# ---- block 1 ----
**Block 1: clock network drawn from the DEF**

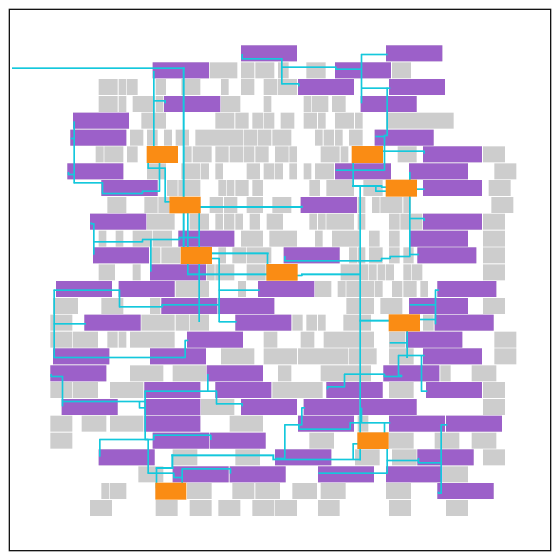
--- src/rtl/score_display_scan.sv ---
// Four-digit BCD score display scanner: frame-boundary commit, ghosting guard, leading-zero blanking.
// Optional blink (16 frames on / 16 off) when SCORE_DISP_BLINK_EN is defined.
module score_display_scan #(
   parameter int unsigned REFRESH_DIV = 50000,
   parameter int unsigned GUARD_CYC   = 16,
   parameter int unsigned LZ_BLANK    = 1
) (
   input  logic       CLK,
   input  logic       RST,
`ifdef SCORE_DISP_BLINK_EN
   input  logic       Blink,
`endif
   input  logic       Upd,
   input  logic [3:0] count1,
   input  logic [3:0] count2,
   input  logic [3:0] count3,
   input  logic [3:0] count4,
   output logic [3:0] An,
   output logic [6:0] Seg,
   output logic       Pending
);

   localparam int unsigned CNT_W = 20;
   localparam int unsigned DIG_W = 2;
   localparam int unsigned SEG_W = 7;
   localparam logic [CNT_W-1:0] CNT_LAST  = CNT_W'(REFRESH_DIV - 1);
   localparam logic [CNT_W-1:0] CNT_GUARD = CNT_W'(GUARD_CYC);
   localparam logic [SEG_W-1:0] SEG_OFF   = 7'b1111111;

   // State encoding is {digit, on}: even = GUARD, odd = ON.
   typedef enum logic [2:0] {
      S_G0 = 3'd0, S_O0 = 3'd1, S_G1 = 3'd2, S_O1 = 3'd3,
      S_G2 = 3'd4, S_O2 = 3'd5, S_G3 = 3'd6, S_O3 = 3'd7
   } state_e;

   state_e                 state_q, state_d;
   logic [CNT_W-1:0]       cnt_q, cnt_d;
   logic [DIG_W-1:0]       dig_q, dig_d;
   logic [3:0][3:0]        shadow_q, disp_q;
   logic                   pending_q;
   logic [3:0]             an_q, an_d;
   logic [SEG_W-1:0]       seg_q, seg_d;
   logic                   boundary_c, dark_c;
   logic                   z3_c, z2_c, z1_c;
   logic [3:0]             blank_c;
   logic [2:0]             st_bits_c;
   logic [DIG_W-1:0]       sel_dig_c;
   logic [3:0][3:0]        counts_c;

   assign counts_c   = {count4, count3, count2, count1};
   assign boundary_c = (cnt_q == CNT_LAST) && (dig_q == 2'd3);

   function automatic logic [SEG_W-1:0] decode(input logic [3:0] v);
      case (v)
         4'd0:    decode = 7'b1000000;
         4'd1:    decode = 7'b1111001;
         4'd2:    decode = 7'b0100100;
         4'd3:    decode = 7'b0110000;
         4'd4:    decode = 7'b0011001;
         4'd5:    decode = 7'b0010010;
         4'd6:    decode = 7'b0000010;
         4'd7:    decode = 7'b1111000;
         4'd8:    decode = 7'b0000000;
         4'd9:    decode = 7'b0010000;
         default: decode = 7'b0111111;
      endcase
   endfunction

`ifdef SCORE_DISP_BLINK_EN
   logic [4:0] frame_q;

   always_ff @(posedge CLK or posedge RST) begin
      if (RST)             frame_q <= '0;
      else if (boundary_c) frame_q <= frame_q + 5'd1;
   end

   assign dark_c = Blink && frame_q[4];
`else
   assign dark_c = 1'b0;
`endif

   // Blanking walks down from the most significant digit; any non-zero (incl. invalid) stops it.
   always_comb begin
      z3_c    = (LZ_BLANK != 0) && (disp_q[3] == 4'd0);
      z2_c    = z3_c && (disp_q[2] == 4'd0);
      z1_c    = z2_c && (disp_q[1] == 4'd0);
      blank_c = {z3_c, z2_c, z1_c, 1'b0};
   end

   // Next scan position and the phase state it implies.
   always_comb begin
      cnt_d = cnt_q + CNT_W'(1);
      dig_d = dig_q;
      if (cnt_q == CNT_LAST) begin
         cnt_d = '0;
         dig_d = dig_q + DIG_W'(1);
      end
      state_d = state_e'({dig_d, (cnt_d >= CNT_GUARD)});
   end

   // Output decode from the current phase; registered below so An and Seg move together.
   always_comb begin
      an_d      = 4'b1111;
      seg_d     = SEG_OFF;
      st_bits_c = state_q;
      sel_dig_c = st_bits_c[2:1];
      if (st_bits_c[0] && !blank_c[sel_dig_c] && !dark_c) begin
         an_d  = ~(4'b0001 << sel_dig_c);
         seg_d = decode(disp_q[sel_dig_c]);
      end
   end

   always_ff @(posedge CLK or posedge RST) begin
      if (RST) begin
         state_q <= S_G0;
         cnt_q   <= '0;
         dig_q   <= '0;
         an_q    <= 4'b1111;
         seg_q   <= SEG_OFF;
      end else begin
         state_q <= state_d;
         cnt_q   <= cnt_d;
         dig_q   <= dig_d;
         an_q    <= an_d;
         seg_q   <= seg_d;
      end
   end

   // Capture into shadow; commit only at the frame boundary to avoid tearing.
   always_ff @(posedge CLK or posedge RST) begin
      if (RST) begin
         shadow_q  <= '0;
         disp_q    <= '0;
         pending_q <= 1'b0;
      end else begin
         if (Upd) shadow_q <= counts_c;
         if (boundary_c) begin
            if (Upd)            disp_q <= counts_c;
            else if (pending_q) disp_q <= shadow_q;
            pending_q <= 1'b0;
         end else if (Upd) begin
            pending_q <= 1'b1;
         end
      end
   end

   assign An      = an_q;
   assign Seg     = seg_q;
   assign Pending = pending_q;

endmodule

--- config.mk ---
export PLATFORM = sky130hd
export DESIGN_NAME = score_display_scan
export DESIGN_NICKNAME = d
export VERILOG_FILES = /design/src/rtl/score_display_scan.sv
export SDC_FILE = /design/constraint.sdc
export NUM_CORES = 1
export LEC_CHECK = 0
export ABC_CLOCK_PERIOD_IN_PS = 6100
export CAP_MARGIN = 20
export CORE_MARGIN = 5
export CORE_UTILIZATION = 55
export CTS_CLUSTER_DIAMETER = 100
export CTS_CLUSTER_SIZE = 30
export DETAILED_ROUTE_END_ITERATION = 8
export PLACE_DENSITY_LB_ADDON = 0.25
export SYNTH_ARGS = -nofsm -noshare
export SYNTH_HDL_FRONTEND = slang
export SYNTH_SLANG_ARGS = --single-unit
--- constraint.sdc ---
create_clock -name CLK -period 6.1 [get_ports CLK]
set_input_delay 1.83 -clock CLK [delete_from_list [all_inputs] [get_ports CLK]]
set_output_delay 1.83 -clock CLK [all_outputs]
set_load 0.05 [all_outputs]
==> flow_summary_export.csv <==
group,metric,value,unit
sta,hold_violations,0,
power,combPwrFrac,8.1,%
critical_path,crit_path_end_kind,"register",
logic_synthesis,ys_seq_share,51.5,%
power,netSwitchingPower,0.220,mW
logic_synthesis,async_flop_share,100,%
sta,fmax,0.280,GHz
logic_synthesis,edf_count,0,
final_layout,drive_gt1_share,23.1,%
logic_synthesis,area_leaders,"dfrtp_1 (43%), dfstp_2 (8.8%), mux2_2 (7.9%)",
critical_path,crit_start,"Upd",
global_route,grtUsageTotal,17.1,%
global_route,grt_pass1_vias,2180,
logic_synthesis,top_area_cell,"dfrtp_1",
detailed_routing,drtAntennaViolNets,0,
clocking,cts_setup_buffers,0,
critical_path,reg2reg_depth,6,
logic_synthesis,synth.avg_cell_area,12.0,µm²
critical_path,timing.rr.end,"disp_q[1]",
floorplan,io_pins,31,
clocking,clock_path_buffers,2,
detailed_routing,drc,0,
sta,slew_headroom,35.7,%
hold_path,min_to,"cnt_q[0]",
power,sequentialPowerShare,51.7,%
global_route,grt_pass1_wl,10000,µm
placed_design,port_buffers,30,
flow_run,warnings,33,
global_route,grt_max_degree,68,
power,p_sw_share,24.2,%
flow_run,drv_cap,0,
power,ir_drop,0.121,mV
final_layout,flop_area,0.00169,mm²
floorplan,fp_util,56.1,%
logic_synthesis,ys_types,45,
sta,fin_crit_sh,58.5,%
critical_path,startpoint_type,"input pin",
final_layout,fill_cells,464,
floorplan,rows,28,
floorplan,die_w,87.3,µm
power,p_comb,0.0737,mW
clocking,cts_buffers,9,
clocking,clock-root-buffer,"clkbuf_8",
hold_path,hold_class,"register to register",
placed_design,dpl.hpwl,4040,µm
critical_path,crit_required,6320,ps
logic_synthesis,yosysCellCount,273,
detailed_routing,firstDrtPassIters,5,
critical_path,rrSetupSlack,3320,ps
hold_path,whs_path_depth,1,
sta,whs,488,ps
run_status,outcome,"finished clean",
floorplan,die_area,0.00761,mm²
critical_path,crit_end,"disp_q[1]",
final_layout,final_common_cell,"dfrtp_1",
## Picture notes: 'clock network drawn from the DEF' of block 1
[cyan] clock wires | length: 787 µm
[purple] flip-flops | count: 67
[orange] cells driving clock nets | count: 9
flops lie: spread over the die
Clock power frac: 40.2%
Clock Skew: 8.22 ps
Clk power: 0.367 mW
Worst-Skew Late Latency: 340 ps

[sequential cells by signal, summed over array words and instances, names as in the netlist]
register / cells
disp_q: 16
dig_q: 2
st_bits_c: 1
Seg: 7
An: 4
Pending: 1
shadow_q: 16
cnt_q: 20
[cells by family after synthesis]
group	synth area share [%]
buffers and inverters	3.32
adder cells (fa/ha/maj)	3.81
multiplexers	16.1
AND/OR/NAND/NOR	15.1
XOR/XNOR	5.34
flip-flops	51.5
AND-OR/OR-AND	4.84
[area by class of cell]
type | instances | area share (%)
sequential | 67 | 44.5
multi-input combinational | 186 | 39.1
timing repair buffer | 31 | 8.10
clock buffer | 9 | 3.26
tap | 75 | 2.47
clock inverter | 7 | 1.94
inverter | 7 | 0.691
[metal layers]
metal  share of wire [%]  track usage (%)
met1                  47             23.3
met3                 6.9             3.78
met5                   0                0
met2                  44             25.0
met4                 2.0             9.76
[through the flow]
step	area, µm²	worst slack, ps
floorplan	3280	2610
global placement	3600	2200
detailed placement	3600	2140
CTS	3800	2500
global route	3800	2410
finish	3800	2530
[critical path, stage by stage]
cell	delay, ps
clkdlybuf4s50_1	940
nor2_1	260
nor2_8	370
mux2_2	380

# ---- block 2 ----
$ cat config.mk
export PLATFORM = sky130hd
export DESIGN_NAME = syzygy_dac_out_stage_flat
export DESIGN_NICKNAME = d
export VERILOG_FILES = /design/src/rtl/syzygy_dac_pkg.sv /design/src/rtl/syzygy_dac_out_stage_if.sv /design/src/rtl/syzygy_dac_chan_scale.sv /design/src/rtl/syzygy_dac_out_stage.sv /design/src/flat_wrapper.sv
export SDC_FILE = /design/constraint.sdc
export NUM_CORES = 1
export LEC_CHECK = 0
export CAP_MARGIN = 30
export CELL_PAD_IN_SITES_DETAIL_PLACEMENT = 1
export CELL_PAD_IN_SITES_GLOBAL_PLACEMENT = 1
export CORE_UTILIZATION = 45
export DETAILED_ROUTE_END_ITERATION = 16
export PLACE_DENSITY_LB_ADDON = 0.1
export SLEW_MARGIN = 20
export SYNTH_ARGS = -nofsm -noshare
export SYNTH_HDL_FRONTEND = slang
export SYNTH_SLANG_ARGS = --single-unit
$ cat constraint.sdc
create_clock -name clk -period 5.4 [get_ports clk]
set_clock_uncertainty 0.05 [all_clocks]
set_input_delay 0.54 -clock clk [delete_from_list [all_inputs] [get_ports clk]]
set_output_delay 0.54 -clock clk [all_outputs]
set_load 0.02 [all_outputs]
$ cat src/rtl/syzygy_dac_pkg.sv
// Shared types and constants for the SYZYGY DAC output stage.
// Contents: ramp FSM state enum, datapath widths, midscale code,
// full-scale ramp level, saturation bounds and an offset-binary helper.
package syzygy_dac_pkg;

    localparam int unsigned DATA_W  = 12;
    localparam int unsigned GAIN_W  = 8;
    localparam int unsigned LEVEL_W = 9;
    localparam int unsigned P_W     = 13;

    localparam logic [DATA_W-1:0]      MIDSCALE_DEFAULT = 12'h800;
    localparam logic [LEVEL_W-1:0]     LEVEL_FULL       = 9'd256;
    localparam logic signed [P_W-1:0]  SAT_MAX          = 13'sd2047;
    localparam logic signed [P_W-1:0]  SAT_MIN          = -13'sd2048;

    typedef enum logic [1:0] {
        MUTED     = 2'd0,
        RAMP_UP   = 2'd1,
        RUN       = 2'd2,
        RAMP_DOWN = 2'd3
    } dac_state_e;

    // Offset binary to two's complement: flip the MSB.
    function automatic logic signed [DATA_W-1:0] ob_to_s(input logic [DATA_W-1:0] x);
        return $signed({~x[DATA_W-1], x[DATA_W-2:0]});
    endfunction

endpackage

$ cat src/rtl/syzygy_dac_out_stage_if.sv
// Host/sample-side bus of the DAC output stage.
// master: drives enable, gain_i/gain_q, data_i/data_q; observes dac_i/dac_q, level, muted.
// slave : the output stage itself (opposite directions).
interface syzygy_dac_out_stage_if;
    import syzygy_dac_pkg::*;

    logic                enable;
    logic [GAIN_W-1:0]   gain_i;
    logic [GAIN_W-1:0]   gain_q;
    logic [DATA_W-1:0]   data_i;
    logic [DATA_W-1:0]   data_q;
    logic [DATA_W-1:0]   dac_i;
    logic [DATA_W-1:0]   dac_q;
    logic [LEVEL_W-1:0]  level;
    logic                muted;

    modport master (
        output enable, gain_i, gain_q, data_i, data_q,
        input  dac_i, dac_q, level, muted
    );

    modport slave (
        input  enable, gain_i, gain_q, data_i, data_q,
        output dac_i, dac_q, level, muted
    );

endinterface

$ cat src/rtl/syzygy_dac_chan_scale.sv
// Single-channel 3-stage scaling pipeline: gain, ramp level, saturate.
// Ports: clk, reset (sync, active-high), data (offset binary), gain (0x80 = 1.0),
//        level (0..256, ramp level), dac (offset binary, registered).
module syzygy_dac_chan_scale
    import syzygy_dac_pkg::*;
#(
    parameter logic [DATA_W-1:0] MIDSCALE = MIDSCALE_DEFAULT
) (
    input  logic                clk,
    input  logic                reset,
    input  logic [DATA_W-1:0]   data,
    input  logic [GAIN_W-1:0]   gain,
    input  logic [LEVEL_W-1:0]  level,
    output logic [DATA_W-1:0]   dac
);

    localparam int unsigned PROD1_W = DATA_W + GAIN_W + 1;
    localparam int unsigned PROD2_W = P_W + LEVEL_W;

    logic signed [PROD1_W-1:0]  prod1_c;
    logic signed [P_W-1:0]      p1_c;
    logic signed [P_W-1:0]      p1_q;
    logic [LEVEL_W-1:0]         level_q;
    logic signed [PROD2_W-1:0]  prod2_c;
    logic signed [P_W-1:0]      p2_c;
    logic signed [P_W-1:0]      p2_q;
    logic [DATA_W-1:0]          sat_c;
    logic [DATA_W-1:0]          dac_c;

    // S1: signed sample times unsigned gain, floor-divide by 128.
    always_comb begin
        prod1_c = PROD1_W'(ob_to_s(data)) * PROD1_W'($signed({1'b0, gain}));
        p1_c    = P_W'(prod1_c >>> 7);
    end

    // S2: scale by the level captured alongside the sample in S1.
    always_comb begin
        prod2_c = PROD2_W'(p1_q) * PROD2_W'($signed({1'b0, level_q}));
        p2_c    = P_W'(prod2_c >>> 8);
    end

    // S3: clamp to the 12-bit signed range and return to offset binary.
    always_comb begin
        sat_c = p2_q[DATA_W-1:0];
        if (p2_q > SAT_MAX) begin
            sat_c = SAT_MAX[DATA_W-1:0];
        end else if (p2_q < SAT_MIN) begin
            sat_c = SAT_MIN[DATA_W-1:0];
        end
        dac_c = {~sat_c[DATA_W-1], sat_c[DATA_W-2:0]};
    end

    // Pipeline registers.
    always_ff @(posedge clk) begin
        if (reset) begin
            p1_q    <= '0;
            level_q <= '0;
            p2_q    <= '0;
            dac     <= MIDSCALE;
        end else begin
            p1_q    <= p1_c;
            level_q <= level;
            p2_q    <= p2_c;
            dac     <= dac_c;
        end
    end

endmodule

$ cat src/rtl/syzygy_dac_out_stage.sv
// DAC output stage: per-channel gain plus shared soft mute/unmute ramp for
// the I/Q DDS streams feeding the AD9116 pin driver.
// Ports: clk, reset (sync, active-high), bus (slave modport): enable, gain_i,
//        gain_q, data_i, data_q in; dac_i, dac_q, level, muted out (registered).
module syzygy_dac_out_stage
    import syzygy_dac_pkg::*;
#(
    parameter int unsigned       RAMP_STEP = 1,
    parameter logic [DATA_W-1:0] MIDSCALE  = MIDSCALE_DEFAULT
) (
    input  logic                    clk,
    input  logic                    reset,
    syzygy_dac_out_stage_if.slave   bus
);

    localparam int unsigned      SUM_W = LEVEL_W + 1;
    localparam logic [SUM_W-1:0] STEP  = SUM_W'(RAMP_STEP);

    dac_state_e          state_q;
    dac_state_e          state_nxt;
    logic [LEVEL_W-1:0]  level_q;
    logic [LEVEL_W-1:0]  level_nxt;
    logic                muted_q;
    logic                muted_nxt;
    logic [SUM_W-1:0]    up_sum_c;
    logic [LEVEL_W-1:0]  level_up_c;
    logic [LEVEL_W-1:0]  level_dn_c;

    // Clamped next ramp levels; the last step may be partial.
    always_comb begin
        up_sum_c   = {1'b0, level_q} + STEP;
        level_up_c = (up_sum_c > {1'b0, LEVEL_FULL}) ? LEVEL_FULL : up_sum_c[LEVEL_W-1:0];
        level_dn_c = ({1'b0, level_q} > STEP) ? (level_q - STEP[LEVEL_W-1:0]) : '0;
    end

    // Ramp FSM next state; a direction reversal holds the level for that cycle.
    always_comb begin
        state_nxt = state_q;
        level_nxt = level_q;
        case (state_q)
            MUTED: begin
                level_nxt = '0;
                if (bus.enable) state_nxt = RAMP_UP;
            end
            RAMP_UP: begin
                if (!bus.enable) begin
                    state_nxt = RAMP_DOWN;
                end else begin
                    level_nxt = level_up_c;
                    if (level_up_c == LEVEL_FULL) state_nxt = RUN;
                end
            end
            RUN: begin
                level_nxt = LEVEL_FULL;
                if (!bus.enable) state_nxt = RAMP_DOWN;
            end
            RAMP_DOWN: begin
                if (bus.enable) begin
                    state_nxt = RAMP_UP;
                end else begin
                    level_nxt = level_dn_c;
                    if (level_dn_c == '0) state_nxt = MUTED;
                end
            end
            default: begin
                state_nxt = MUTED;
                level_nxt = '0;
            end
        endcase
        muted_nxt = (state_nxt == MUTED) && (level_nxt == '0);
    end

    // FSM state, level and muted flag registers.
    always_ff @(posedge clk) begin
        if (reset) begin
            state_q <= MUTED;
            level_q <= '0;
            muted_q <= 1'b1;
        end else begin
            state_q <= state_nxt;
            level_q <= level_nxt;
            muted_q <= muted_nxt;
        end
    end

    assign bus.level = level_q;
    assign bus.muted = muted_q;

    syzygy_dac_chan_scale #(.MIDSCALE(MIDSCALE)) u_chan_i (
        .clk   (clk),
        .reset (reset),
        .data  (bus.data_i),
        .gain  (bus.gain_i),
        .level (level_q),
        .dac   (bus.dac_i)
    );

    syzygy_dac_chan_scale #(.MIDSCALE(MIDSCALE)) u_chan_q (
        .clk   (clk),
        .reset (reset),
        .data  (bus.data_q),
        .gain  (bus.gain_q),
        .level (level_q),
        .dac   (bus.dac_q)
    );

endmodule

$ cat src/flat_wrapper.sv
// flat-port wrapper written by rule: the top's interface ports become plain ports
module syzygy_dac_out_stage_flat import syzygy_dac_pkg::*;
#(
    parameter int unsigned       RAMP_STEP = 1,
    parameter logic [DATA_W-1:0] MIDSCALE  = MIDSCALE_DEFAULT
)
  (clk, reset, bus_enable, bus_gain_i, bus_gain_q, bus_data_i, bus_data_q, bus_dac_i, bus_dac_q, bus_level, bus_muted);
  syzygy_dac_out_stage_if bus_i ();
  input  logic clk;
  input  logic reset;
  input wire logic [$bits(bus_i.enable)-1:0] bus_enable;
  input wire logic [$bits(bus_i.gain_i)-1:0] bus_gain_i;
  input wire logic [$bits(bus_i.gain_q)-1:0] bus_gain_q;
  input wire logic [$bits(bus_i.data_i)-1:0] bus_data_i;
  input wire logic [$bits(bus_i.data_q)-1:0] bus_data_q;
  output wire logic [$bits(bus_i.dac_i)-1:0] bus_dac_i;
  output wire logic [$bits(bus_i.dac_q)-1:0] bus_dac_q;
  output wire logic [$bits(bus_i.level)-1:0] bus_level;
  output wire logic [$bits(bus_i.muted)-1:0] bus_muted;
  assign bus_i.enable = bus_enable;
  assign bus_i.gain_i = bus_gain_i;
  assign bus_i.gain_q = bus_gain_q;
  assign bus_i.data_i = bus_data_i;
  assign bus_i.data_q = bus_data_q;
  assign bus_dac_i = bus_i.dac_i;
  assign bus_dac_q = bus_i.dac_q;
  assign bus_level = bus_i.level;
  assign bus_muted = bus_i.muted;
  syzygy_dac_out_stage #(.RAMP_STEP(RAMP_STEP), .MIDSCALE(MIDSCALE)) u_core (.clk(clk), .reset(reset), .bus(bus_i));
endmodule
**Block 2: clock network drawn from the DEF**

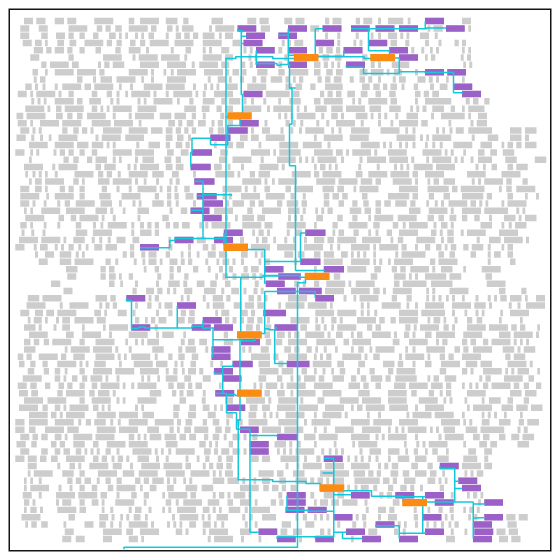
[orange] cells driving clock nets | count: 9
[cyan] clock wires | length: 1,480 µm
[purple] flip-flops | count: 97
routed clock nets: 10
Clk power: 0.658 mW
Worst-Skew Late Latency: 370 ps
Clock power frac: 13.9%

**Block 2: cells by drive strength**

Scale bar: 50 µm.
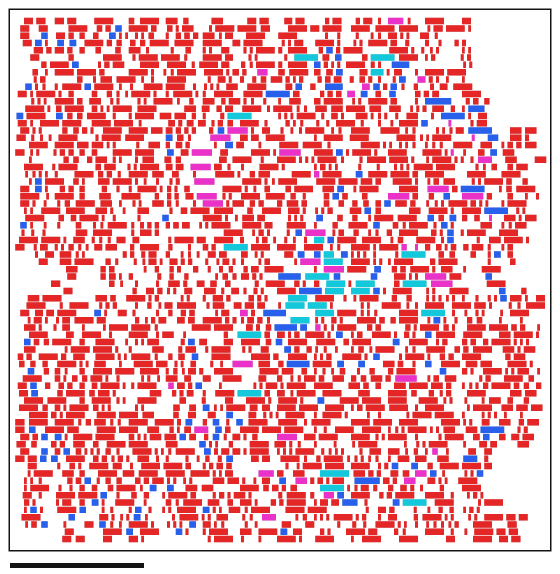
| color | size | cells |
|---|---|---|
| red | drive 1 or less | 1,983 |
| magenta | drive 2 | 43 |
| cyan | drive 6 and up | 26 |
| blue | drive 3 to 4 | 141 |
PnR worst setup slack: 141 ps
bufs w/o clock: 209

**Block 2: clock nets**

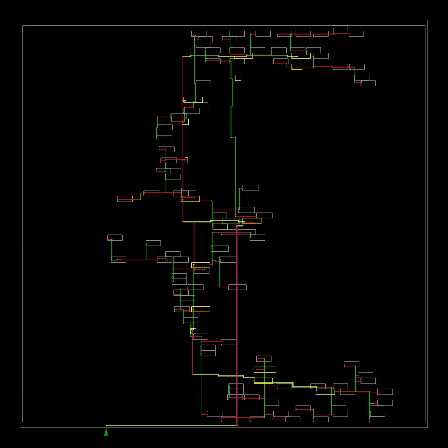
clock buffers: 11
CTS Buf Count: 9
Clock Sink Count: 97
FF+latch count: 97

==> flow_summary_export.csv <==
group,metric,value,unit
run_status,outcome,"finished clean",
global_route,use_met1,31.3,%
critical_path,crit_family,"adder cells",
sta,hold_violations,0,
sta,rsz0062_at_grt,"true",
logic_synthesis,top_logic_kind,"adder cells",
sta,period_needed,5260,ps
global_route,grt_pass1_wl,76800,µm
detailed_routing,routed_wl,45200,µm
placed_design,place_ws,-237,ps
final_layout,final_common_cell,"inv_1",
power,power.density,229,mW/mm²
logic_synthesis,ys.warnings.count,0,
global_route,grt_pass1_vias,15550,
power,p_sw_share,45.2,%
logic_synthesis,yosys.area_share.simple,19.2,%
global_route,use_met2,41.3,%
placed_design,port_buffers,76,
detailed_routing,drtIter0Drc,523,
logic_synthesis,edf_count,0,
final_layout,final_cells,2711,
logic_synthesis,aoi_share,6.76,%
final_layout,flop_area,0.00198,mm²
Yosys cell counts, types with 14 or more instances:
cell      instances  share of area, %
a21o_1           14              0.59
a21oi_1          62               1.7
and2_1          237               8.3
buf_1            14              0.29
clkbuf_1         61               1.3
dfxtp_1          97                11
fa_1            336                38
ha_1            162                11
inv_1           435               9.1
nand2_1         204               4.3
nor2_1          127               2.7
nor2b_1          17              0.59
nor3_1           34              0.95
o21ai_0          34              0.95
xnor2_1          45               2.2
xor2_1           20              0.98
metal layers:
layer	share of wire, %	wire [µm]
met1	46	20900
met2	50	22800
met3	2.2	990
met4	1.3	609
met5	0	0
area by class of cell:
cell class | count | share of cell area (%)
tap | 518 | 3.13
inverter | 435 | 7.88
clock inverter | 4 | 0.260
timing repair buffer | 209 | 9.38
sequential | 97 | 9.54
multi-input combinational | 1437 | 68.6
clock buffer | 11 | 1.17
final timing paths:
path                             endpoint  slack (ps)
setup / recovery  u_core.u_chan_q.p2_q[5]         140
hold / removal     u_core.u_chan_i.dac[5]         440
setup reg to reg  u_core.u_chan_q.p2_q[5]         140
hold reg to reg    u_core.u_chan_i.dac[5]         440

# ---- block 3 ----
**Block 3: cells by drive strength**

Scale bar: 20 µm.
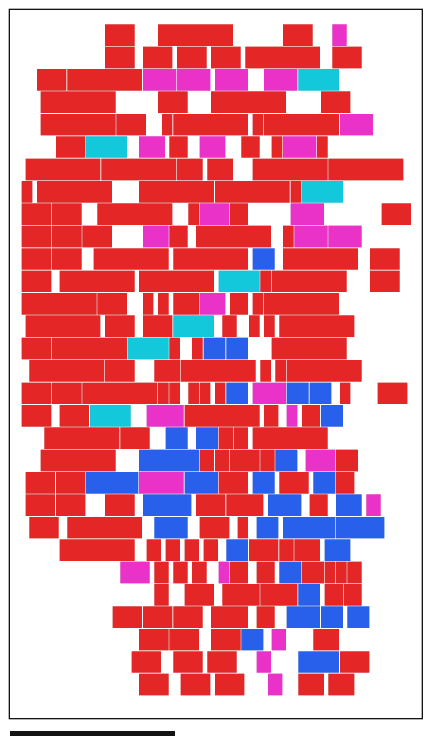
**Block 3: clock nets**

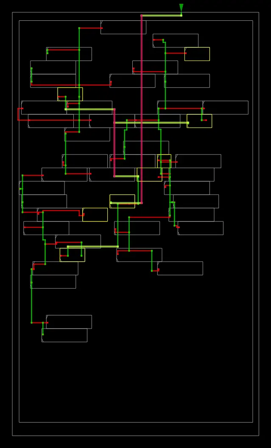
$ cat src/rtl/sr_bank_scheduler_if.sv
// Requester-side command bus of sr_bank_scheduler: per-requester valid/op/idx
// with a one-hot ready strobe returned by the scheduler.
interface sr_bank_scheduler_if #(
  parameter int N_REQ = 4,
  parameter int IDX_W = 3
) ();
  logic [N_REQ-1:0]       req_valid;
  logic [N_REQ-1:0]       req_op;
  logic [N_REQ*IDX_W-1:0] req_idx;
  logic [N_REQ-1:0]       req_ready;

  modport master (
    output req_valid,
    output req_op,
    output req_idx,
    input  req_ready
  );

  modport slave (
    input  req_valid,
    input  req_op,
    input  req_idx,
    output req_ready
  );
endinterface

$ cat src/rtl/sr_bank_scheduler.sv
// Round-robin sequencer of one-hot set/reset pulses onto a bank of SR flip-flops.
// Define SR_SCHED_NOP_FILTER_EN to skip commands that would not change q_shadow.
module sr_bank_scheduler #(
  parameter int N_REQ     = 4,
  parameter int N_BITS    = 8,
  parameter int IDX_W     = 3,
  parameter int PULSE_CYC = 1
) (
  input  logic              clk,
  input  logic              rst,
  sr_bank_scheduler_if.slave req,
  output logic [N_BITS-1:0] s_out,
  output logic [N_BITS-1:0] r_out,
  output logic [N_BITS-1:0] q_shadow,
  output logic              busy,
  output logic              err_idx
);
  localparam int PTR_W = $clog2(N_REQ);
  localparam int CNT_W = (PULSE_CYC > 1) ? $clog2(PULSE_CYC) : 1;

  typedef enum logic {IDLE, DRIVE} state_t;

  state_t             state;
  logic [PTR_W-1:0]   ptr;
  logic [PTR_W-1:0]   nxt_q;
  logic [CNT_W-1:0]   cnt;
  logic               op_q;
  logic [N_BITS-1:0]  mask_q;

  logic [PTR_W-1:0]   win;
  logic [PTR_W-1:0]   win_next;
  logic               win_found;
  logic               win_op;
  logic [IDX_W-1:0]   win_idx;
  logic [N_BITS-1:0]  win_mask;
  logic               win_oob;
  logic               win_nop;
  int unsigned        k;

  // First valid requester at or after ptr, wrapping modulo N_REQ.
  always_comb begin
    win       = '0;
    win_found = 1'b0;
    k         = 0;
    for (int unsigned i = 0; i < N_REQ; i++) begin
      k = 32'(ptr) + i;
      if (k >= N_REQ) k = k - N_REQ;
      if (!win_found && req.req_valid[k]) begin
        win       = PTR_W'(k);
        win_found = 1'b1;
      end
    end
  end

  assign win_op   = req.req_op[win];
  assign win_idx  = req.req_idx[32'(win)*IDX_W +: IDX_W];
  assign win_mask = {{(N_BITS-1){1'b0}}, 1'b1} << win_idx;
  assign win_oob  = 32'(win_idx) >= N_BITS;
  assign win_next = (32'(win) == N_REQ - 1) ? '0 : win + 1'b1;

`ifdef SR_SCHED_NOP_FILTER_EN
  assign win_nop = (win_op == |(q_shadow & win_mask));
`else
  assign win_nop = 1'b0;
`endif

  assign req.req_ready = (state == IDLE && win_found)
                         ? ({{(N_REQ-1){1'b0}}, 1'b1} << win) : '0;

  always_ff @(posedge clk or negedge rst) begin
    if (!rst) begin
      state    <= IDLE;
      ptr      <= '0;
      nxt_q    <= '0;
      cnt      <= '0;
      op_q     <= 1'b0;
      mask_q   <= '0;
      s_out    <= '0;
      r_out    <= '0;
      q_shadow <= '0;
      busy     <= 1'b0;
      err_idx  <= 1'b0;
    end else begin
      err_idx <= 1'b0;
      case (state)
        IDLE: begin
          // In IDLE a winner always sees ready, so win_found is the transfer.
          if (win_found) begin
            if (win_oob) begin
              err_idx <= 1'b1;
              ptr     <= win_next;
            end else if (win_nop) begin
              ptr <= win_next;
            end else begin
              state  <= DRIVE;
              busy   <= 1'b1;
              op_q   <= win_op;
              mask_q <= win_mask;
              nxt_q  <= win_next;
              cnt    <= CNT_W'(PULSE_CYC - 1);
              s_out  <= win_op ? win_mask : '0;
              r_out  <= win_op ? '0 : win_mask;
            end
          end
        end
        DRIVE: begin
          if (cnt == '0) begin
            state    <= IDLE;
            busy     <= 1'b0;
            s_out    <= '0;
            r_out    <= '0;
            ptr      <= nxt_q;
            q_shadow <= op_q ? (q_shadow | mask_q) : (q_shadow & ~mask_q);
          end else begin
            cnt <= cnt - 1'b1;
          end
        end
        default: state <= IDLE;
      endcase
    end
  end
endmodule
$ cat src/flat_wrapper.sv
// flat-port wrapper written by rule: the top's interface ports become plain ports
module sr_bank_scheduler_flat 
#(
  parameter int N_REQ     = 4,
  parameter int N_BITS    = 8,
  parameter int IDX_W     = 3,
  parameter int PULSE_CYC = 1
)
  (clk, rst, s_out, r_out, q_shadow, busy, err_idx, req_req_valid, req_req_op, req_req_idx, req_req_ready);
  sr_bank_scheduler_if #(.N_REQ(N_REQ), .IDX_W(IDX_W)) req_i ();
  input  logic clk;
  input  logic rst;
  output logic [N_BITS-1:0] s_out;
  output logic [N_BITS-1:0] r_out;
  output logic [N_BITS-1:0] q_shadow;
  output logic busy;
  output logic err_idx;
  input wire logic [$bits(req_i.req_valid)-1:0] req_req_valid;
  input wire logic [$bits(req_i.req_op)-1:0] req_req_op;
  input wire logic [$bits(req_i.req_idx)-1:0] req_req_idx;
  output wire logic [$bits(req_i.req_ready)-1:0] req_req_ready;
  assign req_i.req_valid = req_req_valid;
  assign req_i.req_op = req_req_op;
  assign req_i.req_idx = req_req_idx;
  assign req_req_ready = req_i.req_ready;
  sr_bank_scheduler #(.N_REQ(N_REQ), .N_BITS(N_BITS), .IDX_W(IDX_W), .PULSE_CYC(PULSE_CYC)) u_core (.clk(clk), .rst(rst), .req(req_i), .s_out(s_out), .r_out(r_out), .q_shadow(q_shadow), .busy(busy), .err_idx(err_idx));
endmodule
$ cat config.mk
export PLATFORM = sky130hd
export DESIGN_NAME = sr_bank_scheduler_flat
export DESIGN_NICKNAME = d
export VERILOG_FILES = /design/src/rtl/sr_bank_scheduler_if.sv /design/src/rtl/sr_bank_scheduler.sv /design/src/flat_wrapper.sv
export SDC_FILE = /design/constraint.sdc
export NUM_CORES = 1
export LEC_CHECK = 0
export CAP_MARGIN = 20
export CORE_ASPECT_RATIO = 1.75
export CORE_UTILIZATION = 48
export DETAILED_ROUTE_END_ITERATION = 7
export GPL_ROUTABILITY_DRIVEN = 1
export PLACE_DENSITY = 0.91
export SLEW_MARGIN = 10
export SYNTH_ARGS = -nofsm -noshare
export SYNTH_HDL_FRONTEND = slang
export SYNTH_SLANG_ARGS = --single-unit
$ cat constraint.sdc
create_clock -name clk -period 2.7 [get_ports clk]
set_clock_uncertainty 0.15 [all_clocks]
set_input_delay 0.54 -clock clk [delete_from_list [all_inputs] [get_ports clk]]
set_output_delay 0.54 -clock clk [all_outputs]
set_load 0.02 [all_outputs]
==> flow_summary_export.csv <==
group,metric,value,unit
run_status,outcome,"finished clean",
critical_path,critPathMostFrequentCell,"and2_4",
sta,setup_viol,0,
clocking,cts_setup_buffers,2,
final_layout,flop_area,976,µm²
logic_synthesis,fa_ha_area_share,2.59,%
floorplan,die_height,86.0,µm
logic_synthesis,synth.avg_cell_area,11.7,µm²
global_route,grt_pass1_vias,1641,
clocking,clkSinkCount,39,
detailed_routing,drc,0,
final_layout,largest_class,"flip-flops and latches",
global_route,grt_max_degree,40,
detailed_routing,wl_met3,147,µm
logic_synthesis,syn-cell-area,0.00194,mm²
clocking,cts.repair.resized,23,
logic_synthesis,area_leaders,"dfrtp_1 (50%), a32o_1 (8.3%), mux2_2 (5.8%)",
final_layout,lay_top_cells,"clkdlybuf4s50_1 (41), dfrtp_1 (39), buf_4 (18), a32o_1 (16), nand2_1 (14)",
clocking,cts_tree,"yes",
detailed_routing,top_layer_used,"met4",
detailed_routing,drtIter0Drc,41,
final_layout,fill_cells,294,
final_layout,num_antenna_cells,0,
final_layout,sh_comb_area,34.3,%
global_route,grtUsageMet3,4.79,%
final_layout,clock_buffers,7,
logic_synthesis,ys_types,37,
placed_design,finalWeightedCongestion,0.825,
sta,setup-tns-final,0,ps
detailed_routing,vias,1616,
logic_synthesis,top_logic_kind,"AND-OR/OR-AND gates",
critical_path,crit_end,"req_req_ready[2]",
global_route,grtUsageTotal,23.7,%
final_layout,drive_gt1_share,27.4,%
logic_synthesis,async_flop_share,100,%
sta,fin_crit_sh,96.9,%
critical_path,crit_family,"simple AND/OR/NAND/NOR gates",
final_layout,seq_share,36.4,%
Notes on 'cells by drive strength' of block 3 above:
| color | size | cells |
|---|---|---|
| magenta | drive 2 | 26 |
| red | drive 1 or less | 170 |
| cyan | drive 6 and up | 7 |
| blue | drive 3 to 4 | 31 |
cell area after layout: 0.00268 mm²
bufs w/o clock: 68

Notes on 'clock nets' of block 3 above:
Clk power: 0.431 mW
FF+latch count: 39
Worst-Skew Late Latency: 290 ps

[where the power goes]
group	internal (mW)	switching (mW)	total, mW
combinational	0.656	0.687	1.34
clock	0.232	0.199	0.431
sequential	0.777	0.127	0.904
total	1.67	1.01	2.68
[per-stage QoR]
step | worst slack [ps] | power [mW] | utilization, % | hold WS, ps | instance area [µm²]
2_1_floorplan | 279 | 1.71 | - | 94.4 | 1940
3_3_place_gp | -469 | 2.20 | 66.6 | 303 | 2570
3_5_place_dp | -507 | 2.25 | 66.6 | 335 | 2570
4_1_cts | 58.3 | 2.68 | 69.3 | 216 | 2680
5_1_grt | 16.0 | 2.83 | 69.3 | 248 | 2680
6_report | 83.1 | 2.68 | 69.3 | 191 | 2680
[cell usage after synthesis (2+ instances only)]
master and instances:
a21oi_1 2, a22o_1 4, a31o_2 4, a32o_1 16
and2_1 9, and2_4 2, and3_4 2, buf_2 2
clkbuf_1 4, dfrtp_1 39, ha_1 4, inv_1 3
mux2_2 10, mux2i_1 3, nand2_1 14, nand2b_1 4
nand3_1 9, nor2_1 10, o211a_4 2, o21ai_0 6

# ---- block 4 ----
$ cat src/rtl/toad_move_ctrl.sv
// Toad movement controller: turns held direction buttons into cell-by-cell
// moves through a maze. Each move reads the target cell from a
// synchronous maze RAM and then commits or rejects it.
module toad_move_ctrl #(
  parameter logic [7:0]  START_X    = 8'd2,
  parameter logic [7:0]  START_Y    = 8'd2,
  parameter int unsigned STEP_TICKS = 4
) (
  input  logic        clk,
  input  logic        reset,
  input  logic        tick,
  input  logic        btn_up,
  input  logic        btn_down,
  input  logic        btn_left,
  input  logic        btn_right,
  input  logic        restart,
  output logic [13:0] map_addr,
  input  logic [1:0]  map_data,
  output logic [7:0]  locX,
  output logic [7:0]  locY,
  output logic        busy,
  output logic        hit_wall,
  output logic        at_goal
);

  localparam int unsigned     CW       = $clog2(STEP_TICKS) + 1;
  localparam logic [CW-1:0]   CNT_LAST = CW'(STEP_TICKS - 1);
  localparam logic [7:0]      COORD_LO = 8'd2;
  localparam logic [7:0]      COORD_HI = 8'd125;

  typedef enum logic [1:0] {
    S_IDLE,
    S_REQ,
    S_WAIT,
    S_CHECK
  } state_t;

  state_t          state;
  state_t          state_nxt;
  logic [CW-1:0]   step_cnt;
  logic [CW-1:0]   step_cnt_inc;
  logic [7:0]      tgt_x;
  logic [7:0]      tgt_y;
  logic [7:0]      cand_x;
  logic [7:0]      cand_y;
  logic            any_btn;
  logic            cand_ok;
  logic            launch;
  logic            go;

  // Candidate target from the highest-priority held button
  always_comb begin
    cand_x  = locX;
    cand_y  = locY;
    any_btn = btn_up | btn_down | btn_left | btn_right;
    if (btn_up)         cand_y = locY - 8'd1;
    else if (btn_down)  cand_y = locY + 8'd1;
    else if (btn_left)  cand_x = locX - 8'd1;
    else if (btn_right) cand_x = locX + 8'd1;
    cand_ok = (cand_x >= COORD_LO) && (cand_x <= COORD_HI) &&
              (cand_y >= COORD_LO) && (cand_y <= COORD_HI);
  end

  // Launch decision and modulo step-counter increment
  always_comb begin
    step_cnt_inc = (step_cnt == CNT_LAST) ? '0 : step_cnt + CW'(1);
    // Once the goal is reached, launches are suppressed entirely so that
    // no RAM access and no hit_wall pulse occur.
    launch = (state == S_IDLE) && tick && any_btn && (step_cnt == '0) &&
             !at_goal && !restart;
    go     = launch && cand_ok;
  end

  // Next-state logic: a launched move walks REQ -> WAIT -> CHECK -> IDLE
  always_comb begin
    state_nxt = state;
    case (state)
      S_IDLE:  if (go) state_nxt = S_REQ;
      S_REQ:   state_nxt = S_WAIT;
      S_WAIT:  state_nxt = S_CHECK;
      S_CHECK: state_nxt = S_IDLE;
      default: state_nxt = S_IDLE;
    endcase
  end

  // State register; reset beats restart, restart beats everything else
  always_ff @(posedge clk) begin
    if (reset || restart) state <= S_IDLE;
    else                  state <= state_nxt;
  end

  // Datapath: step counter, target latch, RAM address, position and flags
  always_ff @(posedge clk) begin
    if (reset) begin
      step_cnt <= '0;
      tgt_x    <= START_X;
      tgt_y    <= START_Y;
      map_addr <= '0;
      locX     <= START_X;
      locY     <= START_Y;
      hit_wall <= 1'b0;
      at_goal  <= 1'b0;
    end else if (restart) begin
      step_cnt <= '0;
      locX     <= START_X;
      locY     <= START_Y;
      hit_wall <= 1'b0;
      at_goal  <= 1'b0;
    end else begin
      hit_wall <= 1'b0;

      if (!any_btn)
        step_cnt <= '0;
      else if (tick && (state == S_IDLE))
        step_cnt <= step_cnt_inc;

      if (launch) begin
        tgt_x <= cand_x;
        tgt_y <= cand_y;
        if (!cand_ok) hit_wall <= 1'b1;
      end

      if (state == S_REQ)
        map_addr <= {tgt_y[6:0], tgt_x[6:0]};

      if (state == S_CHECK) begin
        case (map_data)
          2'd0: begin
            locX <= tgt_x;
            locY <= tgt_y;
          end
          2'd2: begin
            locX    <= tgt_x;
            locY    <= tgt_y;
            at_goal <= 1'b1;
          end
          default: hit_wall <= 1'b1;
        endcase
      end
    end
  end

  assign busy = (state != S_IDLE);

endmodule

$ cat config.mk
export PLATFORM = sky130hd
export DESIGN_NAME = toad_move_ctrl
export DESIGN_NICKNAME = d
export VERILOG_FILES = /design/src/rtl/toad_move_ctrl.sv
export SDC_FILE = /design/constraint.sdc
export NUM_CORES = 1
export LEC_CHECK = 0
export CORE_MARGIN = 4
export CORE_UTILIZATION = 45
export DETAILED_ROUTE_END_ITERATION = 7
export GPL_TIMING_DRIVEN = 0
export PLACE_DENSITY = 0.69
export SLEW_MARGIN = 10
export SYNTH_ARGS = -nofsm -noshare
export SYNTH_HDL_FRONTEND = slang
export SYNTH_SLANG_ARGS = --single-unit
$ cat constraint.sdc
create_clock -name clk -period 7.2 [get_ports clk]
set_input_delay 1.08 -clock clk [delete_from_list [all_inputs] [get_ports clk]]
set_output_delay 1.08 -clock clk [all_outputs]
set_load 0.05 [all_outputs]
==> flow_summary_export.csv <==
group,metric,value,unit
critical_path,crit_required,7450,ps
final_layout,signal_buffers,60,
floorplan,io_pins,43,
final_layout,logic_area,0.00149,mm²
placed_design,finalWeightedCongestion,0.845,
detailed_routing,drt-vias-per-instance,5.32,
critical_path,cp.arrival,3810,ps
hold_path,min_to,"map_addr[5]",
sta,fin_crit_sh,49.4,%
final_layout,sh_comb_area,45.2,%
sta,hold_violations,0,
clocking,cts_hold_buf,0,
critical_path,critPathKind,"input pin to register",
floorplan,die_area,0.00725,mm²
clocking,cts-htree-levels,2,
power,ir_drop,0.115,mV
logic_synthesis,ys_seq_share,39.6,%
logic_synthesis,top_logic_kind,"simple AND/OR/NAND/NOR gates",
final_layout,comb_cells,254,
logic_synthesis,syn-cell-area,0.00268,mm²
detailed_routing,wl_per_cell,14.2,µm
logic_synthesis,netlist_instances,336,
power,leakagePower,1.13,nW
floorplan,tap-cell-count,72,
critical_path,rrSetupSlack,4460,ps
final_layout,flop_area,0.00106,mm²
detailed_routing,vias,2438,
clocking,cts.repair.resized,0,
critical_path,reg2reg_depth,7,
final_layout,nets,406,
critical_path,cp_cell_sequence,"clkdlybuf4s50_1 > nor2_1 > nand3_1 > o311a_2 > or3_1 > or4b_4 > a31oi_2 > mux2i_1",
clocking,clk_pin_slew,100,ps
final_layout,seq_cells,53,
detailed_routing,drtIter0Drc,150,
global_route,grtUsageTotal,18.7,%
floorplan,fp_util,47.5,%
flow_run,drv_cap,0,
sta,worst_slew_pin_slew,649,ps
logic_synthesis,synth.net_count,357,
logic_synthesis,synth.avg_cell_area,7.98,µm²
final_layout,area_growth,22.6,%
clocking,cts_tree,"yes",
sta,whs,459,ps
final_layout,lay_top_cells,"nand2_1 (81), dfxtp_1 (53), clkdlybuf4s50_1 (42), a21oi_1 (39), nor2_1 (24)",
sta,slew_violations,0,
sta,rsz0062_at_grt,"false",
run_status,outcome,"finished clean",
final_layout,clock_buffers,5,
logic_synthesis,yosysTopAreaCellShare,39.6,%
critical_path,cp.depth,8,
critical_path,critical_path_buf_inv_count,1,
logic_synthesis,yosysCellCount,336,
final_layout,largest_class,"combinational gates",
sta,fmax,0.281,GHz
critical_path,crit_slowest_cell,"nor2_1",
logic_synthesis,ys_sh_xor,3.59,%
final_layout,fill_cells,526,
global_route,grt_overflow,0,
critical_path,crit_end,"state[1]",
sta,setup-tns-final,0,ps
[sequential cells by signal (all words and copies together) (netlist names)]
name	count
step_cnt	3
hit_wall	1
state	2
at_goal	1
map_addr	14
tgt_x	8
locY	8
tgt_y	8
locX	8
[worst reg2reg max path, stage by stage, from the launching register on]
cell and delay, ps:
dfxtp_1 480, inv_1 80, ha_1 320, o311a_2 430
or3_1 350, or4b_4 540, a31oi_2 270, mux2i_1 210
[per-stage QoR]
step                      std cells  power [mW]  util (%)
after floorplan                 336       0.338         -
after global placement          450       0.354      56.6
after detailed placement        450       0.355      56.6
after CTS                       458       0.531      58.2
after global routing            458       0.550      58.2
final                           458       0.526      58.2
[per-layer routing]
metal	up-vias	GRT usage (%)	part of all wire [%]
li1	1255	-	-
met3	7	4.17	6.4
met1	1111	26.6	49
met4	0	5.32	1.2
met5	-	0	0
met2	65	28.4	43
[power breakdown]
| group | switching [mW] | total (mW) | internal, mW |
|---|---|---|---|
| combinational | 0.0279 | 0.0465 | 0.0186 |
| clock | 0.106 | 0.177 | 0.0709 |
| sequential | 0.00398 | 0.302 | 0.298 |
| total | 0.138 | 0.526 | 0.387 |
**Block 4: placed cells, one color a class**

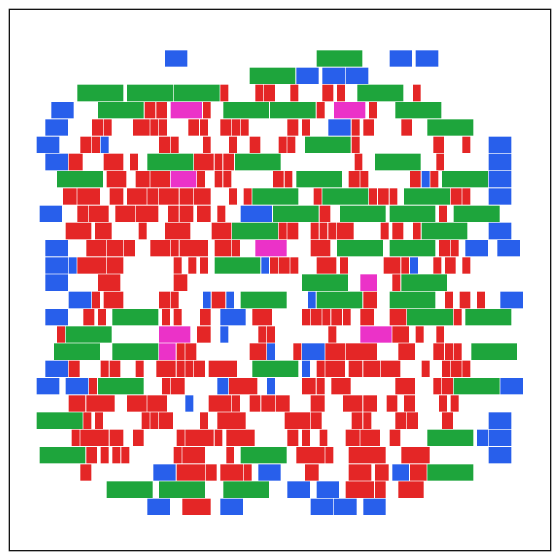
| color | class | cells | share of their area |
|---|---|---|---|
| magenta | clock drivers and dummy loads | 8 | 3.0% |
| blue | other buffers and delay cells | 60 | 16% |
| green | flip-flops | 53 | 33% |
| red | all other logic | 265 | 48% |
Seq/total area: 32.3%
Final Util: 58.2%
cell area after layout: 0.00329 mm²
Core Footprint: 0.00564 mm²
FP Rows: 27

**Block 4: clock network drawn from the DEF**

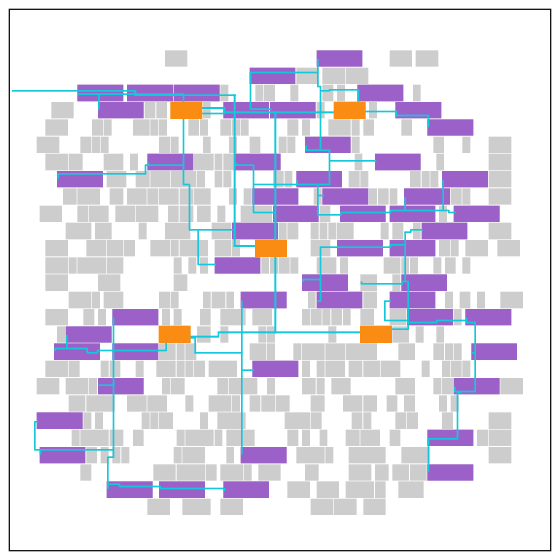
[cyan] clock wires | length: 626 µm
[purple] flip-flops | count: 53
[orange] cells driving clock nets | count: 5
routed clock nets: 6
flops lie: spread over the die
Clock Skew: 7.33 ps
Clock power frac: 33.7%
Worst-Skew Late Latency: 320 ps
Clk power: 0.177 mW


# ---- block 5 ----
[src/rtl/control_output_queue_if.sv]
// Host-bound descriptor queue bus.
//   Write side : iv_fifo_wdata[13:0] {hit, inport[3:0], bufid[8:0]}, i_fifo_wr
//   Issue side : ov_pkt_bufid, ov_pkt_inport, o_mac_entry_hit, o_pkt_bufid_wr,
//                i_pkt_bufid_ack
//   Status     : ov_queue_usedw[AW:0], o_queue_full, o_queue_empty
//   Optional   : ov_drop_cnt[15:0] when CTRL_QUEUE_DROP_CNT_EN is defined
// Modport slave is the queue itself. Modport master is the surrounding logic,
// which drives the write strobe and the ack.
interface control_output_queue_if #(
    parameter int AW = 4
);
    logic [13:0]   iv_fifo_wdata;
    logic          i_fifo_wr;
    logic [8:0]    ov_pkt_bufid;
    logic [3:0]    ov_pkt_inport;
    logic          o_mac_entry_hit;
    logic          o_pkt_bufid_wr;
    logic          i_pkt_bufid_ack;
    logic [AW:0]   ov_queue_usedw;
    logic          o_queue_full;
    logic          o_queue_empty;
`ifdef CTRL_QUEUE_DROP_CNT_EN
    logic [15:0]   ov_drop_cnt;

    modport slave (
        input  iv_fifo_wdata, i_fifo_wr, i_pkt_bufid_ack,
        output ov_pkt_bufid, ov_pkt_inport, o_mac_entry_hit, o_pkt_bufid_wr,
               ov_queue_usedw, o_queue_full, o_queue_empty, ov_drop_cnt
    );
    modport master (
        output iv_fifo_wdata, i_fifo_wr, i_pkt_bufid_ack,
        input  ov_pkt_bufid, ov_pkt_inport, o_mac_entry_hit, o_pkt_bufid_wr,
               ov_queue_usedw, o_queue_full, o_queue_empty, ov_drop_cnt
    );
`else
    modport slave (
        input  iv_fifo_wdata, i_fifo_wr, i_pkt_bufid_ack,
        output ov_pkt_bufid, ov_pkt_inport, o_mac_entry_hit, o_pkt_bufid_wr,
               ov_queue_usedw, o_queue_full, o_queue_empty
    );
    modport master (
        output iv_fifo_wdata, i_fifo_wr, i_pkt_bufid_ack,
        input  ov_pkt_bufid, ov_pkt_inport, o_mac_entry_hit, o_pkt_bufid_wr,
               ov_queue_usedw, o_queue_full, o_queue_empty
    );
`endif
endinterface

[src/rtl/control_output_queue.sv]
// control_output_queue
//   Buffers 14-bit control entries {mac_hit, inport[3:0], bufid[8:0]} from the
//   input-queue stage and issues them in arrival order, one at a time, to the
//   host-port transmit logic over a valid/ack handshake.
// Ports
//   i_clk    : system clock
//   i_rst_n  : asynchronous reset, active low
//   bus      : control_output_queue_if.slave (write port, issue port, status)
// Parameters
//   DEPTH    : entries, power of two 4..256
//   AW       : log2(DEPTH)
// Build option
//   CTRL_QUEUE_DROP_CNT_EN : adds a saturating 16-bit counter of writes that
//                            were dropped because the queue was full.
module control_output_queue #(
    parameter int DEPTH = 16,
    parameter int AW    = 4
) (
    input  logic                  i_clk,
    input  logic                  i_rst_n,
    control_output_queue_if.slave bus
);
    typedef enum logic [1:0] {
        S_IDLE     = 2'd0,
        S_WAIT_ACK = 2'd1,
        S_GAP      = 2'd2
    } state_t;

    state_t        r_state;
    logic [13:0]   r_mem [DEPTH];
    logic [AW-1:0] r_wr_ptr;
    logic [AW-1:0] r_rd_ptr;
    logic [AW:0]   r_count;
    logic [AW:0]   w_count_nxt;
    logic          r_full;
    logic          r_empty;
    logic          w_wr_ok;
    logic          w_pop;
    logic [8:0]    r_bufid;
    logic [3:0]    r_inport;
    logic          r_hit;
    logic          r_wr;

    // Full decision uses the pre-edge count: a write that arrives while full is
    // dropped even if the FSM frees a slot on the same edge.
    assign w_wr_ok = bus.i_fifo_wr & ~r_full;
    // Pop only happens when the FSM loads a new descriptor; the ack itself
    // does not touch the stored count.
    assign w_pop   = (r_state == S_IDLE) & ~r_empty;

    always_comb begin
        w_count_nxt = r_count;
        if (w_wr_ok && !w_pop)
            w_count_nxt = r_count + 1'b1;
        else if (!w_wr_ok && w_pop)
            w_count_nxt = r_count - 1'b1;
    end

    // Storage array is not reset; pointers define what is valid.
    always_ff @(posedge i_clk) begin
        if (w_wr_ok)
            r_mem[r_wr_ptr] <= bus.iv_fifo_wdata;
    end

    always_ff @(posedge i_clk or negedge i_rst_n) begin
        if (!i_rst_n) begin
            r_wr_ptr <= '0;
            r_count  <= '0;
            r_full   <= 1'b0;
            r_empty  <= 1'b1;
        end else begin
            if (w_wr_ok)
                r_wr_ptr <= r_wr_ptr + 1'b1;
            r_count <= w_count_nxt;
            r_full  <= (w_count_nxt == (AW+1)'(DEPTH));
            r_empty <= (w_count_nxt == '0);
        end
    end

    // Issue FSM: IDLE loads the head entry, WAIT_ACK holds it, GAP inserts
    // one dead cycle so back-to-back descriptors are 3 cycles apart.
    always_ff @(posedge i_clk or negedge i_rst_n) begin
        if (!i_rst_n) begin
            r_state  <= S_IDLE;
            r_rd_ptr <= '0;
            r_wr     <= 1'b0;
            r_bufid  <= '0;
            r_inport <= '0;
            r_hit    <= 1'b0;
        end else begin
            case (r_state)
                S_IDLE: begin
                    if (w_pop) begin
                        {r_hit, r_inport, r_bufid} <= r_mem[r_rd_ptr];
                        r_rd_ptr <= r_rd_ptr + 1'b1;
                        r_wr     <= 1'b1;
                        r_state  <= S_WAIT_ACK;
                    end
                end
                S_WAIT_ACK: begin
                    if (bus.i_pkt_bufid_ack) begin
                        r_wr     <= 1'b0;
                        r_bufid  <= '0;
                        r_inport <= '0;
                        r_hit    <= 1'b0;
                        r_state  <= S_GAP;
                    end
                end
                S_GAP:   r_state <= S_IDLE;
                default: r_state <= S_IDLE;
            endcase
        end
    end

`ifdef CTRL_QUEUE_DROP_CNT_EN
    logic [15:0] r_drop_cnt;

    always_ff @(posedge i_clk or negedge i_rst_n) begin
        if (!i_rst_n)
            r_drop_cnt <= '0;
        else if (bus.i_fifo_wr && r_full && (r_drop_cnt != 16'hFFFF))
            r_drop_cnt <= r_drop_cnt + 16'd1;
    end

    assign bus.ov_drop_cnt = r_drop_cnt;
`endif

    assign bus.ov_pkt_bufid    = r_bufid;
    assign bus.ov_pkt_inport   = r_inport;
    assign bus.o_mac_entry_hit = r_hit;
    assign bus.o_pkt_bufid_wr  = r_wr;
    assign bus.ov_queue_usedw  = r_count;
    assign bus.o_queue_full    = r_full;
    assign bus.o_queue_empty   = r_empty;
endmodule

[src/flat_wrapper.sv]
// flat-port wrapper written by rule: the top's interface ports become plain ports
module control_output_queue_flat 
#(
    parameter int DEPTH = 16,
    parameter int AW    = 4
)
  (i_clk, i_rst_n, bus_iv_fifo_wdata, bus_i_fifo_wr, bus_i_pkt_bufid_ack, bus_ov_pkt_bufid, bus_ov_pkt_inport, bus_o_mac_entry_hit, bus_o_pkt_bufid_wr, bus_ov_queue_usedw, bus_o_queue_full, bus_o_queue_empty);
  control_output_queue_if #(.AW(AW)) bus_i ();
  input  logic i_clk;
  input  logic i_rst_n;
  input wire logic [$bits(bus_i.iv_fifo_wdata)-1:0] bus_iv_fifo_wdata;
  input wire logic [$bits(bus_i.i_fifo_wr)-1:0] bus_i_fifo_wr;
  input wire logic [$bits(bus_i.i_pkt_bufid_ack)-1:0] bus_i_pkt_bufid_ack;
  output wire logic [$bits(bus_i.ov_pkt_bufid)-1:0] bus_ov_pkt_bufid;
  output wire logic [$bits(bus_i.ov_pkt_inport)-1:0] bus_ov_pkt_inport;
  output wire logic [$bits(bus_i.o_mac_entry_hit)-1:0] bus_o_mac_entry_hit;
  output wire logic [$bits(bus_i.o_pkt_bufid_wr)-1:0] bus_o_pkt_bufid_wr;
  output wire logic [$bits(bus_i.ov_queue_usedw)-1:0] bus_ov_queue_usedw;
  output wire logic [$bits(bus_i.o_queue_full)-1:0] bus_o_queue_full;
  output wire logic [$bits(bus_i.o_queue_empty)-1:0] bus_o_queue_empty;
  assign bus_i.iv_fifo_wdata = bus_iv_fifo_wdata;
  assign bus_i.i_fifo_wr = bus_i_fifo_wr;
  assign bus_i.i_pkt_bufid_ack = bus_i_pkt_bufid_ack;
  assign bus_ov_pkt_bufid = bus_i.ov_pkt_bufid;
  assign bus_ov_pkt_inport = bus_i.ov_pkt_inport;
  assign bus_o_mac_entry_hit = bus_i.o_mac_entry_hit;
  assign bus_o_pkt_bufid_wr = bus_i.o_pkt_bufid_wr;
  assign bus_ov_queue_usedw = bus_i.ov_queue_usedw;
  assign bus_o_queue_full = bus_i.o_queue_full;
  assign bus_o_queue_empty = bus_i.o_queue_empty;
  control_output_queue #(.DEPTH(DEPTH), .AW(AW)) u_core (.i_clk(i_clk), .i_rst_n(i_rst_n), .bus(bus_i));
endmodule
[config.mk]
export PLATFORM = sky130hd
export DESIGN_NAME = control_output_queue_flat
export DESIGN_NICKNAME = d
export VERILOG_FILES = /design/src/rtl/control_output_queue_if.sv /design/src/rtl/control_output_queue.sv /design/src/flat_wrapper.sv
export SDC_FILE = /design/constraint.sdc
export NUM_CORES = 1
export LEC_CHECK = 0
export ABC_AREA = 0
export CORE_ASPECT_RATIO = 1.4
export CORE_MARGIN = 2
export CORE_UTILIZATION = 25
export CTS_CLUSTER_DIAMETER = 30
export DETAILED_ROUTE_END_ITERATION = 12
export PLACE_DENSITY = 0.39
export SYNTH_ARGS = -nofsm -noshare
export SYNTH_HDL_FRONTEND = slang
export SYNTH_SLANG_ARGS = --single-unit
[constraint.sdc]
create_clock -name i_clk -period 1.75 [get_ports i_clk]
set_clock_uncertainty 0.05 [all_clocks]
set_input_delay 0.525 -clock i_clk [delete_from_list [all_inputs] [get_ports i_clk]]
set_output_delay 0.525 -clock i_clk [all_outputs]
set_load 0.02 [all_outputs]
==> flow_summary_export.csv <==
group,metric,value,unit
global_route,top_usage_layer,"met2",
global_route,grt_overflow,0,
final_layout,final_core_util,33.7,%
clocking,cts_hold_buf,1,
critical_path,critical_path_buf_inv_count,1,
detailed_routing,drtAntennaViolNets,0,
power,sequentialPowerShare,34.2,%
clocking,cts.repair.resized,136,
final_layout,drive_gt1_share,38.9,%
power,internal-power,16.5,mW
logic_synthesis,synth_flop_count,256,
placed_design,dpl_cell_area,0.0118,mm²
logic_synthesis,edf_count,224,
critical_path,cp_cell_sequence,"buf_12 > mux4_2 > mux2_4 > a22oi_2 > o21ai_1",
clocking,cts_tree,"yes",
logic_synthesis,top_area_cell,"edfxtp_1",
clocking,cts_setup_buffers,4,
logic_synthesis,synthTopCellsByCount,"edfxtp_1 (224), mux2i_1 (63), mux4_2 (32)",
logic_synthesis,yosysCellCount,525,
sta,hold_violations,0,
power,powerSeq,8.13,mW
flow_run,warnings,33,
power,netSwitchingPower,7.29,mW
detailed_routing,drt-vias-per-instance,4.35,
logic_synthesis,synth.avg_cell_area,19.3,µm²
run_status,outcome,"finished, violations left",
power,ir_drop,0.610,mV
logic_synthesis,area_leaders,"edfxtp_1 (67%), dfrtp_1 (7.7%), mux4_2 (7.1%)",
detailed_routing,vias,5303,
global_route,grtUsageMet3,1.99,%
detailed_routing,firstDrtPassIters,4,
critical_path,crit_slowest_cell,"mux4_2",
sta,fin_ws,-66.0,ps
clocking,clkSinkCount,256,
critical_path,crit_family,"multiplexers",
critical_path,r2r_start,"u_core.r_rd_ptr[0]",
flow_run,drv_cap,0,
clocking,clock_path_buffers,3,
global_route,grt_pass1_wl,36300,µm
sta,setup_viol,10,
sta,rsz0062_at_grt,"true",
logic_synthesis,yosysTopAreaCellShare,66.5,%
power,power-top-group,"sequential cells",
logic_synthesis,syn-cell-area,0.0101,mm²
run_status,violations,"setup timing",
final_layout,nets,682,
detailed_routing,top_layer_used,"met4",
power,p_comb,7.97,mW
sta,slew_violations,0,
clocking,clock-root-buffer,"clkbuf_16",
final_layout,num_antenna_cells,0,
global_route,use_met2,21.5,%
global_route,grtUsageTotal,11.6,%
-- area by class of cell --
cell class	count	area (µm²)
fill	3891	26600
sequential	256	7540
multi-input combinational	239	2740
timing repair buffer	116	1220
clock buffer	45	1010
tap	534	668
clock inverter	23	288
inverter	5	18.8
-- flip-flops by register name, indices dropped and copies added (netlist names) --
register and cells:
u_core.r_wr_ptr 4, u_core.r_mem 224, u_core.bus.ov_pkt_bufid 9, u_core.r_rd_ptr 4, u_core.bus.ov_pkt_inport 4, u_core.bus.o_mac_entry_hit 1
u_core.bus.o_pkt_bufid_wr 1, u_core.bus.o_queue_full 1, u_core.bus.ov_queue_usedw 5, u_core.bus.o_queue_empty 1, u_core.r_state 2
-- cell families after synthesis --
group                      share of synthesized area (%)
AOI/OAI and AO/OA                                   4.80
and+or+nand+nor                                     3.75
muxes                                               13.6
xor gates and xnor gates                           0.779
DFF                                                 74.4
adders and majority gates                          0.866
buffers and inverters                               1.78
-- metrics by stage --
step	cells	TNS (ps)
after global routing	1218	-1390
after CTS	1214	-418
final	1218	-255
after global placement	1141	-120790
after detailed placement	1141	-120470
after floorplan	525	-8990
**Block 5: clock network drawn from the DEF**

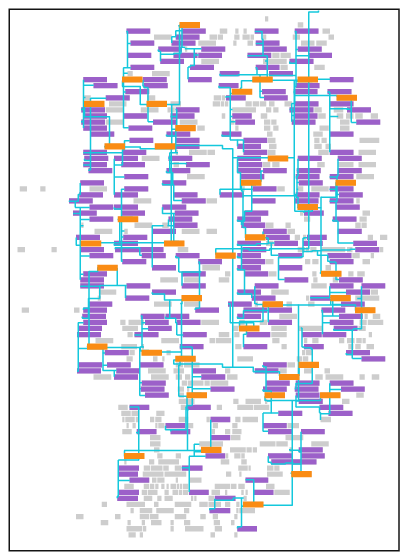
[cyan] clock wires | length: 3,340 µm
[purple] flip-flops | count: 256
[orange] cells driving clock nets | count: 39
routed clock nets: 40
flops lie: spread over the die
Clock power frac: 32.3%
Clk power: 7.67 mW
Worst-Skew Late Latency: 520 ps

**Block 5: clock nets**

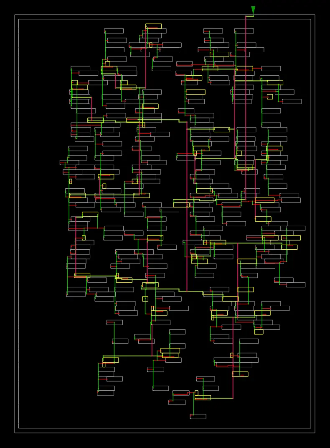
clock buffers: 45
CTS Buf Count: 39


# ---- block 6 ----
**Block 6: clock network drawn from the DEF**

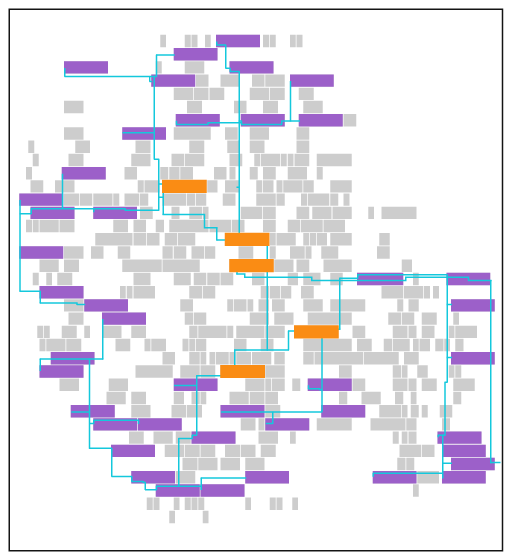
**Block 6: cells by drive strength**

Scale bar: 20 µm.
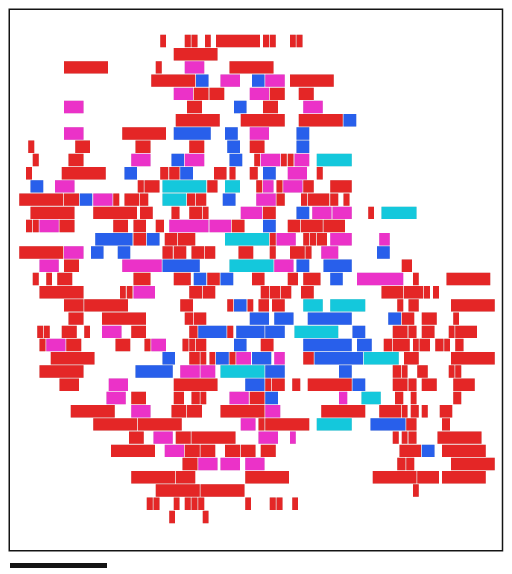
`src/rtl/sort_pkg.sv`:
```
// Shared types and helpers for the paced insertion-sort sequencer.
// Optional swap counter is enabled with the SORT_SWAP_COUNT_EN macro.
package sort_pkg;

   typedef enum logic [1:0] {
      IDLE = 2'd0,
      LOAD = 2'd1,
      RUN  = 2'd2,
      DONE = 2'd3
   } sort_state_t;

   // Index width for an n-element array; never narrower than one bit.
   function automatic int idx_width(input int n);
      return (n > 1) ? $clog2(n) : 1;
   endfunction

   // Width able to hold the worst-case swap count n(n-1)/2.
   function automatic int swap_count_width(input int n);
      return $clog2(n * (n - 1) / 2 + 1);
   endfunction

   // LSB position of element k in a flat vector of w-bit elements.
   function automatic int elem_lsb(input int k, input int w);
      return k * w;
   endfunction

endpackage

```
`src/rtl/sort_step_sequencer_compare_swap_unit.sv`:
```
// Combinational compare/swap of one adjacent pair. a_lo sits at the lower
// array index; the outputs are the pair in ascending order. Equal operands
// pass through unchanged so the sort stays stable.
module compare_swap_unit #(
   parameter int W = 4
) (
   input  logic [W-1:0] a_lo,
   input  logic [W-1:0] a_hi,
   output logic         gt,
   output logic [W-1:0] lo_out,
   output logic [W-1:0] hi_out
);

   // Strict greater-than decides the swap; ties never swap.
   always_comb begin
      gt     = (a_lo > a_hi);
      lo_out = gt ? a_hi : a_lo;
      hi_out = gt ? a_lo : a_hi;
   end

endmodule

```
`src/rtl/sort_step_sequencer.sv`:
```
// Paced insertion sort over an N-element register array, one compare/swap
// per accepted step, so the display can render every intermediate state.
// Optional feature: define SORT_SWAP_COUNT_EN to add the swap_count output.
//
// Handshake: start is a request accepted only in IDLE or DONE (ignored in
// LOAD/RUN); step_en is a per-cycle request consumed only in RUN and ignored
// elsewhere. There is no back-pressure; all outputs are registered.
module sort_step_sequencer
   import sort_pkg::*;
#(
   parameter  int N  = 8,
   parameter  int W  = 4,
   localparam int IW = idx_width(N)
`ifdef SORT_SWAP_COUNT_EN
   ,
   localparam int SCW = swap_count_width(N)
`endif
) (
   input  logic            clk,
   input  logic            rst_n,
   input  logic            start,
   input  logic [N*W-1:0]  load_data,
   input  logic            step_en,
   output logic [N*W-1:0]  data_out,
   output logic [IW-1:0]   cur_i,
   output logic [IW-1:0]   cur_j,
   output logic            swapped,
   output logic            busy,
   output logic            done,
`ifdef SORT_SWAP_COUNT_EN
   output logic [SCW-1:0]  swap_count,
`endif
   output sort_state_t     state_dbg
);

   sort_state_t           state, nxt_state;
   logic [N-1:0][W-1:0]   arr, nxt_arr;
   logic [IW-1:0]         nxt_i, nxt_j;
   logic                  nxt_swapped;
   logic                  advance;
   logic [IW-1:0]         j_lo;
   logic [W-1:0]          op_lo, op_hi, res_lo, res_hi;
   logic                  gt;
`ifdef SORT_SWAP_COUNT_EN
   logic [SCW-1:0]        nxt_cnt;
`endif

   assign data_out  = arr;
   assign state_dbg = state;

   // The pair under test is (cur_j-1, cur_j); cur_j >= 1 whenever it is used.
   assign j_lo  = cur_j - IW'(1);
   assign op_lo = arr[j_lo];
   assign op_hi = arr[cur_j];

   compare_swap_unit #(.W(W)) u_cmp (
      .a_lo   (op_lo),
      .a_hi   (op_hi),
      .gt     (gt),
      .lo_out (res_lo),
      .hi_out (res_hi)
   );

   // Next-state logic: load on accepted start, one compare/swap per RUN step.
   always_comb begin
      nxt_state   = state;
      nxt_arr     = arr;
      nxt_i       = cur_i;
      nxt_j       = cur_j;
      nxt_swapped = 1'b0;
      advance     = 1'b0;
`ifdef SORT_SWAP_COUNT_EN
      nxt_cnt     = swap_count;
`endif
      unique case (state)
         IDLE, DONE: begin
            if (start) begin
               for (int k = 0; k < N; k++) begin
                  nxt_arr[k] = load_data[elem_lsb(k, W) +: W];
               end
               nxt_i     = IW'(1);
               nxt_j     = IW'(1);
               nxt_state = LOAD;
`ifdef SORT_SWAP_COUNT_EN
               nxt_cnt   = '0;
`endif
            end
         end
         LOAD: begin
            nxt_state = RUN;
         end
         RUN: begin
            if (step_en) begin
               if (gt) begin
                  nxt_arr[j_lo]  = res_lo;
                  nxt_arr[cur_j] = res_hi;
                  nxt_swapped    = 1'b1;
`ifdef SORT_SWAP_COUNT_EN
                  nxt_cnt        = swap_count + SCW'(1);
`endif
                  if (cur_j == IW'(1)) advance = 1'b1;
                  else                 nxt_j   = j_lo;
               end else begin
                  advance = 1'b1;
               end
            end
         end
         default: begin
            nxt_state = IDLE;
         end
      endcase

      // The inserted element has settled: move to the next outer index.
      if (advance) begin
         if (cur_i == IW'(N - 1)) begin
            nxt_state = DONE;
         end else begin
            nxt_i = cur_i + IW'(1);
            nxt_j = cur_i + IW'(1);
         end
      end
   end

   // State, array and status registers; reset clears everything at once.
   always_ff @(posedge clk or negedge rst_n) begin
      if (!rst_n) begin
         state      <= IDLE;
         arr        <= '0;
         cur_i      <= '0;
         cur_j      <= '0;
         swapped    <= 1'b0;
         busy       <= 1'b0;
         done       <= 1'b0;
`ifdef SORT_SWAP_COUNT_EN
         swap_count <= '0;
`endif
      end else begin
         state      <= nxt_state;
         arr        <= nxt_arr;
         cur_i      <= nxt_i;
         cur_j      <= nxt_j;
         swapped    <= nxt_swapped;
         busy       <= (nxt_state == LOAD) || (nxt_state == RUN);
         done       <= (nxt_state == DONE);
`ifdef SORT_SWAP_COUNT_EN
         swap_count <= nxt_cnt;
`endif
      end
   end

endmodule

```
`config.mk`:
```
export PLATFORM = sky130hd
export DESIGN_NAME = sort_step_sequencer
export DESIGN_NICKNAME = d
export VERILOG_FILES = /design/src/rtl/sort_pkg.sv /design/src/rtl/sort_step_sequencer_compare_swap_unit.sv /design/src/rtl/sort_step_sequencer.sv
export SDC_FILE = /design/constraint.sdc
export NUM_CORES = 1
export LEC_CHECK = 0
export ABC_CLOCK_PERIOD_IN_PS = 3800
export CORE_ASPECT_RATIO = 1.1
export CORE_UTILIZATION = 30
export CTS_CLUSTER_SIZE = 10
export DETAILED_ROUTE_END_ITERATION = 6
export DONT_BUFFER_PORTS = 1
export SLEW_MARGIN = 25
export SYNTH_ARGS = -nofsm -noshare
export SYNTH_HDL_FRONTEND = slang
export SYNTH_HIERARCHICAL = 1
export SYNTH_SLANG_ARGS = --single-unit
export TNS_END_PERCENT = 50
```
`constraint.sdc`:
```
create_clock -name clk -period 3.8 [get_ports clk]
set_input_delay 1.14 -clock clk [delete_from_list [all_inputs] [get_ports clk]]
set_output_delay 1.14 -clock clk [all_outputs]
set_load 0.005 [all_outputs]
```
==> flow_summary_export.csv <==
group,metric,value,unit
final_layout,clk_share,3.66,%
final_layout,clock_buffers,6,
sta,worst_slew_pin_slew,605,ps
sta,fin_ws,98.0,ps
logic_synthesis,syn-cell-area,0.00325,mm²
global_route,grt_pass1_wl,18500,µm
final_layout,seq_cells,43,
detailed_routing,drt-vias-per-instance,6.01,
final_layout,flop_area,0.00108,mm²
run_status,outcome,"finished clean",
critical_path,crit_slowest_cell,"dfrtp_1",
placed_design,dpl_cell_area,0.00371,mm²
logic_synthesis,netlist_instances,345,
placed_design,place_ws,-28.1,ps
final_layout,num_antenna_cells,0,
clocking,cts_tree,"yes",
detailed_routing,drtIter0Drc,238,
logic_synthesis,synth.avg_cell_area,9.41,µm²
global_route,use_met2,36.5,%
final_layout,final_cell_area,0.00404,mm²
logic_synthesis,synth_flop_count,43,
critical_path,critPathMaxStageDelay,410,ps
floorplan,coreArea,0.0104,mm²
detailed_routing,vias,3130,
sta,slew_violations,0,
critical_path,startpoint_type,"register",
final_layout,final_core_util,38.7,%
sta,setup-tns-final,0,ps
logic_synthesis,edf_count,0,
sta,period_needed,3700,ps
final_layout,drive_gt1_share,32.8,%
hold_path,hold_class,"input pin to async pin",
clocking,cts.repair.resized,2,
critical_path,crit_required,3970,ps
sta,setup_viol,0,
placed_design,port_buffers,0,
About 'clock network drawn from the DEF' of block 6:
[purple] flip-flops | count: 43
[cyan] clock wires | length: 691 µm
[orange] cells driving clock nets | count: 5
flops lie: spread over the die
Clock Skew: 7.06 ps
Worst-Skew Late Latency: 290 ps

About 'cells by drive strength' of block 6:
| color | size | cells |
|---|---|---|
| cyan | drive 6 and up | 14 |
| blue | drive 3 to 4 | 54 |
| red | drive 1 or less | 254 |
| magenta | drive 2 | 56 |
bufs w/o clock: 43
Area Overhead vs Synth: 24.4%

cells in the mapped netlist, types with 3 or more instances:
library cell,count
a21oi_1,8
a22oi_1,18
and3_1,3
buf_2,7
clkbuf_1,7
dfrtp_1,43
ha_1,11
inv_1,11
mux2_1,3
mux2_2,37
mux2i_1,4
nand2_1,66
nand2b_1,3
nand3_1,9
nand3b_1,3
nand4_1,6
nor2_1,14
nor2b_1,5
nor3_1,3
o21ai_0,7
o21ai_2,4
o221ai_1,32
or3_1,3
cell families after synthesis:
family          share of synthesized area [%]
simple gates                             17.3
compound gates                           24.0
mux                                      16.5
flops                                    33.2
buf+inv                                  3.86
fa+ha+maj                                4.24
xor+xnor                                 1.00
layer usage:
layer  routed length (µm)  up-vias  share of wire (%)
li1                     -     1398                  -
met1                 4690     1526                 39
met2                 5840      167                 48
met3                  983       39                8.2
met4                  521        0                4.3
met5                    0        -                  0
worst paths after layout:
check,from,endpoint,slack (ps),cells after the start
setup / recovery,cur_j[0],data_out[31],100,16
hold / removal,rst_n,state_dbg[0],540,0
setup reg to reg,cur_j[0],data_out[31],100,16
hold reg to reg,cur_i[1],cur_i[1],560,2
max in group asynchronous,rst_n,data_out[1],3150,0
min in group clk,cur_i[1],cur_i[1],560,2

# ---- block 7 ----
**Block 7: clock nets**

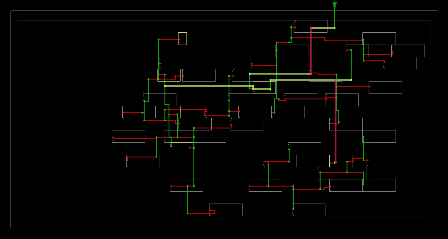
**Block 7: register map, names as in the netlist**

Scale bar: 20 µm.
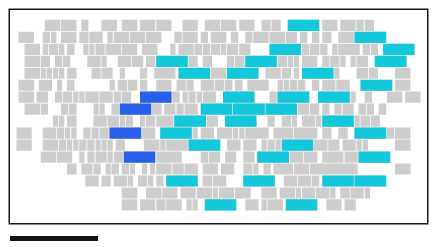
[src/rtl/mips_defs.sv]
// Shared constants for the multi-cycle MIPS control path: opcodes, functs,
// ALU control codes, ALU B-source selects and controller state encodings.
package mips_defs;

   localparam logic [5:0] OP_RTYPE = 6'b000000;
   localparam logic [5:0] OP_LW    = 6'b100011;
   localparam logic [5:0] OP_SW    = 6'b101011;
   localparam logic [5:0] OP_ADDI  = 6'b001000;
   localparam logic [5:0] OP_ANDI  = 6'b001100;
   localparam logic [5:0] OP_BEQ   = 6'b000100;
   localparam logic [5:0] OP_BNE   = 6'b000101;

   localparam logic [5:0] FN_ADD = 6'b100000;
   localparam logic [5:0] FN_SUB = 6'b100010;
   localparam logic [5:0] FN_AND = 6'b100100;
   localparam logic [5:0] FN_OR  = 6'b100101;
   localparam logic [5:0] FN_SLT = 6'b101010;

   localparam logic [2:0] ALU_ADD = 3'b010;
   localparam logic [2:0] ALU_SUB = 3'b110;
   localparam logic [2:0] ALU_AND = 3'b000;
   localparam logic [2:0] ALU_OR  = 3'b001;
   localparam logic [2:0] ALU_SLT = 3'b111;

   localparam logic [1:0] SRCB_B       = 2'd0;
   localparam logic [1:0] SRCB_FOUR    = 2'd1;
   localparam logic [1:0] SRCB_IMM     = 2'd2;
   localparam logic [1:0] SRCB_IMM_SH2 = 2'd3;

   localparam logic [3:0] S_FETCH  = 4'd0;
   localparam logic [3:0] S_DECODE = 4'd1;
   localparam logic [3:0] S_MEMADR = 4'd2;
   localparam logic [3:0] S_MEMRD  = 4'd3;
   localparam logic [3:0] S_MEMWB  = 4'd4;
   localparam logic [3:0] S_MEMWR  = 4'd5;
   localparam logic [3:0] S_EXEC_R = 4'd6;
   localparam logic [3:0] S_RWB    = 4'd7;
   localparam logic [3:0] S_EXEC_I = 4'd8;
   localparam logic [3:0] S_IWB    = 4'd9;
   localparam logic [3:0] S_BRANCH = 4'd10;
   localparam logic [3:0] S_TRAP   = 4'd15;

endpackage

[src/rtl/mips_alu_decoder.sv]
// Maps opcode/funct to an ALU control code; flags R-type functs outside the subset.
module mips_alu_decoder
   import mips_defs::*;
(
   input  logic [5:0] opcode,
   input  logic [5:0] funct,
   output logic [2:0] alu_ctrl,
   output logic       funct_valid
);

   always_comb begin
      alu_ctrl    = ALU_ADD;
      funct_valid = 1'b1;
      if (opcode == OP_RTYPE) begin
         case (funct)
            FN_ADD:  alu_ctrl = ALU_ADD;
            FN_SUB:  alu_ctrl = ALU_SUB;
            FN_AND:  alu_ctrl = ALU_AND;
            FN_OR:   alu_ctrl = ALU_OR;
            FN_SLT:  alu_ctrl = ALU_SLT;
            // Unknown functs fall back to slt when the controller does not trap them.
            default: begin
               alu_ctrl    = ALU_SLT;
               funct_valid = 1'b0;
            end
         endcase
      end else if (opcode == OP_ANDI) begin
         alu_ctrl = ALU_AND;
      end
   end

endmodule

[src/rtl/mips_multicycle_ctrl.sv]
// Multi-cycle MIPS control FSM sharing one memory port, with ready-based wait states,
// a sticky trap state and a retired-instruction counter.
module mips_multicycle_ctrl
   import mips_defs::*;
#(
   parameter int unsigned CNT_W             = 32,
   parameter bit          TRAP_ON_BAD_FUNCT = 1'b1
) (
   input  logic             clk,
   input  logic             reset,
   input  logic [5:0]       opcode,
   input  logic [5:0]       funct,
   input  logic             alu_zero,
   input  logic             mem_ready,
   output logic             mem_req,
   output logic             mem_we,
   output logic             iord,
   output logic             ir_write,
   output logic             pc_en,
   output logic             pc_src,
   output logic             alu_src_a,
   output logic [1:0]       alu_src_b,
   output logic [2:0]       alu_ctrl,
   output logic             reg_we,
   output logic             reg_dst,
   output logic             mem_to_reg,
   output logic             illegal,
   output logic [CNT_W-1:0] retired,
   output logic [3:0]       state_dbg
);

   logic [3:0]       state_q, state_d;
   logic [CNT_W-1:0] retired_q;
   logic             retire;
   logic [2:0]       dec_alu_ctrl;
   logic             funct_valid;

   mips_alu_decoder u_alu_decoder (
      .opcode      (opcode),
      .funct       (funct),
      .alu_ctrl    (dec_alu_ctrl),
      .funct_valid (funct_valid)
   );

   always_comb begin
      state_d = state_q;
      retire  = 1'b0;
      case (state_q)
         S_FETCH:  if (mem_ready) state_d = S_DECODE;
         S_DECODE: begin
            case (opcode)
               OP_LW, OP_SW:     state_d = S_MEMADR;
               OP_RTYPE:         state_d = (TRAP_ON_BAD_FUNCT && !funct_valid) ? S_TRAP
                                                                               : S_EXEC_R;
               OP_ADDI, OP_ANDI: state_d = S_EXEC_I;
               OP_BEQ, OP_BNE:   state_d = S_BRANCH;
               default:          state_d = S_TRAP;
            endcase
         end
         S_MEMADR: state_d = (opcode == OP_SW) ? S_MEMWR : S_MEMRD;
         S_MEMRD:  if (mem_ready) state_d = S_MEMWB;
         S_MEMWR: begin
            if (mem_ready) begin
               state_d = S_FETCH;
               retire  = 1'b1;
            end
         end
         S_EXEC_R: state_d = S_RWB;
         S_EXEC_I: state_d = S_IWB;
         S_MEMWB, S_RWB, S_IWB, S_BRANCH: begin
            state_d = S_FETCH;
            retire  = 1'b1;
         end
         S_TRAP:   state_d = S_TRAP;
         default:  state_d = S_TRAP;
      endcase
   end

   always_comb begin
      mem_req    = 1'b0;
      mem_we     = 1'b0;
      iord       = 1'b0;
      ir_write   = 1'b0;
      pc_en      = 1'b0;
      pc_src     = 1'b0;
      alu_src_a  = 1'b0;
      alu_src_b  = SRCB_B;
      alu_ctrl   = ALU_ADD;
      reg_we     = 1'b0;
      reg_dst    = 1'b0;
      mem_to_reg = 1'b0;
      case (state_q)
         S_FETCH: begin
            mem_req   = 1'b1;
            alu_src_b = SRCB_FOUR;
            ir_write  = mem_ready;
            pc_en     = mem_ready;
         end
         S_DECODE: alu_src_b = SRCB_IMM_SH2;
         S_MEMADR: begin
            alu_src_a = 1'b1;
            alu_src_b = SRCB_IMM;
         end
         S_MEMRD: begin
            mem_req = 1'b1;
            iord    = 1'b1;
         end
         S_MEMWB: begin
            reg_we     = 1'b1;
            mem_to_reg = 1'b1;
         end
         S_MEMWR: begin
            mem_req = 1'b1;
            mem_we  = 1'b1;
            iord    = 1'b1;
         end
         S_EXEC_R: begin
            alu_src_a = 1'b1;
            alu_ctrl  = dec_alu_ctrl;
         end
         S_RWB: begin
            reg_we  = 1'b1;
            reg_dst = 1'b1;
         end
         S_EXEC_I: begin
            alu_src_a = 1'b1;
            alu_src_b = SRCB_IMM;
            alu_ctrl  = dec_alu_ctrl;
         end
         S_IWB: reg_we = 1'b1;
         S_BRANCH: begin
            alu_src_a = 1'b1;
            alu_ctrl  = ALU_SUB;
            pc_src    = 1'b1;
            pc_en     = alu_zero ^ (opcode == OP_BNE);
         end
         default: ;
      endcase
      // Reset suppresses every side-effecting strobe so an abandoned access writes nothing.
      if (reset) begin
         mem_req  = 1'b0;
         mem_we   = 1'b0;
         ir_write = 1'b0;
         pc_en    = 1'b0;
         reg_we   = 1'b0;
      end
   end

   always_ff @(posedge clk) begin
      if (reset) begin
         state_q   <= S_FETCH;
         retired_q <= '0;
      end else begin
         state_q <= state_d;
         if (retire) retired_q <= retired_q + CNT_W'(1);
      end
   end

   assign illegal   = (state_q == S_TRAP);
   assign retired   = retired_q;
   assign state_dbg = state_q;

endmodule
[config.mk]
export PLATFORM = sky130hd
export DESIGN_NAME = mips_multicycle_ctrl
export DESIGN_NICKNAME = d
export VERILOG_FILES = /design/src/rtl/mips_defs.sv /design/src/rtl/mips_alu_decoder.sv /design/src/rtl/mips_multicycle_ctrl.sv
export SDC_FILE = /design/constraint.sdc
export NUM_CORES = 1
export LEC_CHECK = 0
export CAP_MARGIN = 40
export CORE_ASPECT_RATIO = 0.5
export CORE_UTILIZATION = 50
export CTS_CLUSTER_DIAMETER = 100
export CTS_CLUSTER_SIZE = 8
export DETAILED_ROUTE_END_ITERATION = 7
export PLACE_DENSITY = 0.93
export SLEW_MARGIN = 25
export SYNTH_ARGS = -nofsm -noshare
export SYNTH_HDL_FRONTEND = slang
export SYNTH_SLANG_ARGS = --single-unit
[constraint.sdc]
create_clock -name clk -period 4.5 [get_ports clk]
set_input_delay 0.675 -clock clk [delete_from_list [all_inputs] [get_ports clk]]
set_output_delay 0.675 -clock clk [all_outputs]
set_load 0.05 [all_outputs]
==> flow_summary_export.csv <==
group,metric,value,unit
run_status,outcome,"finished clean",
sta,slew_headroom,53.8,%
logic_synthesis,ys_types,43,
logic_synthesis,synth_top_cell_by_count,"nor2_1",
global_route,antenna_found_initial,0,
global_route,grt_max_degree,33,
critical_path,crit_start,"opcode[5]",
floorplan,die_area,0.00458,mm²
logic_synthesis,yosysTopAreaCellShare,33.5,%
detailed_routing,firstDrtPassIters,4,
detailed_routing,drt-vias-per-instance,5.77,
sta,worst_slew_pin_slew,691,ps
final_layout,final_cells,402,
critical_path,critical_path_buf_inv_count,2,
sta,whs,493,ps
critical_path,startpoint_type,"input pin",
floorplan,coreArea,0.00400,mm²
power,ir_drop,0.504,mV
power,netSwitchingPower,0.652,mW
power,power-top-group,"combinational logic",
hold_path,hold_class,"register to register",
placed_design,dp.cells,394,
clocking,clock_path_buffers,2,
logic_synthesis,ys_sh_xor,7.74,%
placed_design,dpl.hpwl,4140,µm
final_layout,final_core_util,73.8,%
critical_path,crit_slowest_cell,"clkdlybuf4s50_1",
critical_path,critPathMostFrequentCell,"clkdlybuf4s50_1",
power,powerSeq,0.413,mW
power,fin_total_pwr,1.37,mW
logic_synthesis,netlist_instances,285,
floorplan,rows,16,
global_route,grt_pass1_wl,9690,µm
logic_synthesis,synth.net_count,302,
logic_synthesis,yosysCellCount,285,
Notes on 'clock nets' of block 7 above:
CTS Buf Count: 5
Clock Sink Count: 36
Clock Skew: 10.4 ps

Notes on 'register map, names as in the netlist' of block 7 above:
| color | netlist name | sequential cells |
|---|---|---|
| blue | state_dbg | 4 |
| cyan | retired | 32 |
Seq/total area: 24.4%
Storage cell area: 721 µm²

## cells in the final DEF, fill, tap and decap left out, types with 2 or more instances in the layout
cell type / n
o31ai_1: 3
and3_1: 7
inv_1: 11
and4_1: 4
and2_1: 3
nand4_1: 4
xnor2_1: 4
nor3b_1: 2
a31oi_1: 5
nand2_1: 20
or4_1: 3
o21ai_0: 20
nor3_1: 7
nand2b_1: 7
clkbuf_8: 5
nor4_1: 2
o211ai_1: 7
a311oi_1: 2
nand3_1: 6
nor2_1: 39
xor2_1: 15
o2111ai_1: 6
clkdlybuf4s50_1: 67
dfxtp_1: 36
or3_1: 14
a21oi_1: 28
o2111ai_2: 2
## per-layer routing
metal  vias up  wire length (µm)  track usage (%)
met5         -                 0                0
met4         0                92             10.6
met3        13               287             5.50
met2        77              2930             46.0
met1      1073              2500             31.3
li1       1157                 -                -
## layout make-up
class | instances | area, µm²
Multi-Input combinational cell | 225 | 1340
Clock buffer | 5 | 68.8
Fill cell | 292 | 1050
Tap cell | 54 | 67.6
Sequential cell | 36 | 721
Clock inverter | 3 | 42.5
Inverter | 11 | 41.3
Timing Repair Buffer | 68 | 678
## registers in the layout (all words and copies together), names as in the netlist
name       count
state_dbg      4
retired       32

# ---- block 8 ----
**Block 8: clock network drawn from the DEF**

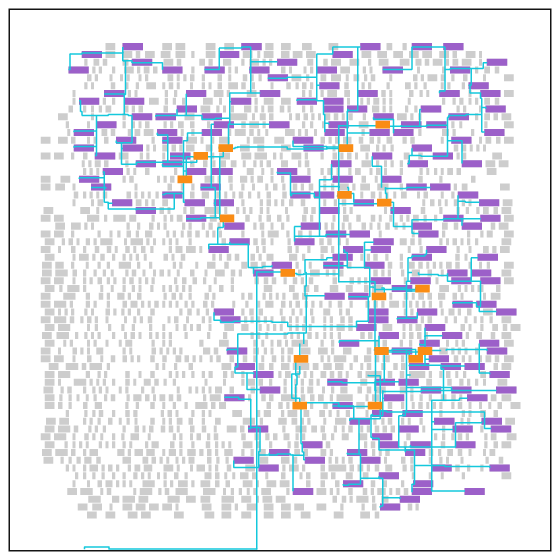
**Block 8: placed cells, one color a class**

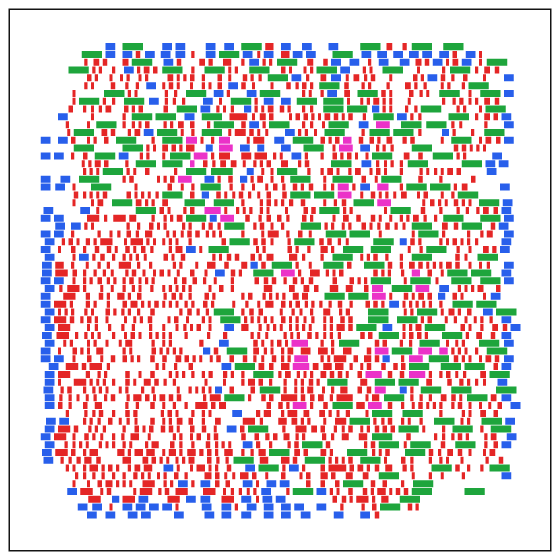
**Block 8: cells by drive strength**

Scale bar: 50 µm.
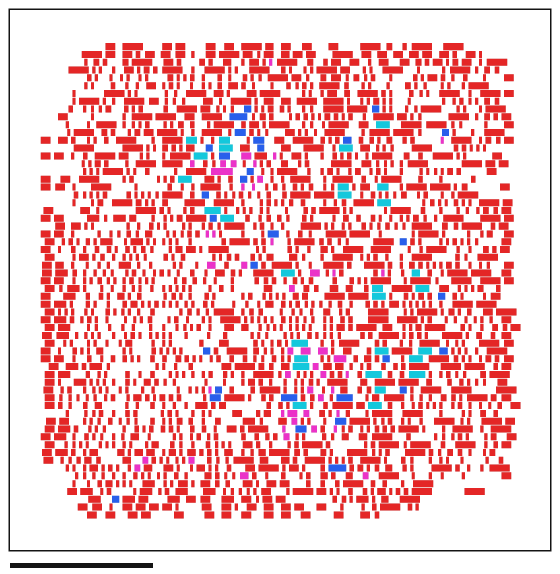
--- config.mk ---
export PLATFORM = sky130hd
export DESIGN_NAME = fetch_pc_unit
export DESIGN_NICKNAME = d
export VERILOG_FILES = /design/src/rtl/core_types_pkg.sv /design/src/rtl/fetch_skid_buffer.sv /design/src/rtl/fetch_pc_unit.sv
export SDC_FILE = /design/constraint.sdc
export NUM_CORES = 1
export LEC_CHECK = 0
export ABC_AREA = 1
export ABC_CLOCK_PERIOD_IN_PS = 4700
export CELL_PAD_IN_SITES_DETAIL_PLACEMENT = 1
export CELL_PAD_IN_SITES_GLOBAL_PLACEMENT = 1
export CORE_MARGIN = 10
export CORE_UTILIZATION = 41
export CTS_BUF_LIST = sky130_fd_sc_hd__clkbuf_8
export CTS_CLUSTER_SIZE = 14
export DETAILED_ROUTE_END_ITERATION = 10
export HOLD_SLACK_MARGIN = 0.05
export PLACE_DENSITY_LB_ADDON = 0.2
export SLEW_MARGIN = 0
export SYNTH_ARGS = -nofsm -noshare
export SYNTH_HDL_FRONTEND = slang
export SYNTH_HIERARCHICAL = 1
export SYNTH_SLANG_ARGS = --single-unit
--- constraint.sdc ---
create_clock -name Clock -period 4.7 [get_ports Clock]
set_input_delay 0.94 -clock Clock [delete_from_list [all_inputs] [get_ports Clock]]
set_output_delay 0.94 -clock Clock [all_outputs]
set_load 0.02 [all_outputs]
--- src/rtl/core_types_pkg.sv ---
// Shared core types: branching-unit control bundle, fetch FSM states and
// fetch constants used by the instruction-fetch stage.
package core_types_pkg;

    localparam logic [31:0] DEFAULT_RESET_PC = 32'h0000_0000;
    localparam logic [31:0] NOP_INSTR        = 32'h0000_0013;

    typedef struct packed {
        logic        flush;
        logic        hold;
        logic        bypass;
        logic        branch;
        logic [31:0] PCnext;
        logic [31:0] PCcurrent;
    } branching_out_t;

    typedef enum logic [1:0] {
        IDLE  = 2'd0,
        FETCH = 2'd1,
        DRAIN = 2'd2
    } fetch_state_t;

    // Absolute on bypass, PC-relative on branch; always word aligned.
    function automatic logic [31:0] fetch_target(input branching_out_t b);
        logic [31:0] t;
        t = b.bypass ? b.PCnext : (b.PCcurrent + b.PCnext);
        return t & 32'hFFFF_FFFC;
    endfunction

endpackage

--- src/rtl/fetch_skid_buffer.sv ---
// One-entry {PC, instr} holding register for a response that returns while
// decode is held. Clear beats load; load beats drain so refill-on-drain keeps it full.
module fetch_skid_buffer
    import core_types_pkg::*;
(
    input  logic        clk_i,
    input  logic        rst_i,
    input  logic        clear_i,
    input  logic        load_i,
    input  logic        drain_i,
    input  logic [31:0] pc_i,
    input  logic [31:0] instr_i,
    output logic        full_o,
    output logic [31:0] pc_o,
    output logic [31:0] instr_o
);

    logic        full_q;
    logic [31:0] pc_q;
    logic [31:0] instr_q;

    always_ff @(posedge clk_i) begin
        if (rst_i) begin
            full_q  <= 1'b0;
            pc_q    <= 32'h0;
            instr_q <= NOP_INSTR;
        end else if (clear_i) begin
            full_q  <= 1'b0;
        end else if (load_i) begin
            full_q  <= 1'b1;
            pc_q    <= pc_i;
            instr_q <= instr_i;
        end else if (drain_i) begin
            full_q  <= 1'b0;
        end
    end

    assign full_o  = full_q;
    assign pc_o    = pc_q;
    assign instr_o = instr_q;

endmodule

--- src/rtl/fetch_pc_unit.sv ---
// Instruction-fetch stage: owns the PC, issues single-outstanding imem requests
// and fills the IF/DEC register, with a one-entry skid buffer for held decode.
module fetch_pc_unit
    import core_types_pkg::*;
#(
    parameter logic [31:0] RESET_PC = DEFAULT_RESET_PC
) (
    input  logic           Clock,
    input  logic           Reset,
    input  branching_out_t branching_out,
    output logic           imem_req,
    output logic [31:0]    imem_addr,
    input  logic           imem_gnt,
    input  logic           imem_rvalid,
    input  logic [31:0]    imem_rdata,
    output logic [31:0]    PCIF,
    output logic [31:0]    instrDEC,
    output logic           validDEC
);

    fetch_state_t state_q, state_d;
    logic [31:0]  fetch_pc_q, fetch_pc_d;
    logic [31:0]  req_pc_q, req_pc_d;
    logic         outstanding_q, outstanding_d;
    logic [31:0]  pcif_q, pcif_d;
    logic [31:0]  instr_q, instr_d;
    logic         valid_q, valid_d;

    logic         redirect;
    logic [31:0]  target;
    logic         grant;
    logic         resp_live;
    logic         resp_take;
    logic         skid_full;
    logic         skid_load;
    logic         skid_drain;
    logic         skid_clear;
    logic [31:0]  skid_pc;
    logic [31:0]  skid_instr;

    assign redirect  = branching_out.bypass | branching_out.branch;
    assign target    = fetch_target(branching_out);
    assign resp_live = imem_rvalid && outstanding_q;
    assign resp_take = resp_live && (state_q == FETCH);
    assign grant     = imem_req && imem_gnt;

    // Request depends only on state, registers and the memory handshake.
    assign imem_req  = (state_q == FETCH) && !skid_full && (!outstanding_q || imem_rvalid);
    assign imem_addr = fetch_pc_q;

    always_comb begin
        state_d       = state_q;
        fetch_pc_d    = fetch_pc_q;
        req_pc_d      = req_pc_q;
        pcif_d        = pcif_q;
        instr_d       = instr_q;
        valid_d       = valid_q;
        skid_load     = 1'b0;
        skid_drain    = 1'b0;
        skid_clear    = 1'b0;
        outstanding_d = grant | (outstanding_q & ~imem_rvalid);

        case (state_q)
            IDLE:    state_d = FETCH;
            FETCH:   state_d = FETCH;
            DRAIN:   if (resp_live) state_d = FETCH;
            default: state_d = IDLE;
        endcase

        if (grant) begin
            req_pc_d   = fetch_pc_q;
            fetch_pc_d = fetch_pc_q + 32'd4;
        end

        if (redirect) begin
            fetch_pc_d = target;
            valid_d    = 1'b0;
            skid_clear = 1'b1;
            state_d    = outstanding_d ? DRAIN : FETCH;
        end else if (branching_out.flush) begin
            valid_d    = 1'b0;
            skid_clear = 1'b1;
        end else if (branching_out.hold) begin
            if (resp_take) begin
                // Nowhere to park a second word: drop it and refetch it later.
                if (skid_full) begin
                    fetch_pc_d = req_pc_q;
                end else begin
                    skid_load = 1'b1;
                end
            end
        end else begin
            if (skid_full) begin
                pcif_d     = skid_pc;
                instr_d    = skid_instr;
                valid_d    = 1'b1;
                skid_drain = 1'b1;
                skid_load  = resp_take;
            end else if (resp_take) begin
                pcif_d  = req_pc_q;
                instr_d = imem_rdata;
                valid_d = 1'b1;
            end else begin
                valid_d = 1'b0;
            end
        end
    end

    always_ff @(posedge Clock) begin
        if (Reset) begin
            state_q       <= IDLE;
            fetch_pc_q    <= RESET_PC;
            req_pc_q      <= RESET_PC;
            outstanding_q <= 1'b0;
            pcif_q        <= 32'h0;
            instr_q       <= NOP_INSTR;
            valid_q       <= 1'b0;
        end else begin
            state_q       <= state_d;
            fetch_pc_q    <= fetch_pc_d;
            req_pc_q      <= req_pc_d;
            outstanding_q <= outstanding_d;
            pcif_q        <= pcif_d;
            instr_q       <= instr_d;
            valid_q       <= valid_d;
        end
    end

    fetch_skid_buffer u_skid (
        .clk_i   (Clock),
        .rst_i   (Reset),
        .clear_i (skid_clear),
        .load_i  (skid_load),
        .drain_i (skid_drain),
        .pc_i    (req_pc_q),
        .instr_i (imem_rdata),
        .full_o  (skid_full),
        .pc_o    (skid_pc),
        .instr_o (skid_instr)
    );

    assign PCIF     = pcif_q;
    assign instrDEC = instr_q;
    assign validDEC = valid_q;

endmodule

==> flow_summary_export.csv <==
group,metric,value,unit
final_layout,inv_count,203,
run_status,outcome,"finished clean",
detailed_routing,dr_wl_met2,21300,µm
critical_path,cp.depth,6,
placed_design,finalWeightedCongestion,0.926,
logic_synthesis,area_leaders,"dfxtp_1 (34%), nand2_1 (16%), nor2_1 (8.6%)",
critical_path,crit_path_end_kind,"output port",
global_route,grt_max_degree,94,
logic_synthesis,netlist_instances,1833,
floorplan,die_w,188,µm
sta,fmax,0.298,GHz
power,p_comb,0.785,mW
critical_path,critPathMaxStageDelay,610,ps
final_layout,drive_gt1_share,5.32,%
flow_run,warnings,26,
floorplan,die_area,0.0354,mm²
sta,period_needed,3360,ps
detailed_routing,drc,0,
power,p_sw_share,35.2,%
placed_design,dpl.hpwl,32600,µm
critical_path,r2r_start,"u_skid/full_o",
clocking,cts_hold_buf,0,
final_layout,clk_share,2.92,%
final_layout,seq_share,27.8,%
final_layout,num_antenna_cells,0,
power,power.density,265,mW/mm²
critical_path,critical_path.max_fanout,3,
logic_synthesis,synth_flop_count,197,
logic_synthesis,synthTopCellsByCount,"nand2_1 (487), nor2_1 (267), dfxtp_1 (197)",
flow_run,drv_cap,0,
critical_path,cp.arrival,2420,ps
global_route,grt_pass1_vias,13070,
hold_path,whs_path_depth,2,
logic_synthesis,synth.net_count,1969,
critical_path,timing.rr.end,"u_skid/instr_o[0]",
power,fin_total_pwr,3.76,mW
power,combPwrFrac,20.9,%
logic_synthesis,yosysCellCount,1833,
detailed_routing,firstDrtPassIters,5,
final_layout,logic_area,0.00646,mm²
About 'clock network drawn from the DEF' of block 8:
[purple] flip-flops | count: 197
[orange] cells driving clock nets | count: 17
[cyan] clock wires | length: 2,670 µm
routed clock nets: 18
Clock Skew: 18.3 ps
Clk power: 1.17 mW
Worst-Skew Late Latency: 490 ps
Clock power frac: 31.1%

About 'placed cells, one color a class' of block 8:
| color | class | cells | share of their area |
|---|---|---|---|
| magenta | clock drivers and dummy loads | 32 | 3.0% |
| red | all other logic | 1,545 | 53% |
| blue | other buffers and delay cells | 218 | 16% |
| green | flip-flops | 197 | 29% |
FP Rows: 61
Core Footprint: 0.0279 mm²

About 'cells by drive strength' of block 8:
| color | size | cells |
|---|---|---|
| magenta | drive 2 | 47 |
| blue | drive 3 to 4 | 30 |
| red | drive 1 or less | 1,886 |
| cyan | drive 6 and up | 29 |
cell area after layout: 0.0142 mm²
Area Overhead vs Synth: 22.4%
PnR worst setup slack: 1340 ps
bufs w/o clock: 218

kinds of logic (layout without fill, tap and decap cells):
group / Yosys count / after routing / synth area share (%)
buffers and inverters: 294 / 453 / 10.4
AOI/OAI and AO/OA: 337 / 337 / 16.3
DFF: 197 / 197 / 34.0
xor gates and xnor gates: 23 / 23 / 1.74
adders and majority gates: 32 / 32 / 3.45
and+or+nand+nor: 950 / 950 / 34.1
metrics by stage:
step                instance area (µm²)  std cells  setup slack, ps  hold slack [ps]
detailed placement                13800       2338             1280              461
floorplan                         11600       1833             2350              420
finish                            14200       2370             1340              475
CTS                               14200       2370             1340              474
global placement                  13800       2338             1380              428
global route                      14200       2370             1290              502
worst register-to-register path: stages, from the launching register on:
cell     delay, ps
dfxtp_2        630
buf_4          570
ha_1           360
nor3_2         230
buf_4          640
nand2_1        230
nand2_1        130
nand3_1         80
flip-flops by register name, indices dropped and copies added, names as in the netlist, named ones only:
| register | cells |
|---|---|
| state_q | 2 |
| u_skid/pc_o | 32 |
| PCIF | 32 |
| instrDEC | 32 |
| u_skid/instr_o | 32 |
| validDEC | 1 |
| u_skid/full_o | 1 |
| imem_addr | 30 |
| outstanding_q | 1 |
| req_pc_q | 32 |

# ---- block 9 ----
**Block 9: register map, names as in the netlist**

Scale bar: 20 µm.
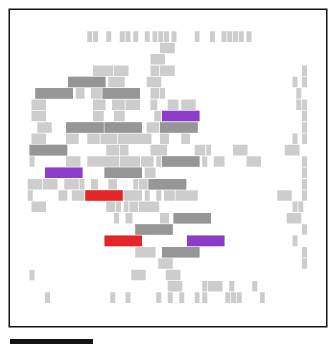
**Block 9: cells by drive strength**

Scale bar: 20 µm.
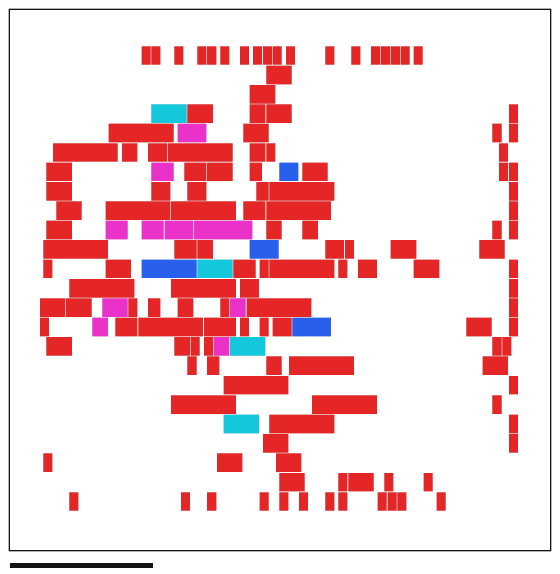
--- src/rtl/irq_exc_controller_pkg.sv ---
// Shared definitions for the interrupt/exception controller:
// FSM encodings, register offsets, CAUSE layout, default vectors.
package irq_pkg;

    typedef enum logic [1:0] {
        ST_IDLE   = 2'd0,
        ST_TAKEN  = 2'd1,
        ST_KERNEL = 2'd2
    } fsm_state_t;

    localparam logic [1:0] REG_MASK   = 2'd0;
    localparam logic [1:0] REG_PEND   = 2'd1;
    localparam logic [1:0] REG_CAUSE  = 2'd2;
    localparam logic [1:0] REG_STATUS = 2'd3;

    localparam int CAUSE_EXC_BIT   = 31;
    localparam int CAUSE_VLD_BIT   = 30;
    localparam int STATUS_KERR_BIT = 8;

    // TAKEN waits this many extra clocks for kernel entry
    localparam logic [1:0] TMO_LAST = 2'd3;

    localparam logic [31:0] IRQ_VEC_DEF = 32'h8000_0004;
    localparam logic [31:0] EXC_VEC_DEF = 32'h8000_0008;

    function automatic logic [31:0] make_cause(
        input logic       exc,
        input logic [2:0] idx
    );
        logic [31:0] c;
        c                = '0;
        c[CAUSE_EXC_BIT] = exc;
        c[CAUSE_VLD_BIT] = 1'b1;
        c[2:0]           = idx;
        return c;
    endfunction

endpackage

--- src/rtl/irq_exc_controller_if.sv ---
// Peripheral-bus config/status port of the trap controller.
// The bus side drives strobes; the controller returns read data.
interface irq_exc_controller_if;
    logic        cfg_wr;
    logic        cfg_rd;
    logic [3:0]  cfg_addr;
    logic [31:0] cfg_wdata;
    logic [31:0] cfg_rdata;

    modport master (
        output cfg_wr,
        output cfg_rd,
        output cfg_addr,
        output cfg_wdata,
        input  cfg_rdata
    );

    modport slave (
        input  cfg_wr,
        input  cfg_rd,
        input  cfg_addr,
        input  cfg_wdata,
        output cfg_rdata
    );
endinterface

--- src/rtl/irq_exc_controller_prio_enc.sv ---
// Lowest-index-first priority encoder: request vector -> any, index.
// Used once per trap class.
module irq_prio_enc #(
    parameter int W = 2
) (
    input  logic [W-1:0] req,
    output logic         any,
    output logic [2:0]   idx
);

    // scan high to low so the lowest set index is left in idx
    always_comb begin
        any = |req;
        idx = '0;
        for (int i = W - 1; i >= 0; i--) begin
            if (req[i]) idx = 3'(i);
        end
    end

endmodule

--- src/rtl/irq_exc_controller.sv ---
// Trap controller: latches irq edges, masks and prioritises them
// against exceptions, and sequences one trap at a time.
import irq_pkg::*;

module irq_exc_controller #(
    parameter int          NUM_IRQ = 2,
    parameter int          NUM_EXC = 2,
    parameter logic [31:0] IRQ_VEC = IRQ_VEC_DEF,
    parameter logic [31:0] EXC_VEC = EXC_VEC_DEF
) (
    input  logic               clk,
    input  logic               reset,
    input  logic [NUM_IRQ-1:0] irq_src,
    input  logic [NUM_EXC-1:0] exc_src,
    input  logic               kernel_mode,
    input  logic               hold_off,
    output logic               take_irq,
    output logic               take_exc,
    output logic [31:0]        vector,
    irq_exc_controller_if.slave cfg
);

    fsm_state_t         state;
    logic [1:0]         tmo_cnt;
    logic [NUM_IRQ-1:0] irq_hist;
    logic [NUM_IRQ-1:0] pend_q;
    logic [NUM_IRQ-1:0] mask_q;
    logic [31:0]        cause_q;
    logic               kerr;
    logic               exc_hist;

    logic [NUM_IRQ-1:0] irq_rise;
    logic [NUM_IRQ-1:0] pend_clr;
    logic [NUM_IRQ-1:0] irq_vec;
    logic               irq_req;
    logic               exc_req;
    logic [2:0]         irq_idx;
    logic [2:0]         exc_idx;
    logic               exc_rise;
    logic               tmo_hit;
    logic               wr_mask;
    logic               wr_pend;
    logic               wr_status;
    logic               unused_ok;

    assign unused_ok = ^{cfg.cfg_addr[1:0], cfg.cfg_wdata};

    // decode config writes and request conditioning
    always_comb begin
        wr_mask   = 1'b0;
        wr_pend   = 1'b0;
        wr_status = 1'b0;
        if (cfg.cfg_wr) begin
            unique case (cfg.cfg_addr[3:2])
                REG_MASK:   wr_mask   = 1'b1;
                REG_PEND:   wr_pend   = 1'b1;
                REG_STATUS: wr_status = 1'b1;
                default:    ;
            endcase
        end
        irq_rise = irq_src & ~irq_hist;
        pend_clr = wr_pend ? cfg.cfg_wdata[NUM_IRQ-1:0] : '0;
        // a fresh edge counts as pending in the cycle it is latched
        irq_vec  = (pend_q | irq_rise) & mask_q;
        exc_rise = (|exc_src) & ~exc_hist;
        tmo_hit  = (state == ST_TAKEN) && !kernel_mode
                   && (tmo_cnt == TMO_LAST);
    end

    irq_prio_enc #(.W(NUM_IRQ)) u_irq_enc (
        .req (irq_vec),
        .any (irq_req),
        .idx (irq_idx)
    );

    irq_prio_enc #(.W(NUM_EXC)) u_exc_enc (
        .req (exc_src),
        .any (exc_req),
        .idx (exc_idx)
    );

    // source history, pending latch (set beats W1C) and mask
    always_ff @(posedge clk or negedge reset) begin
        if (!reset) begin
            irq_hist <= '0;
            exc_hist <= 1'b0;
            pend_q   <= '0;
            mask_q   <= '0;
        end else begin
            irq_hist <= irq_src;
            exc_hist <= |exc_src;
            pend_q   <= (pend_q & ~pend_clr) | irq_rise;
            if (wr_mask) mask_q <= cfg.cfg_wdata[NUM_IRQ-1:0];
        end
    end

    // sticky kernel error: missed kernel entry or exception in kernel
    always_ff @(posedge clk or negedge reset) begin
        if (!reset) begin
            kerr <= 1'b0;
        end else if (tmo_hit || (exc_rise && kernel_mode)) begin
            kerr <= 1'b1;
        end else if (wr_status && cfg.cfg_wdata[STATUS_KERR_BIT]) begin
            kerr <= 1'b0;
        end
    end

    // trap sequencer with registered take pulses, vector and cause
    always_ff @(posedge clk or negedge reset) begin
        if (!reset) begin
            state    <= ST_IDLE;
            tmo_cnt  <= '0;
            take_irq <= 1'b0;
            take_exc <= 1'b0;
            vector   <= '0;
            cause_q  <= '0;
        end else begin
            take_irq <= 1'b0;
            take_exc <= 1'b0;
            vector   <= '0;
            unique case (state)
                ST_IDLE: begin
                    if ((exc_req || irq_req) && !kernel_mode && !hold_off) begin
                        state   <= ST_TAKEN;
                        tmo_cnt <= '0;
                        if (exc_req) begin
                            take_exc <= 1'b1;
                            vector   <= EXC_VEC;
                            cause_q  <= make_cause(1'b1, exc_idx);
                        end else begin
                            take_irq <= 1'b1;
                            vector   <= IRQ_VEC;
                            cause_q  <= make_cause(1'b0, irq_idx);
                        end
                    end
                end
                ST_TAKEN: begin
                    if (kernel_mode) begin
                        state <= ST_KERNEL;
                    end else if (tmo_cnt == TMO_LAST) begin
                        state <= ST_IDLE;
                    end else begin
                        tmo_cnt <= tmo_cnt + 2'd1;
                    end
                end
                ST_KERNEL: begin
                    if (!kernel_mode) state <= ST_IDLE;
                end
                default: state <= ST_IDLE;
            endcase
        end
    end

    // combinational register read, zero when not selected
    always_comb begin
        cfg.cfg_rdata = '0;
        if (cfg.cfg_rd) begin
            unique case (cfg.cfg_addr[3:2])
                REG_MASK:   cfg.cfg_rdata = 32'(mask_q);
                REG_PEND:   cfg.cfg_rdata = 32'(pend_q);
                REG_CAUSE:  cfg.cfg_rdata = cause_q;
                REG_STATUS: cfg.cfg_rdata = {23'd0, kerr, 6'd0, state};
                default:    cfg.cfg_rdata = '0;
            endcase
        end
    end

endmodule

--- src/flat_wrapper.sv ---
// flat-port wrapper written by rule: the top's interface ports become plain ports
module irq_exc_controller_flat 
#(
    parameter int          NUM_IRQ = 2,
    parameter int          NUM_EXC = 2,
    parameter logic [31:0] IRQ_VEC = IRQ_VEC_DEF,
    parameter logic [31:0] EXC_VEC = EXC_VEC_DEF
)
  (clk, reset, irq_src, exc_src, kernel_mode, hold_off, take_irq, take_exc, vector, cfg_cfg_wr, cfg_cfg_rd, cfg_cfg_addr, cfg_cfg_wdata, cfg_cfg_rdata);
  irq_exc_controller_if cfg_i ();
  input  logic clk;
  input  logic reset;
  input  logic [NUM_IRQ-1:0] irq_src;
  input  logic [NUM_EXC-1:0] exc_src;
  input  logic kernel_mode;
  input  logic hold_off;
  output logic take_irq;
  output logic take_exc;
  output logic [31:0] vector;
  input wire logic [$bits(cfg_i.cfg_wr)-1:0] cfg_cfg_wr;
  input wire logic [$bits(cfg_i.cfg_rd)-1:0] cfg_cfg_rd;
  input wire logic [$bits(cfg_i.cfg_addr)-1:0] cfg_cfg_addr;
  input wire logic [$bits(cfg_i.cfg_wdata)-1:0] cfg_cfg_wdata;
  output wire logic [$bits(cfg_i.cfg_rdata)-1:0] cfg_cfg_rdata;
  assign cfg_i.cfg_wr = cfg_cfg_wr;
  assign cfg_i.cfg_rd = cfg_cfg_rd;
  assign cfg_i.cfg_addr = cfg_cfg_addr;
  assign cfg_i.cfg_wdata = cfg_cfg_wdata;
  assign cfg_cfg_rdata = cfg_i.cfg_rdata;
  irq_exc_controller #(.NUM_IRQ(NUM_IRQ), .NUM_EXC(NUM_EXC), .IRQ_VEC(IRQ_VEC), .EXC_VEC(EXC_VEC)) u_core (.clk(clk), .reset(reset), .irq_src(irq_src), .exc_src(exc_src), .kernel_mode(kernel_mode), .hold_off(hold_off), .take_irq(take_irq), .take_exc(take_exc), .vector(vector), .cfg(cfg_i));
endmodule
--- config.mk ---
export PLATFORM = sky130hd
export DESIGN_NAME = irq_exc_controller_flat
export DESIGN_NICKNAME = d
export VERILOG_FILES = /design/src/rtl/irq_exc_controller_pkg.sv /design/src/rtl/irq_exc_controller_if.sv /design/src/rtl/irq_exc_controller_prio_enc.sv /design/src/rtl/irq_exc_controller.sv /design/src/flat_wrapper.sv
export SDC_FILE = /design/constraint.sdc
export NUM_CORES = 1
export LEC_CHECK = 0
export ABC_AREA = 0
export ABC_CLOCK_PERIOD_IN_PS = 3600
export CAP_MARGIN = 20
export CORE_MARGIN = 4
export CORE_UTILIZATION = 28
export DETAILED_ROUTE_END_ITERATION = 6
export PLACE_DENSITY = 0.73
export SYNTH_ARGS = -nofsm -noshare
export SYNTH_HDL_FRONTEND = slang
export SYNTH_SLANG_ARGS = --single-unit
--- constraint.sdc ---
create_clock -name clk -period 3.6 [get_ports clk]
set_input_delay 0.72 -clock clk [delete_from_list [all_inputs] [get_ports clk]]
set_output_delay 0.72 -clock clk [all_outputs]
set_load 0.01 [all_outputs]
==> flow_summary_export.csv <==
group,metric,value,unit
run_status,outcome,"finished clean",
floorplan,fp_util,29.3,%
detailed_routing,drtAntennaViolNets,0,
clocking,cts.repair.resized,0,
hold_path,hold_start,"u_core.cause_q[30]",
logic_synthesis,synth_flop_count,18,
logic_synthesis,yosysCellCount,129,
critical_path,rrSetupSlack,2210,ps
critical_path,cp_cell_sequence,"clkdlybuf4s50_1 > mux4_2 > and2_1 > clkdlybuf4s50_1",
floorplan,die_height,75.7,µm
critical_path,reg2reg_depth,4,
final_layout,drive_gt1_share,11.7,%
placed_design,place_ws,482,ps
placed_design,port_buffers,24,
critical_path,startpoint_type,"input pin",
critical_path,crit_family,"buffers and inverters",
logic_synthesis,netlist_instances,129,
critical_path,crit_start,"cfg_cfg_addr[2]",
final_layout,final_common_cell,"conb_1",
global_route,grt_pass1_vias,691,
floorplan,die_w,75.7,µm
hold_path,hold_class,"register to register",
global_route,grt_pass1_wl,3220,µm
critical_path,crit_path_end_kind,"output port",
clocking,clock-root-buffer,"clkbuf_8",
critical_path,crit_slowest_cell,"clkdlybuf4s50_1",
critical_path,critical_path_buf_inv_count,2,
hold_path,min_to,"u_core.cause_q[30]",
detailed_routing,drtIter0Drc,7,
power,fin_total_pwr,0.624,mW
logic_synthesis,async_flop_share,100,%
logic_synthesis,flop_cell,"dfrtp_1",
critical_path,critical_path.max_fanout,2,
critical_path,timing.rr.end,"u_core.cause_q[31]",
logic_synthesis,syn-cell-area,0.00128,mm²
power,ir_drop,0.156,mV
placed_design,finalWeightedCongestion,0.759,
logic_synthesis,ys_seq_share,35.1,%
clocking,cts_hold_buf,0,
detailed_routing,wl_per_cell,10.5,µm
critical_path,critPathKind,"input pin to output port",
global_route,grt_overflow,0,
sta,hold_violations,0,
sta,fmax,0.322,GHz
critical_path,crit_required,2880,ps
global_route,grt_max_degree,19,
final_layout,nets,202,
detailed_routing,firstDrtPassIters,3,
clocking,cts_buffers,3,
clocking,cts_setup_buffers,0,
placed_design,dpl_cell_area,0.00136,mm²
power,leakagePower,0.661,nW
flow_run,warnings,57,
logic_synthesis,synthTopCellsByCount,"buf_4 (58), dfrtp_1 (18), nand2_1 (5)",
final_layout,final_cells,206,
logic_synthesis,ys_area,0.00128,mm²
sta,whs,478,ps
logic_synthesis,area_leaders,"dfrtp_1 (35%), buf_4 (34%), and2_1 (1.9%)",
logic_synthesis,synth_top_cell_by_count,"buf_4",
power,power.density,442,mW/mm²
critical_path,cp.arrival,2380,ps
critical_path,r2r_start,"u_core.state[0]",
clocking,cts_tree,"yes",
logic_synthesis,synth.avg_cell_area,9.96,µm²
logic_synthesis,yosysTopAreaCellShare,35.1,%
sta,setup_viol,0,
detailed_routing,drc,0,
clocking,clock_path_buffers,2,
detailed_routing,routed_wl,2170,µm
placed_design,dp.cells,202,
About 'register map, names as in the netlist' of block 9:
| color | netlist name | sequential cells |
|---|---|---|
| red | u_core.tmo_cnt | 2 |
| purple | u_core.cause_q | 3 |
Seq. pwr: 0.276 mW
Final Util: 32.2%
Storage cell area: 450 µm²
Seq/total area: 31.9%

About 'cells by drive strength' of block 9:
| color | size | cells |
|---|---|---|
| cyan | drive 6 and up | 4 |
| magenta | drive 2 | 10 |
| red | drive 1 or less | 136 |
| blue | drive 3 to 4 | 4 |
PnR worst setup slack: 497 ps
bufs w/o clock: 25
Area Overhead vs Synth: 9.93%

[cell families (layout without fill, tap and decap cells)]
kind of cell / after synthesis / in the layout / synth area share (%)
AOI/OAI and AO/OA: 12 / 12 / 7.98
DFF: 18 / 18 / 35.1
buffers and inverters: 62 / 32 / 35.6
and+or+nand+nor: 29 / 29 / 13.9
xor gates and xnor gates: 1 / 1 / 0.682
muxes: 5 / 5 / 5.45
adders and majority gates: 1 / 1 / 0.974
other: 1 / 56 / 0.292
[layer usage]
metal | global-route usage (%) | part of all wire, % | vias up
li1 | - | - | 359
met1 | 8.45 | 37 | 344
met2 | 12.5 | 50 | 42
met3 | 2.37 | 11 | 5
met4 | 4.66 | 2.2 | 0
met5 | 0 | 0 | -
[cell type report]
class | count | area (µm²)
multi-input combinational | 104 | 583
clock buffer | 4 | 55.1
fill | 466 | 2970
inverter | 3 | 11.3
timing repair buffer | 25 | 248
sequential | 18 | 450
tap | 52 | 65.1
[where the power goes]
part	total (mW)	internal, mW	leakage [nW]	switching [mW]
Sequential	0.276	0.244	0.212	0.0320
Combinational	0.179	0.0883	0.421	0.0910
Clock	0.169	0.0974	0.0288	0.0713
Total	0.624	0.429	0.661	0.194

# ---- block 10 ----
**Block 10: placed cells, one color a class**

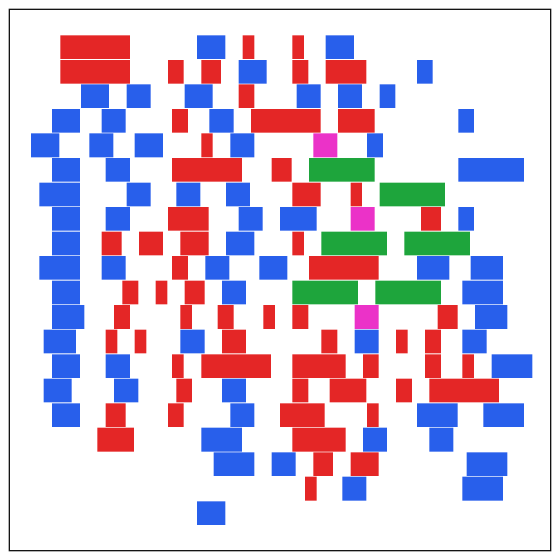
[src/rtl/ffo_p.sv]
// Find-first-one from the right: registered position of the highest-index set bit
// of b, where b[0] is the leftmost bit, plus a valid flag. The search is a
// log2(N)-deep binary priority tree, and the result has one cycle of latency.
module ffo_p #(
  parameter  int unsigned N = 32,
  localparam int unsigned W = $clog2(N)
) (
  input  logic         clk,
  input  logic         rst,
  input  logic [0:N-1] b,
  output logic         v,
  output logic [0:W-1] p
);

  // Tree level l has N>>l nodes. Node k covers b[k*2^l +: 2^l].
  // Each node carries a valid bit and the offset of the winning bit within
  // the range it covers. The offset is kept at the full W width, and only its
  // low l bits can be nonzero.
  for (genvar l = 0; l <= W; l++) begin : g_lvl
    localparam int unsigned NODES = N >> l;

    logic [NODES-1:0] v_c;
    logic [W-1:0]     p_c [NODES];

    if (l == 0) begin : g_leaf
      // Leaves: each bit of b is its own one-bit node.
      for (genvar k = 0; k < NODES; k++) begin : g_bit
        assign v_c[k] = b[k];
        assign p_c[k] = '0;
      end
    end else begin : g_node
      // The right child covers the higher indices, so it wins whenever it is valid.
      // Lower-index bits (even X) then never reach the output.
      localparam logic [W-1:0] RIGHT_OFS = W'(1) << (l - 1);

      for (genvar k = 0; k < NODES; k++) begin : g_pair
        assign v_c[k] = g_lvl[l-1].v_c[2*k+1] | g_lvl[l-1].v_c[2*k];
        assign p_c[k] = g_lvl[l-1].v_c[2*k+1]
                      ? (g_lvl[l-1].p_c[2*k+1] | RIGHT_OFS)
                      : g_lvl[l-1].p_c[2*k];
      end
    end
  end

  logic         v_d;
  logic         v_q;
  logic [W-1:0] p_d;
  logic [W-1:0] p_q;

  // Next result comes from the tree root. The position is forced to 0 when no bit is set.
  always_comb begin
    v_d = 1'b0;
    p_d = '0;
    v_d = g_lvl[W].v_c[0];
    if (v_d) begin
      p_d = g_lvl[W].p_c[0];
    end
  end

  // Result register. Valid and position update together, and reset wins.
  always_ff @(posedge clk) begin
    if (rst) begin
      v_q <= 1'b0;
      p_q <= '0;
    end else begin
      v_q <= v_d;
      p_q <= p_d;
    end
  end

  assign v = v_q;
  assign p = p_q;

endmodule

[config.mk]
export PLATFORM = sky130hd
export DESIGN_NAME = ffo_p
export DESIGN_NICKNAME = d
export VERILOG_FILES = /design/src/rtl/ffo_p.sv
export SDC_FILE = /design/constraint.sdc
export NUM_CORES = 1
export LEC_CHECK = 0
export CAP_MARGIN = 15
export CELL_PAD_IN_SITES_DETAIL_PLACEMENT = 2
export CELL_PAD_IN_SITES_GLOBAL_PLACEMENT = 2
export CORE_UTILIZATION = 14
export DETAILED_ROUTE_END_ITERATION = 8
export PLACE_DENSITY = 0.77
export RECOVER_POWER = 50
export SLEW_MARGIN = 10
export SYNTH_ARGS = -nofsm -noshare
export SYNTH_HDL_FRONTEND = slang
export SYNTH_SLANG_ARGS = --single-unit
[constraint.sdc]
create_clock -name clk -period 2 [get_ports clk]
set_clock_uncertainty 0.2 [all_clocks]
set_input_delay 0.6 -clock clk [delete_from_list [all_inputs] [get_ports clk]]
set_output_delay 0.6 -clock clk [all_outputs]
set_load 0.1 [all_outputs]
==> flow_summary_export.csv <==
group,metric,value,unit
logic_synthesis,flop_cell,"dfxtp_1",
final_layout,drive_gt1_share,40.4,%
logic_synthesis,async_flop_share,0,%
placed_design,place_ws,-508,ps
sta,setup_viol,0,
final_layout,area_growth,172,%
logic_synthesis,ys.warnings.count,0,
logic_synthesis,edf_count,0,
critical_path,startpoint_type,"input pin",
logic_synthesis,ys_area,469,µm²
hold_path,min_to,"p[3]",
hold_path,whs_path_depth,4,
global_route,top_usage_layer,"met2",
floorplan,die_w,59.9,µm
critical_path,critPathKind,"input pin to register",
logic_synthesis,ys_types,24,
power,sequentialPowerShare,28.3,%
sta,worst_slew_pin_slew,546,ps
sta,fin_ws,45.3,ps
detailed_routing,drtIter0Drc,23,
critical_path,cp.arrival,1920,ps
final_layout,signal_buffers,67,
final_layout,flop_area,120,µm²
hold_path,hold_start,"b[14]",
floorplan,die_height,59.9,µm
logic_synthesis,yosysTopAreaCellShare,25.6,%
critical_path,crit_required,1970,ps
logic_synthesis,synth_flop_count,6,
detailed_routing,routed_wl,2720,µm
final_layout,area_share_nonclk_buffers,46.4,%
logic_synthesis,netlist_instances,66,
power,p_sw_share,36.6,%
global_route,grt_max_degree,6,
final_layout,clock_buffers,3,
power,netSwitchingPower,0.169,mW
global_route,grt_pass1_wl,4140,µm
run_status,outcome,"finished clean",
global_route,antenna_found_initial,0,
detailed_routing,wl_per_cell,15.1,µm
logic_synthesis,yosysCellCount,66,
global_route,grtUsageTotal,15.9,%
clocking,cts-htree-levels,1,
power,fin_total_pwr,0.461,mW
global_route,grtUsageMet3,2.81,%
final_layout,fill_cells,378,
final_layout,largest_class,"buffers",
power,power_frac_clock,23.7,%
power,ir_drop,0.119,mV
sta,fin_crit_sh,97.7,%
flow_run,drv_cap,0,
detailed_routing,firstDrtPassIters,2,
detailed_routing,vias,809,
global_route,use_met1,15.3,%
final_layout,nets,172,
sta,setup-tns-final,0,ps
logic_synthesis,synthTopCellsByCount,"a21oi_1 (8), nor2_1 (8), inv_1 (7), nor4_1 (7), dfxtp_1 (6)",
logic_synthesis,syn-cell-area,469,µm²
sta,fmax,0.512,GHz
About 'placed cells, one color a class' of block 10:
| color | class | cells | share of their area |
|---|---|---|---|
| magenta | cells driving clock nets | 3 | 1.8% |
| green | flip-flops | 6 | 9.8% |
| blue | other buffers and delay cells | 67 | 48% |
| red | all other logic | 60 | 40% |
Final Util: 40.8%
Seq/total area: 9.41%
FP Rows: 20
Core Footprint: 0.00313 mm²
cell area after layout: 0.00128 mm²

-- critical path, stage by stage --
cell and delay, ps:
dlygate4sd2_1 270, nor4_4 320, buf_4 150, buf_4 100, o21ai_0 100, a22o_1 240
a21oi_1 130
-- power groups by stage --
stage	registers, mW	clock network [mW]	logic, mW
after floorplan	0.185	0	0.0278
after CTS	0.134	0.115	0.228
after global routing	0.131	0.124	0.233
final	0.130	0.109	0.221
after global placement	0.136	0	0.223
after detailed placement	0.136	0	0.231
-- kinds of logic (layout without fill, tap and decap cells) --
group | after synthesis | count (layout) | share of synthesized area, %
and+or+nand+nor | 33 | 33 | 42.1
DFF | 6 | 6 | 25.6
AOI/OAI and AO/OA | 20 | 20 | 26.7
buffers and inverters | 7 | 77 | 5.60
-- metal layers --
metal	vias up	share of wire (%)
li1	385	-
met1	383	33
met2	34	59
met3	7	5.7
met4	0	2.8
met5	-	0
-- repair_timing --
item | in CTS | in global routing
pin swaps | 10 | 10
gates resized | 30 | 25
hold buffers | 0 | 0
setup endpoints to repair | 6 | 5
setup buffers | 4 | 0
endpoints found under the hold margin | 0 | 0
-- state kept, by name (all words and copies together), names as in the netlist --
name and flops:
v 1, p 5


==> notes/layouts.md <==
Pictures saved along the way, in no particular order.

Clock nets.
Plate I
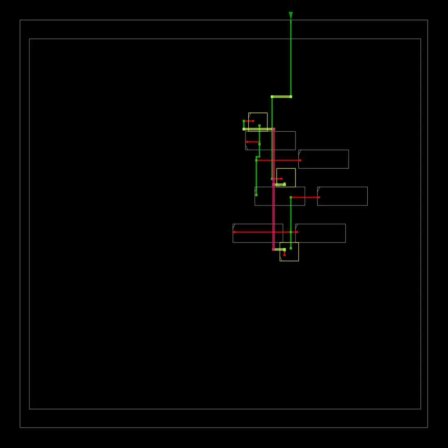
Plate II
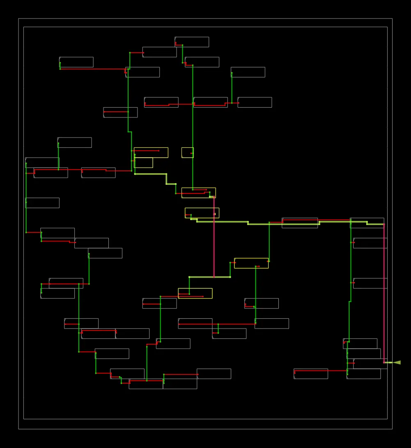
Plate III
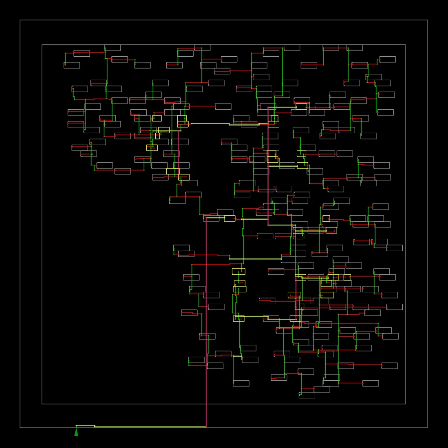
Plate IV
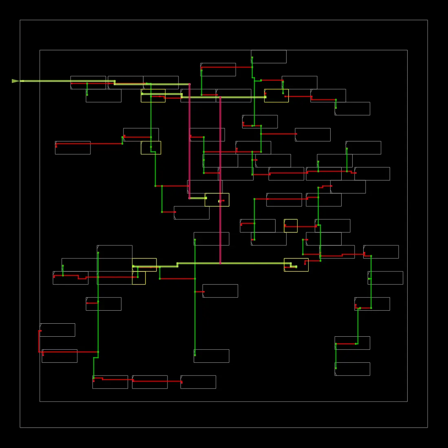
Plate V
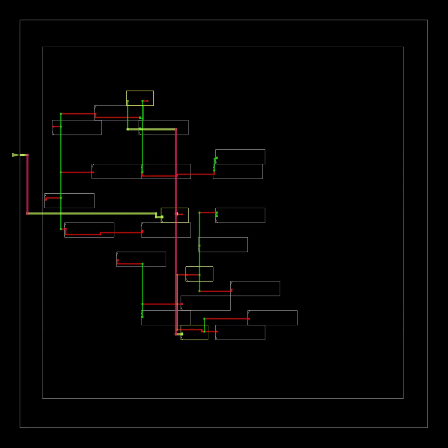
- most sequential cells: Plate III
| picture | from |
|---|---|
| Plate II | block 6 |
| Plate I | block 10 |
| Plate III | block 8 |
| Plate IV | block 4 |
| Plate V | block 9 |


## Gallery

Cells by drive strength.
image #1
Scale bar: 20 µm.
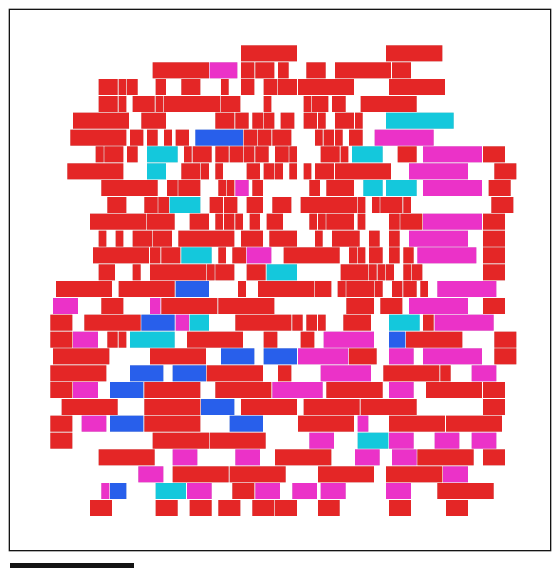
image #2
Scale bar: 20 µm.
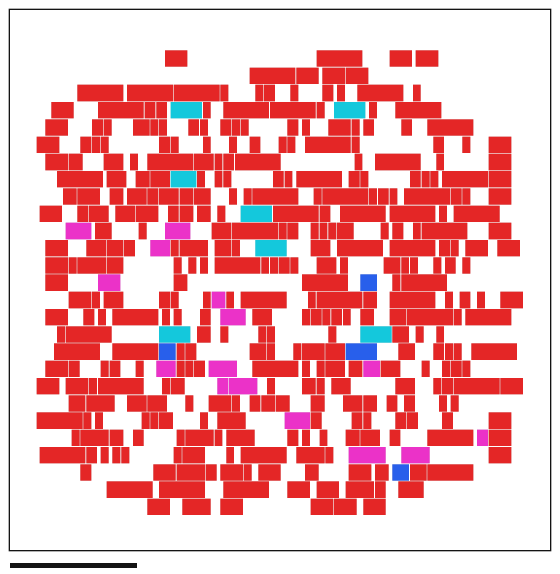
image #3
Scale bar: 50 µm.
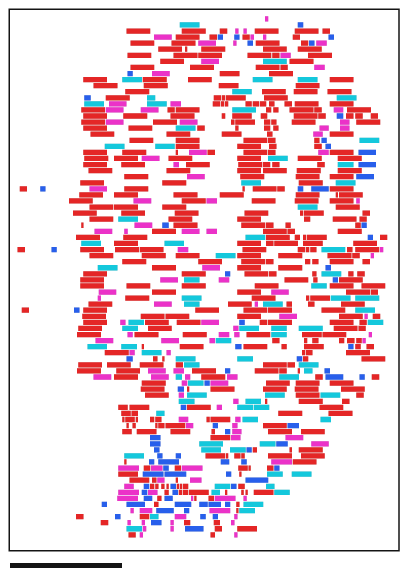
image #4
Scale bar: 20 µm.
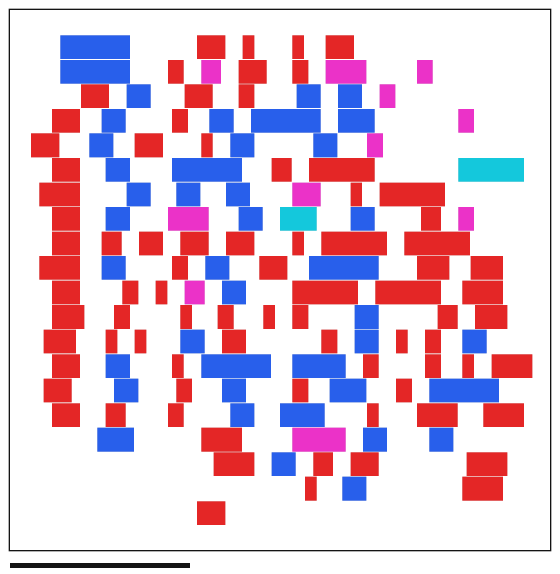
image #5
Scale bar: 20 µm.
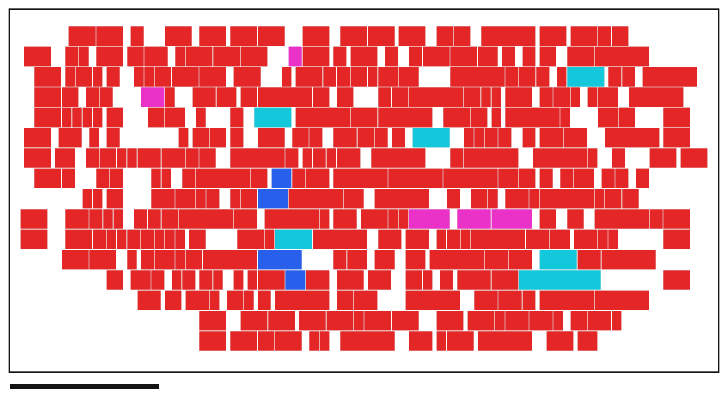
Image #3 is block 5.
Image #1 is block 1.
Image #5 is block 7.
Image #2 is block 4.
Image #4 is block 10.
The one with the smallest die is image #4.
The one with the most cells is image #3.

No activity file was given, so power comes from the tool's default toggle rates.
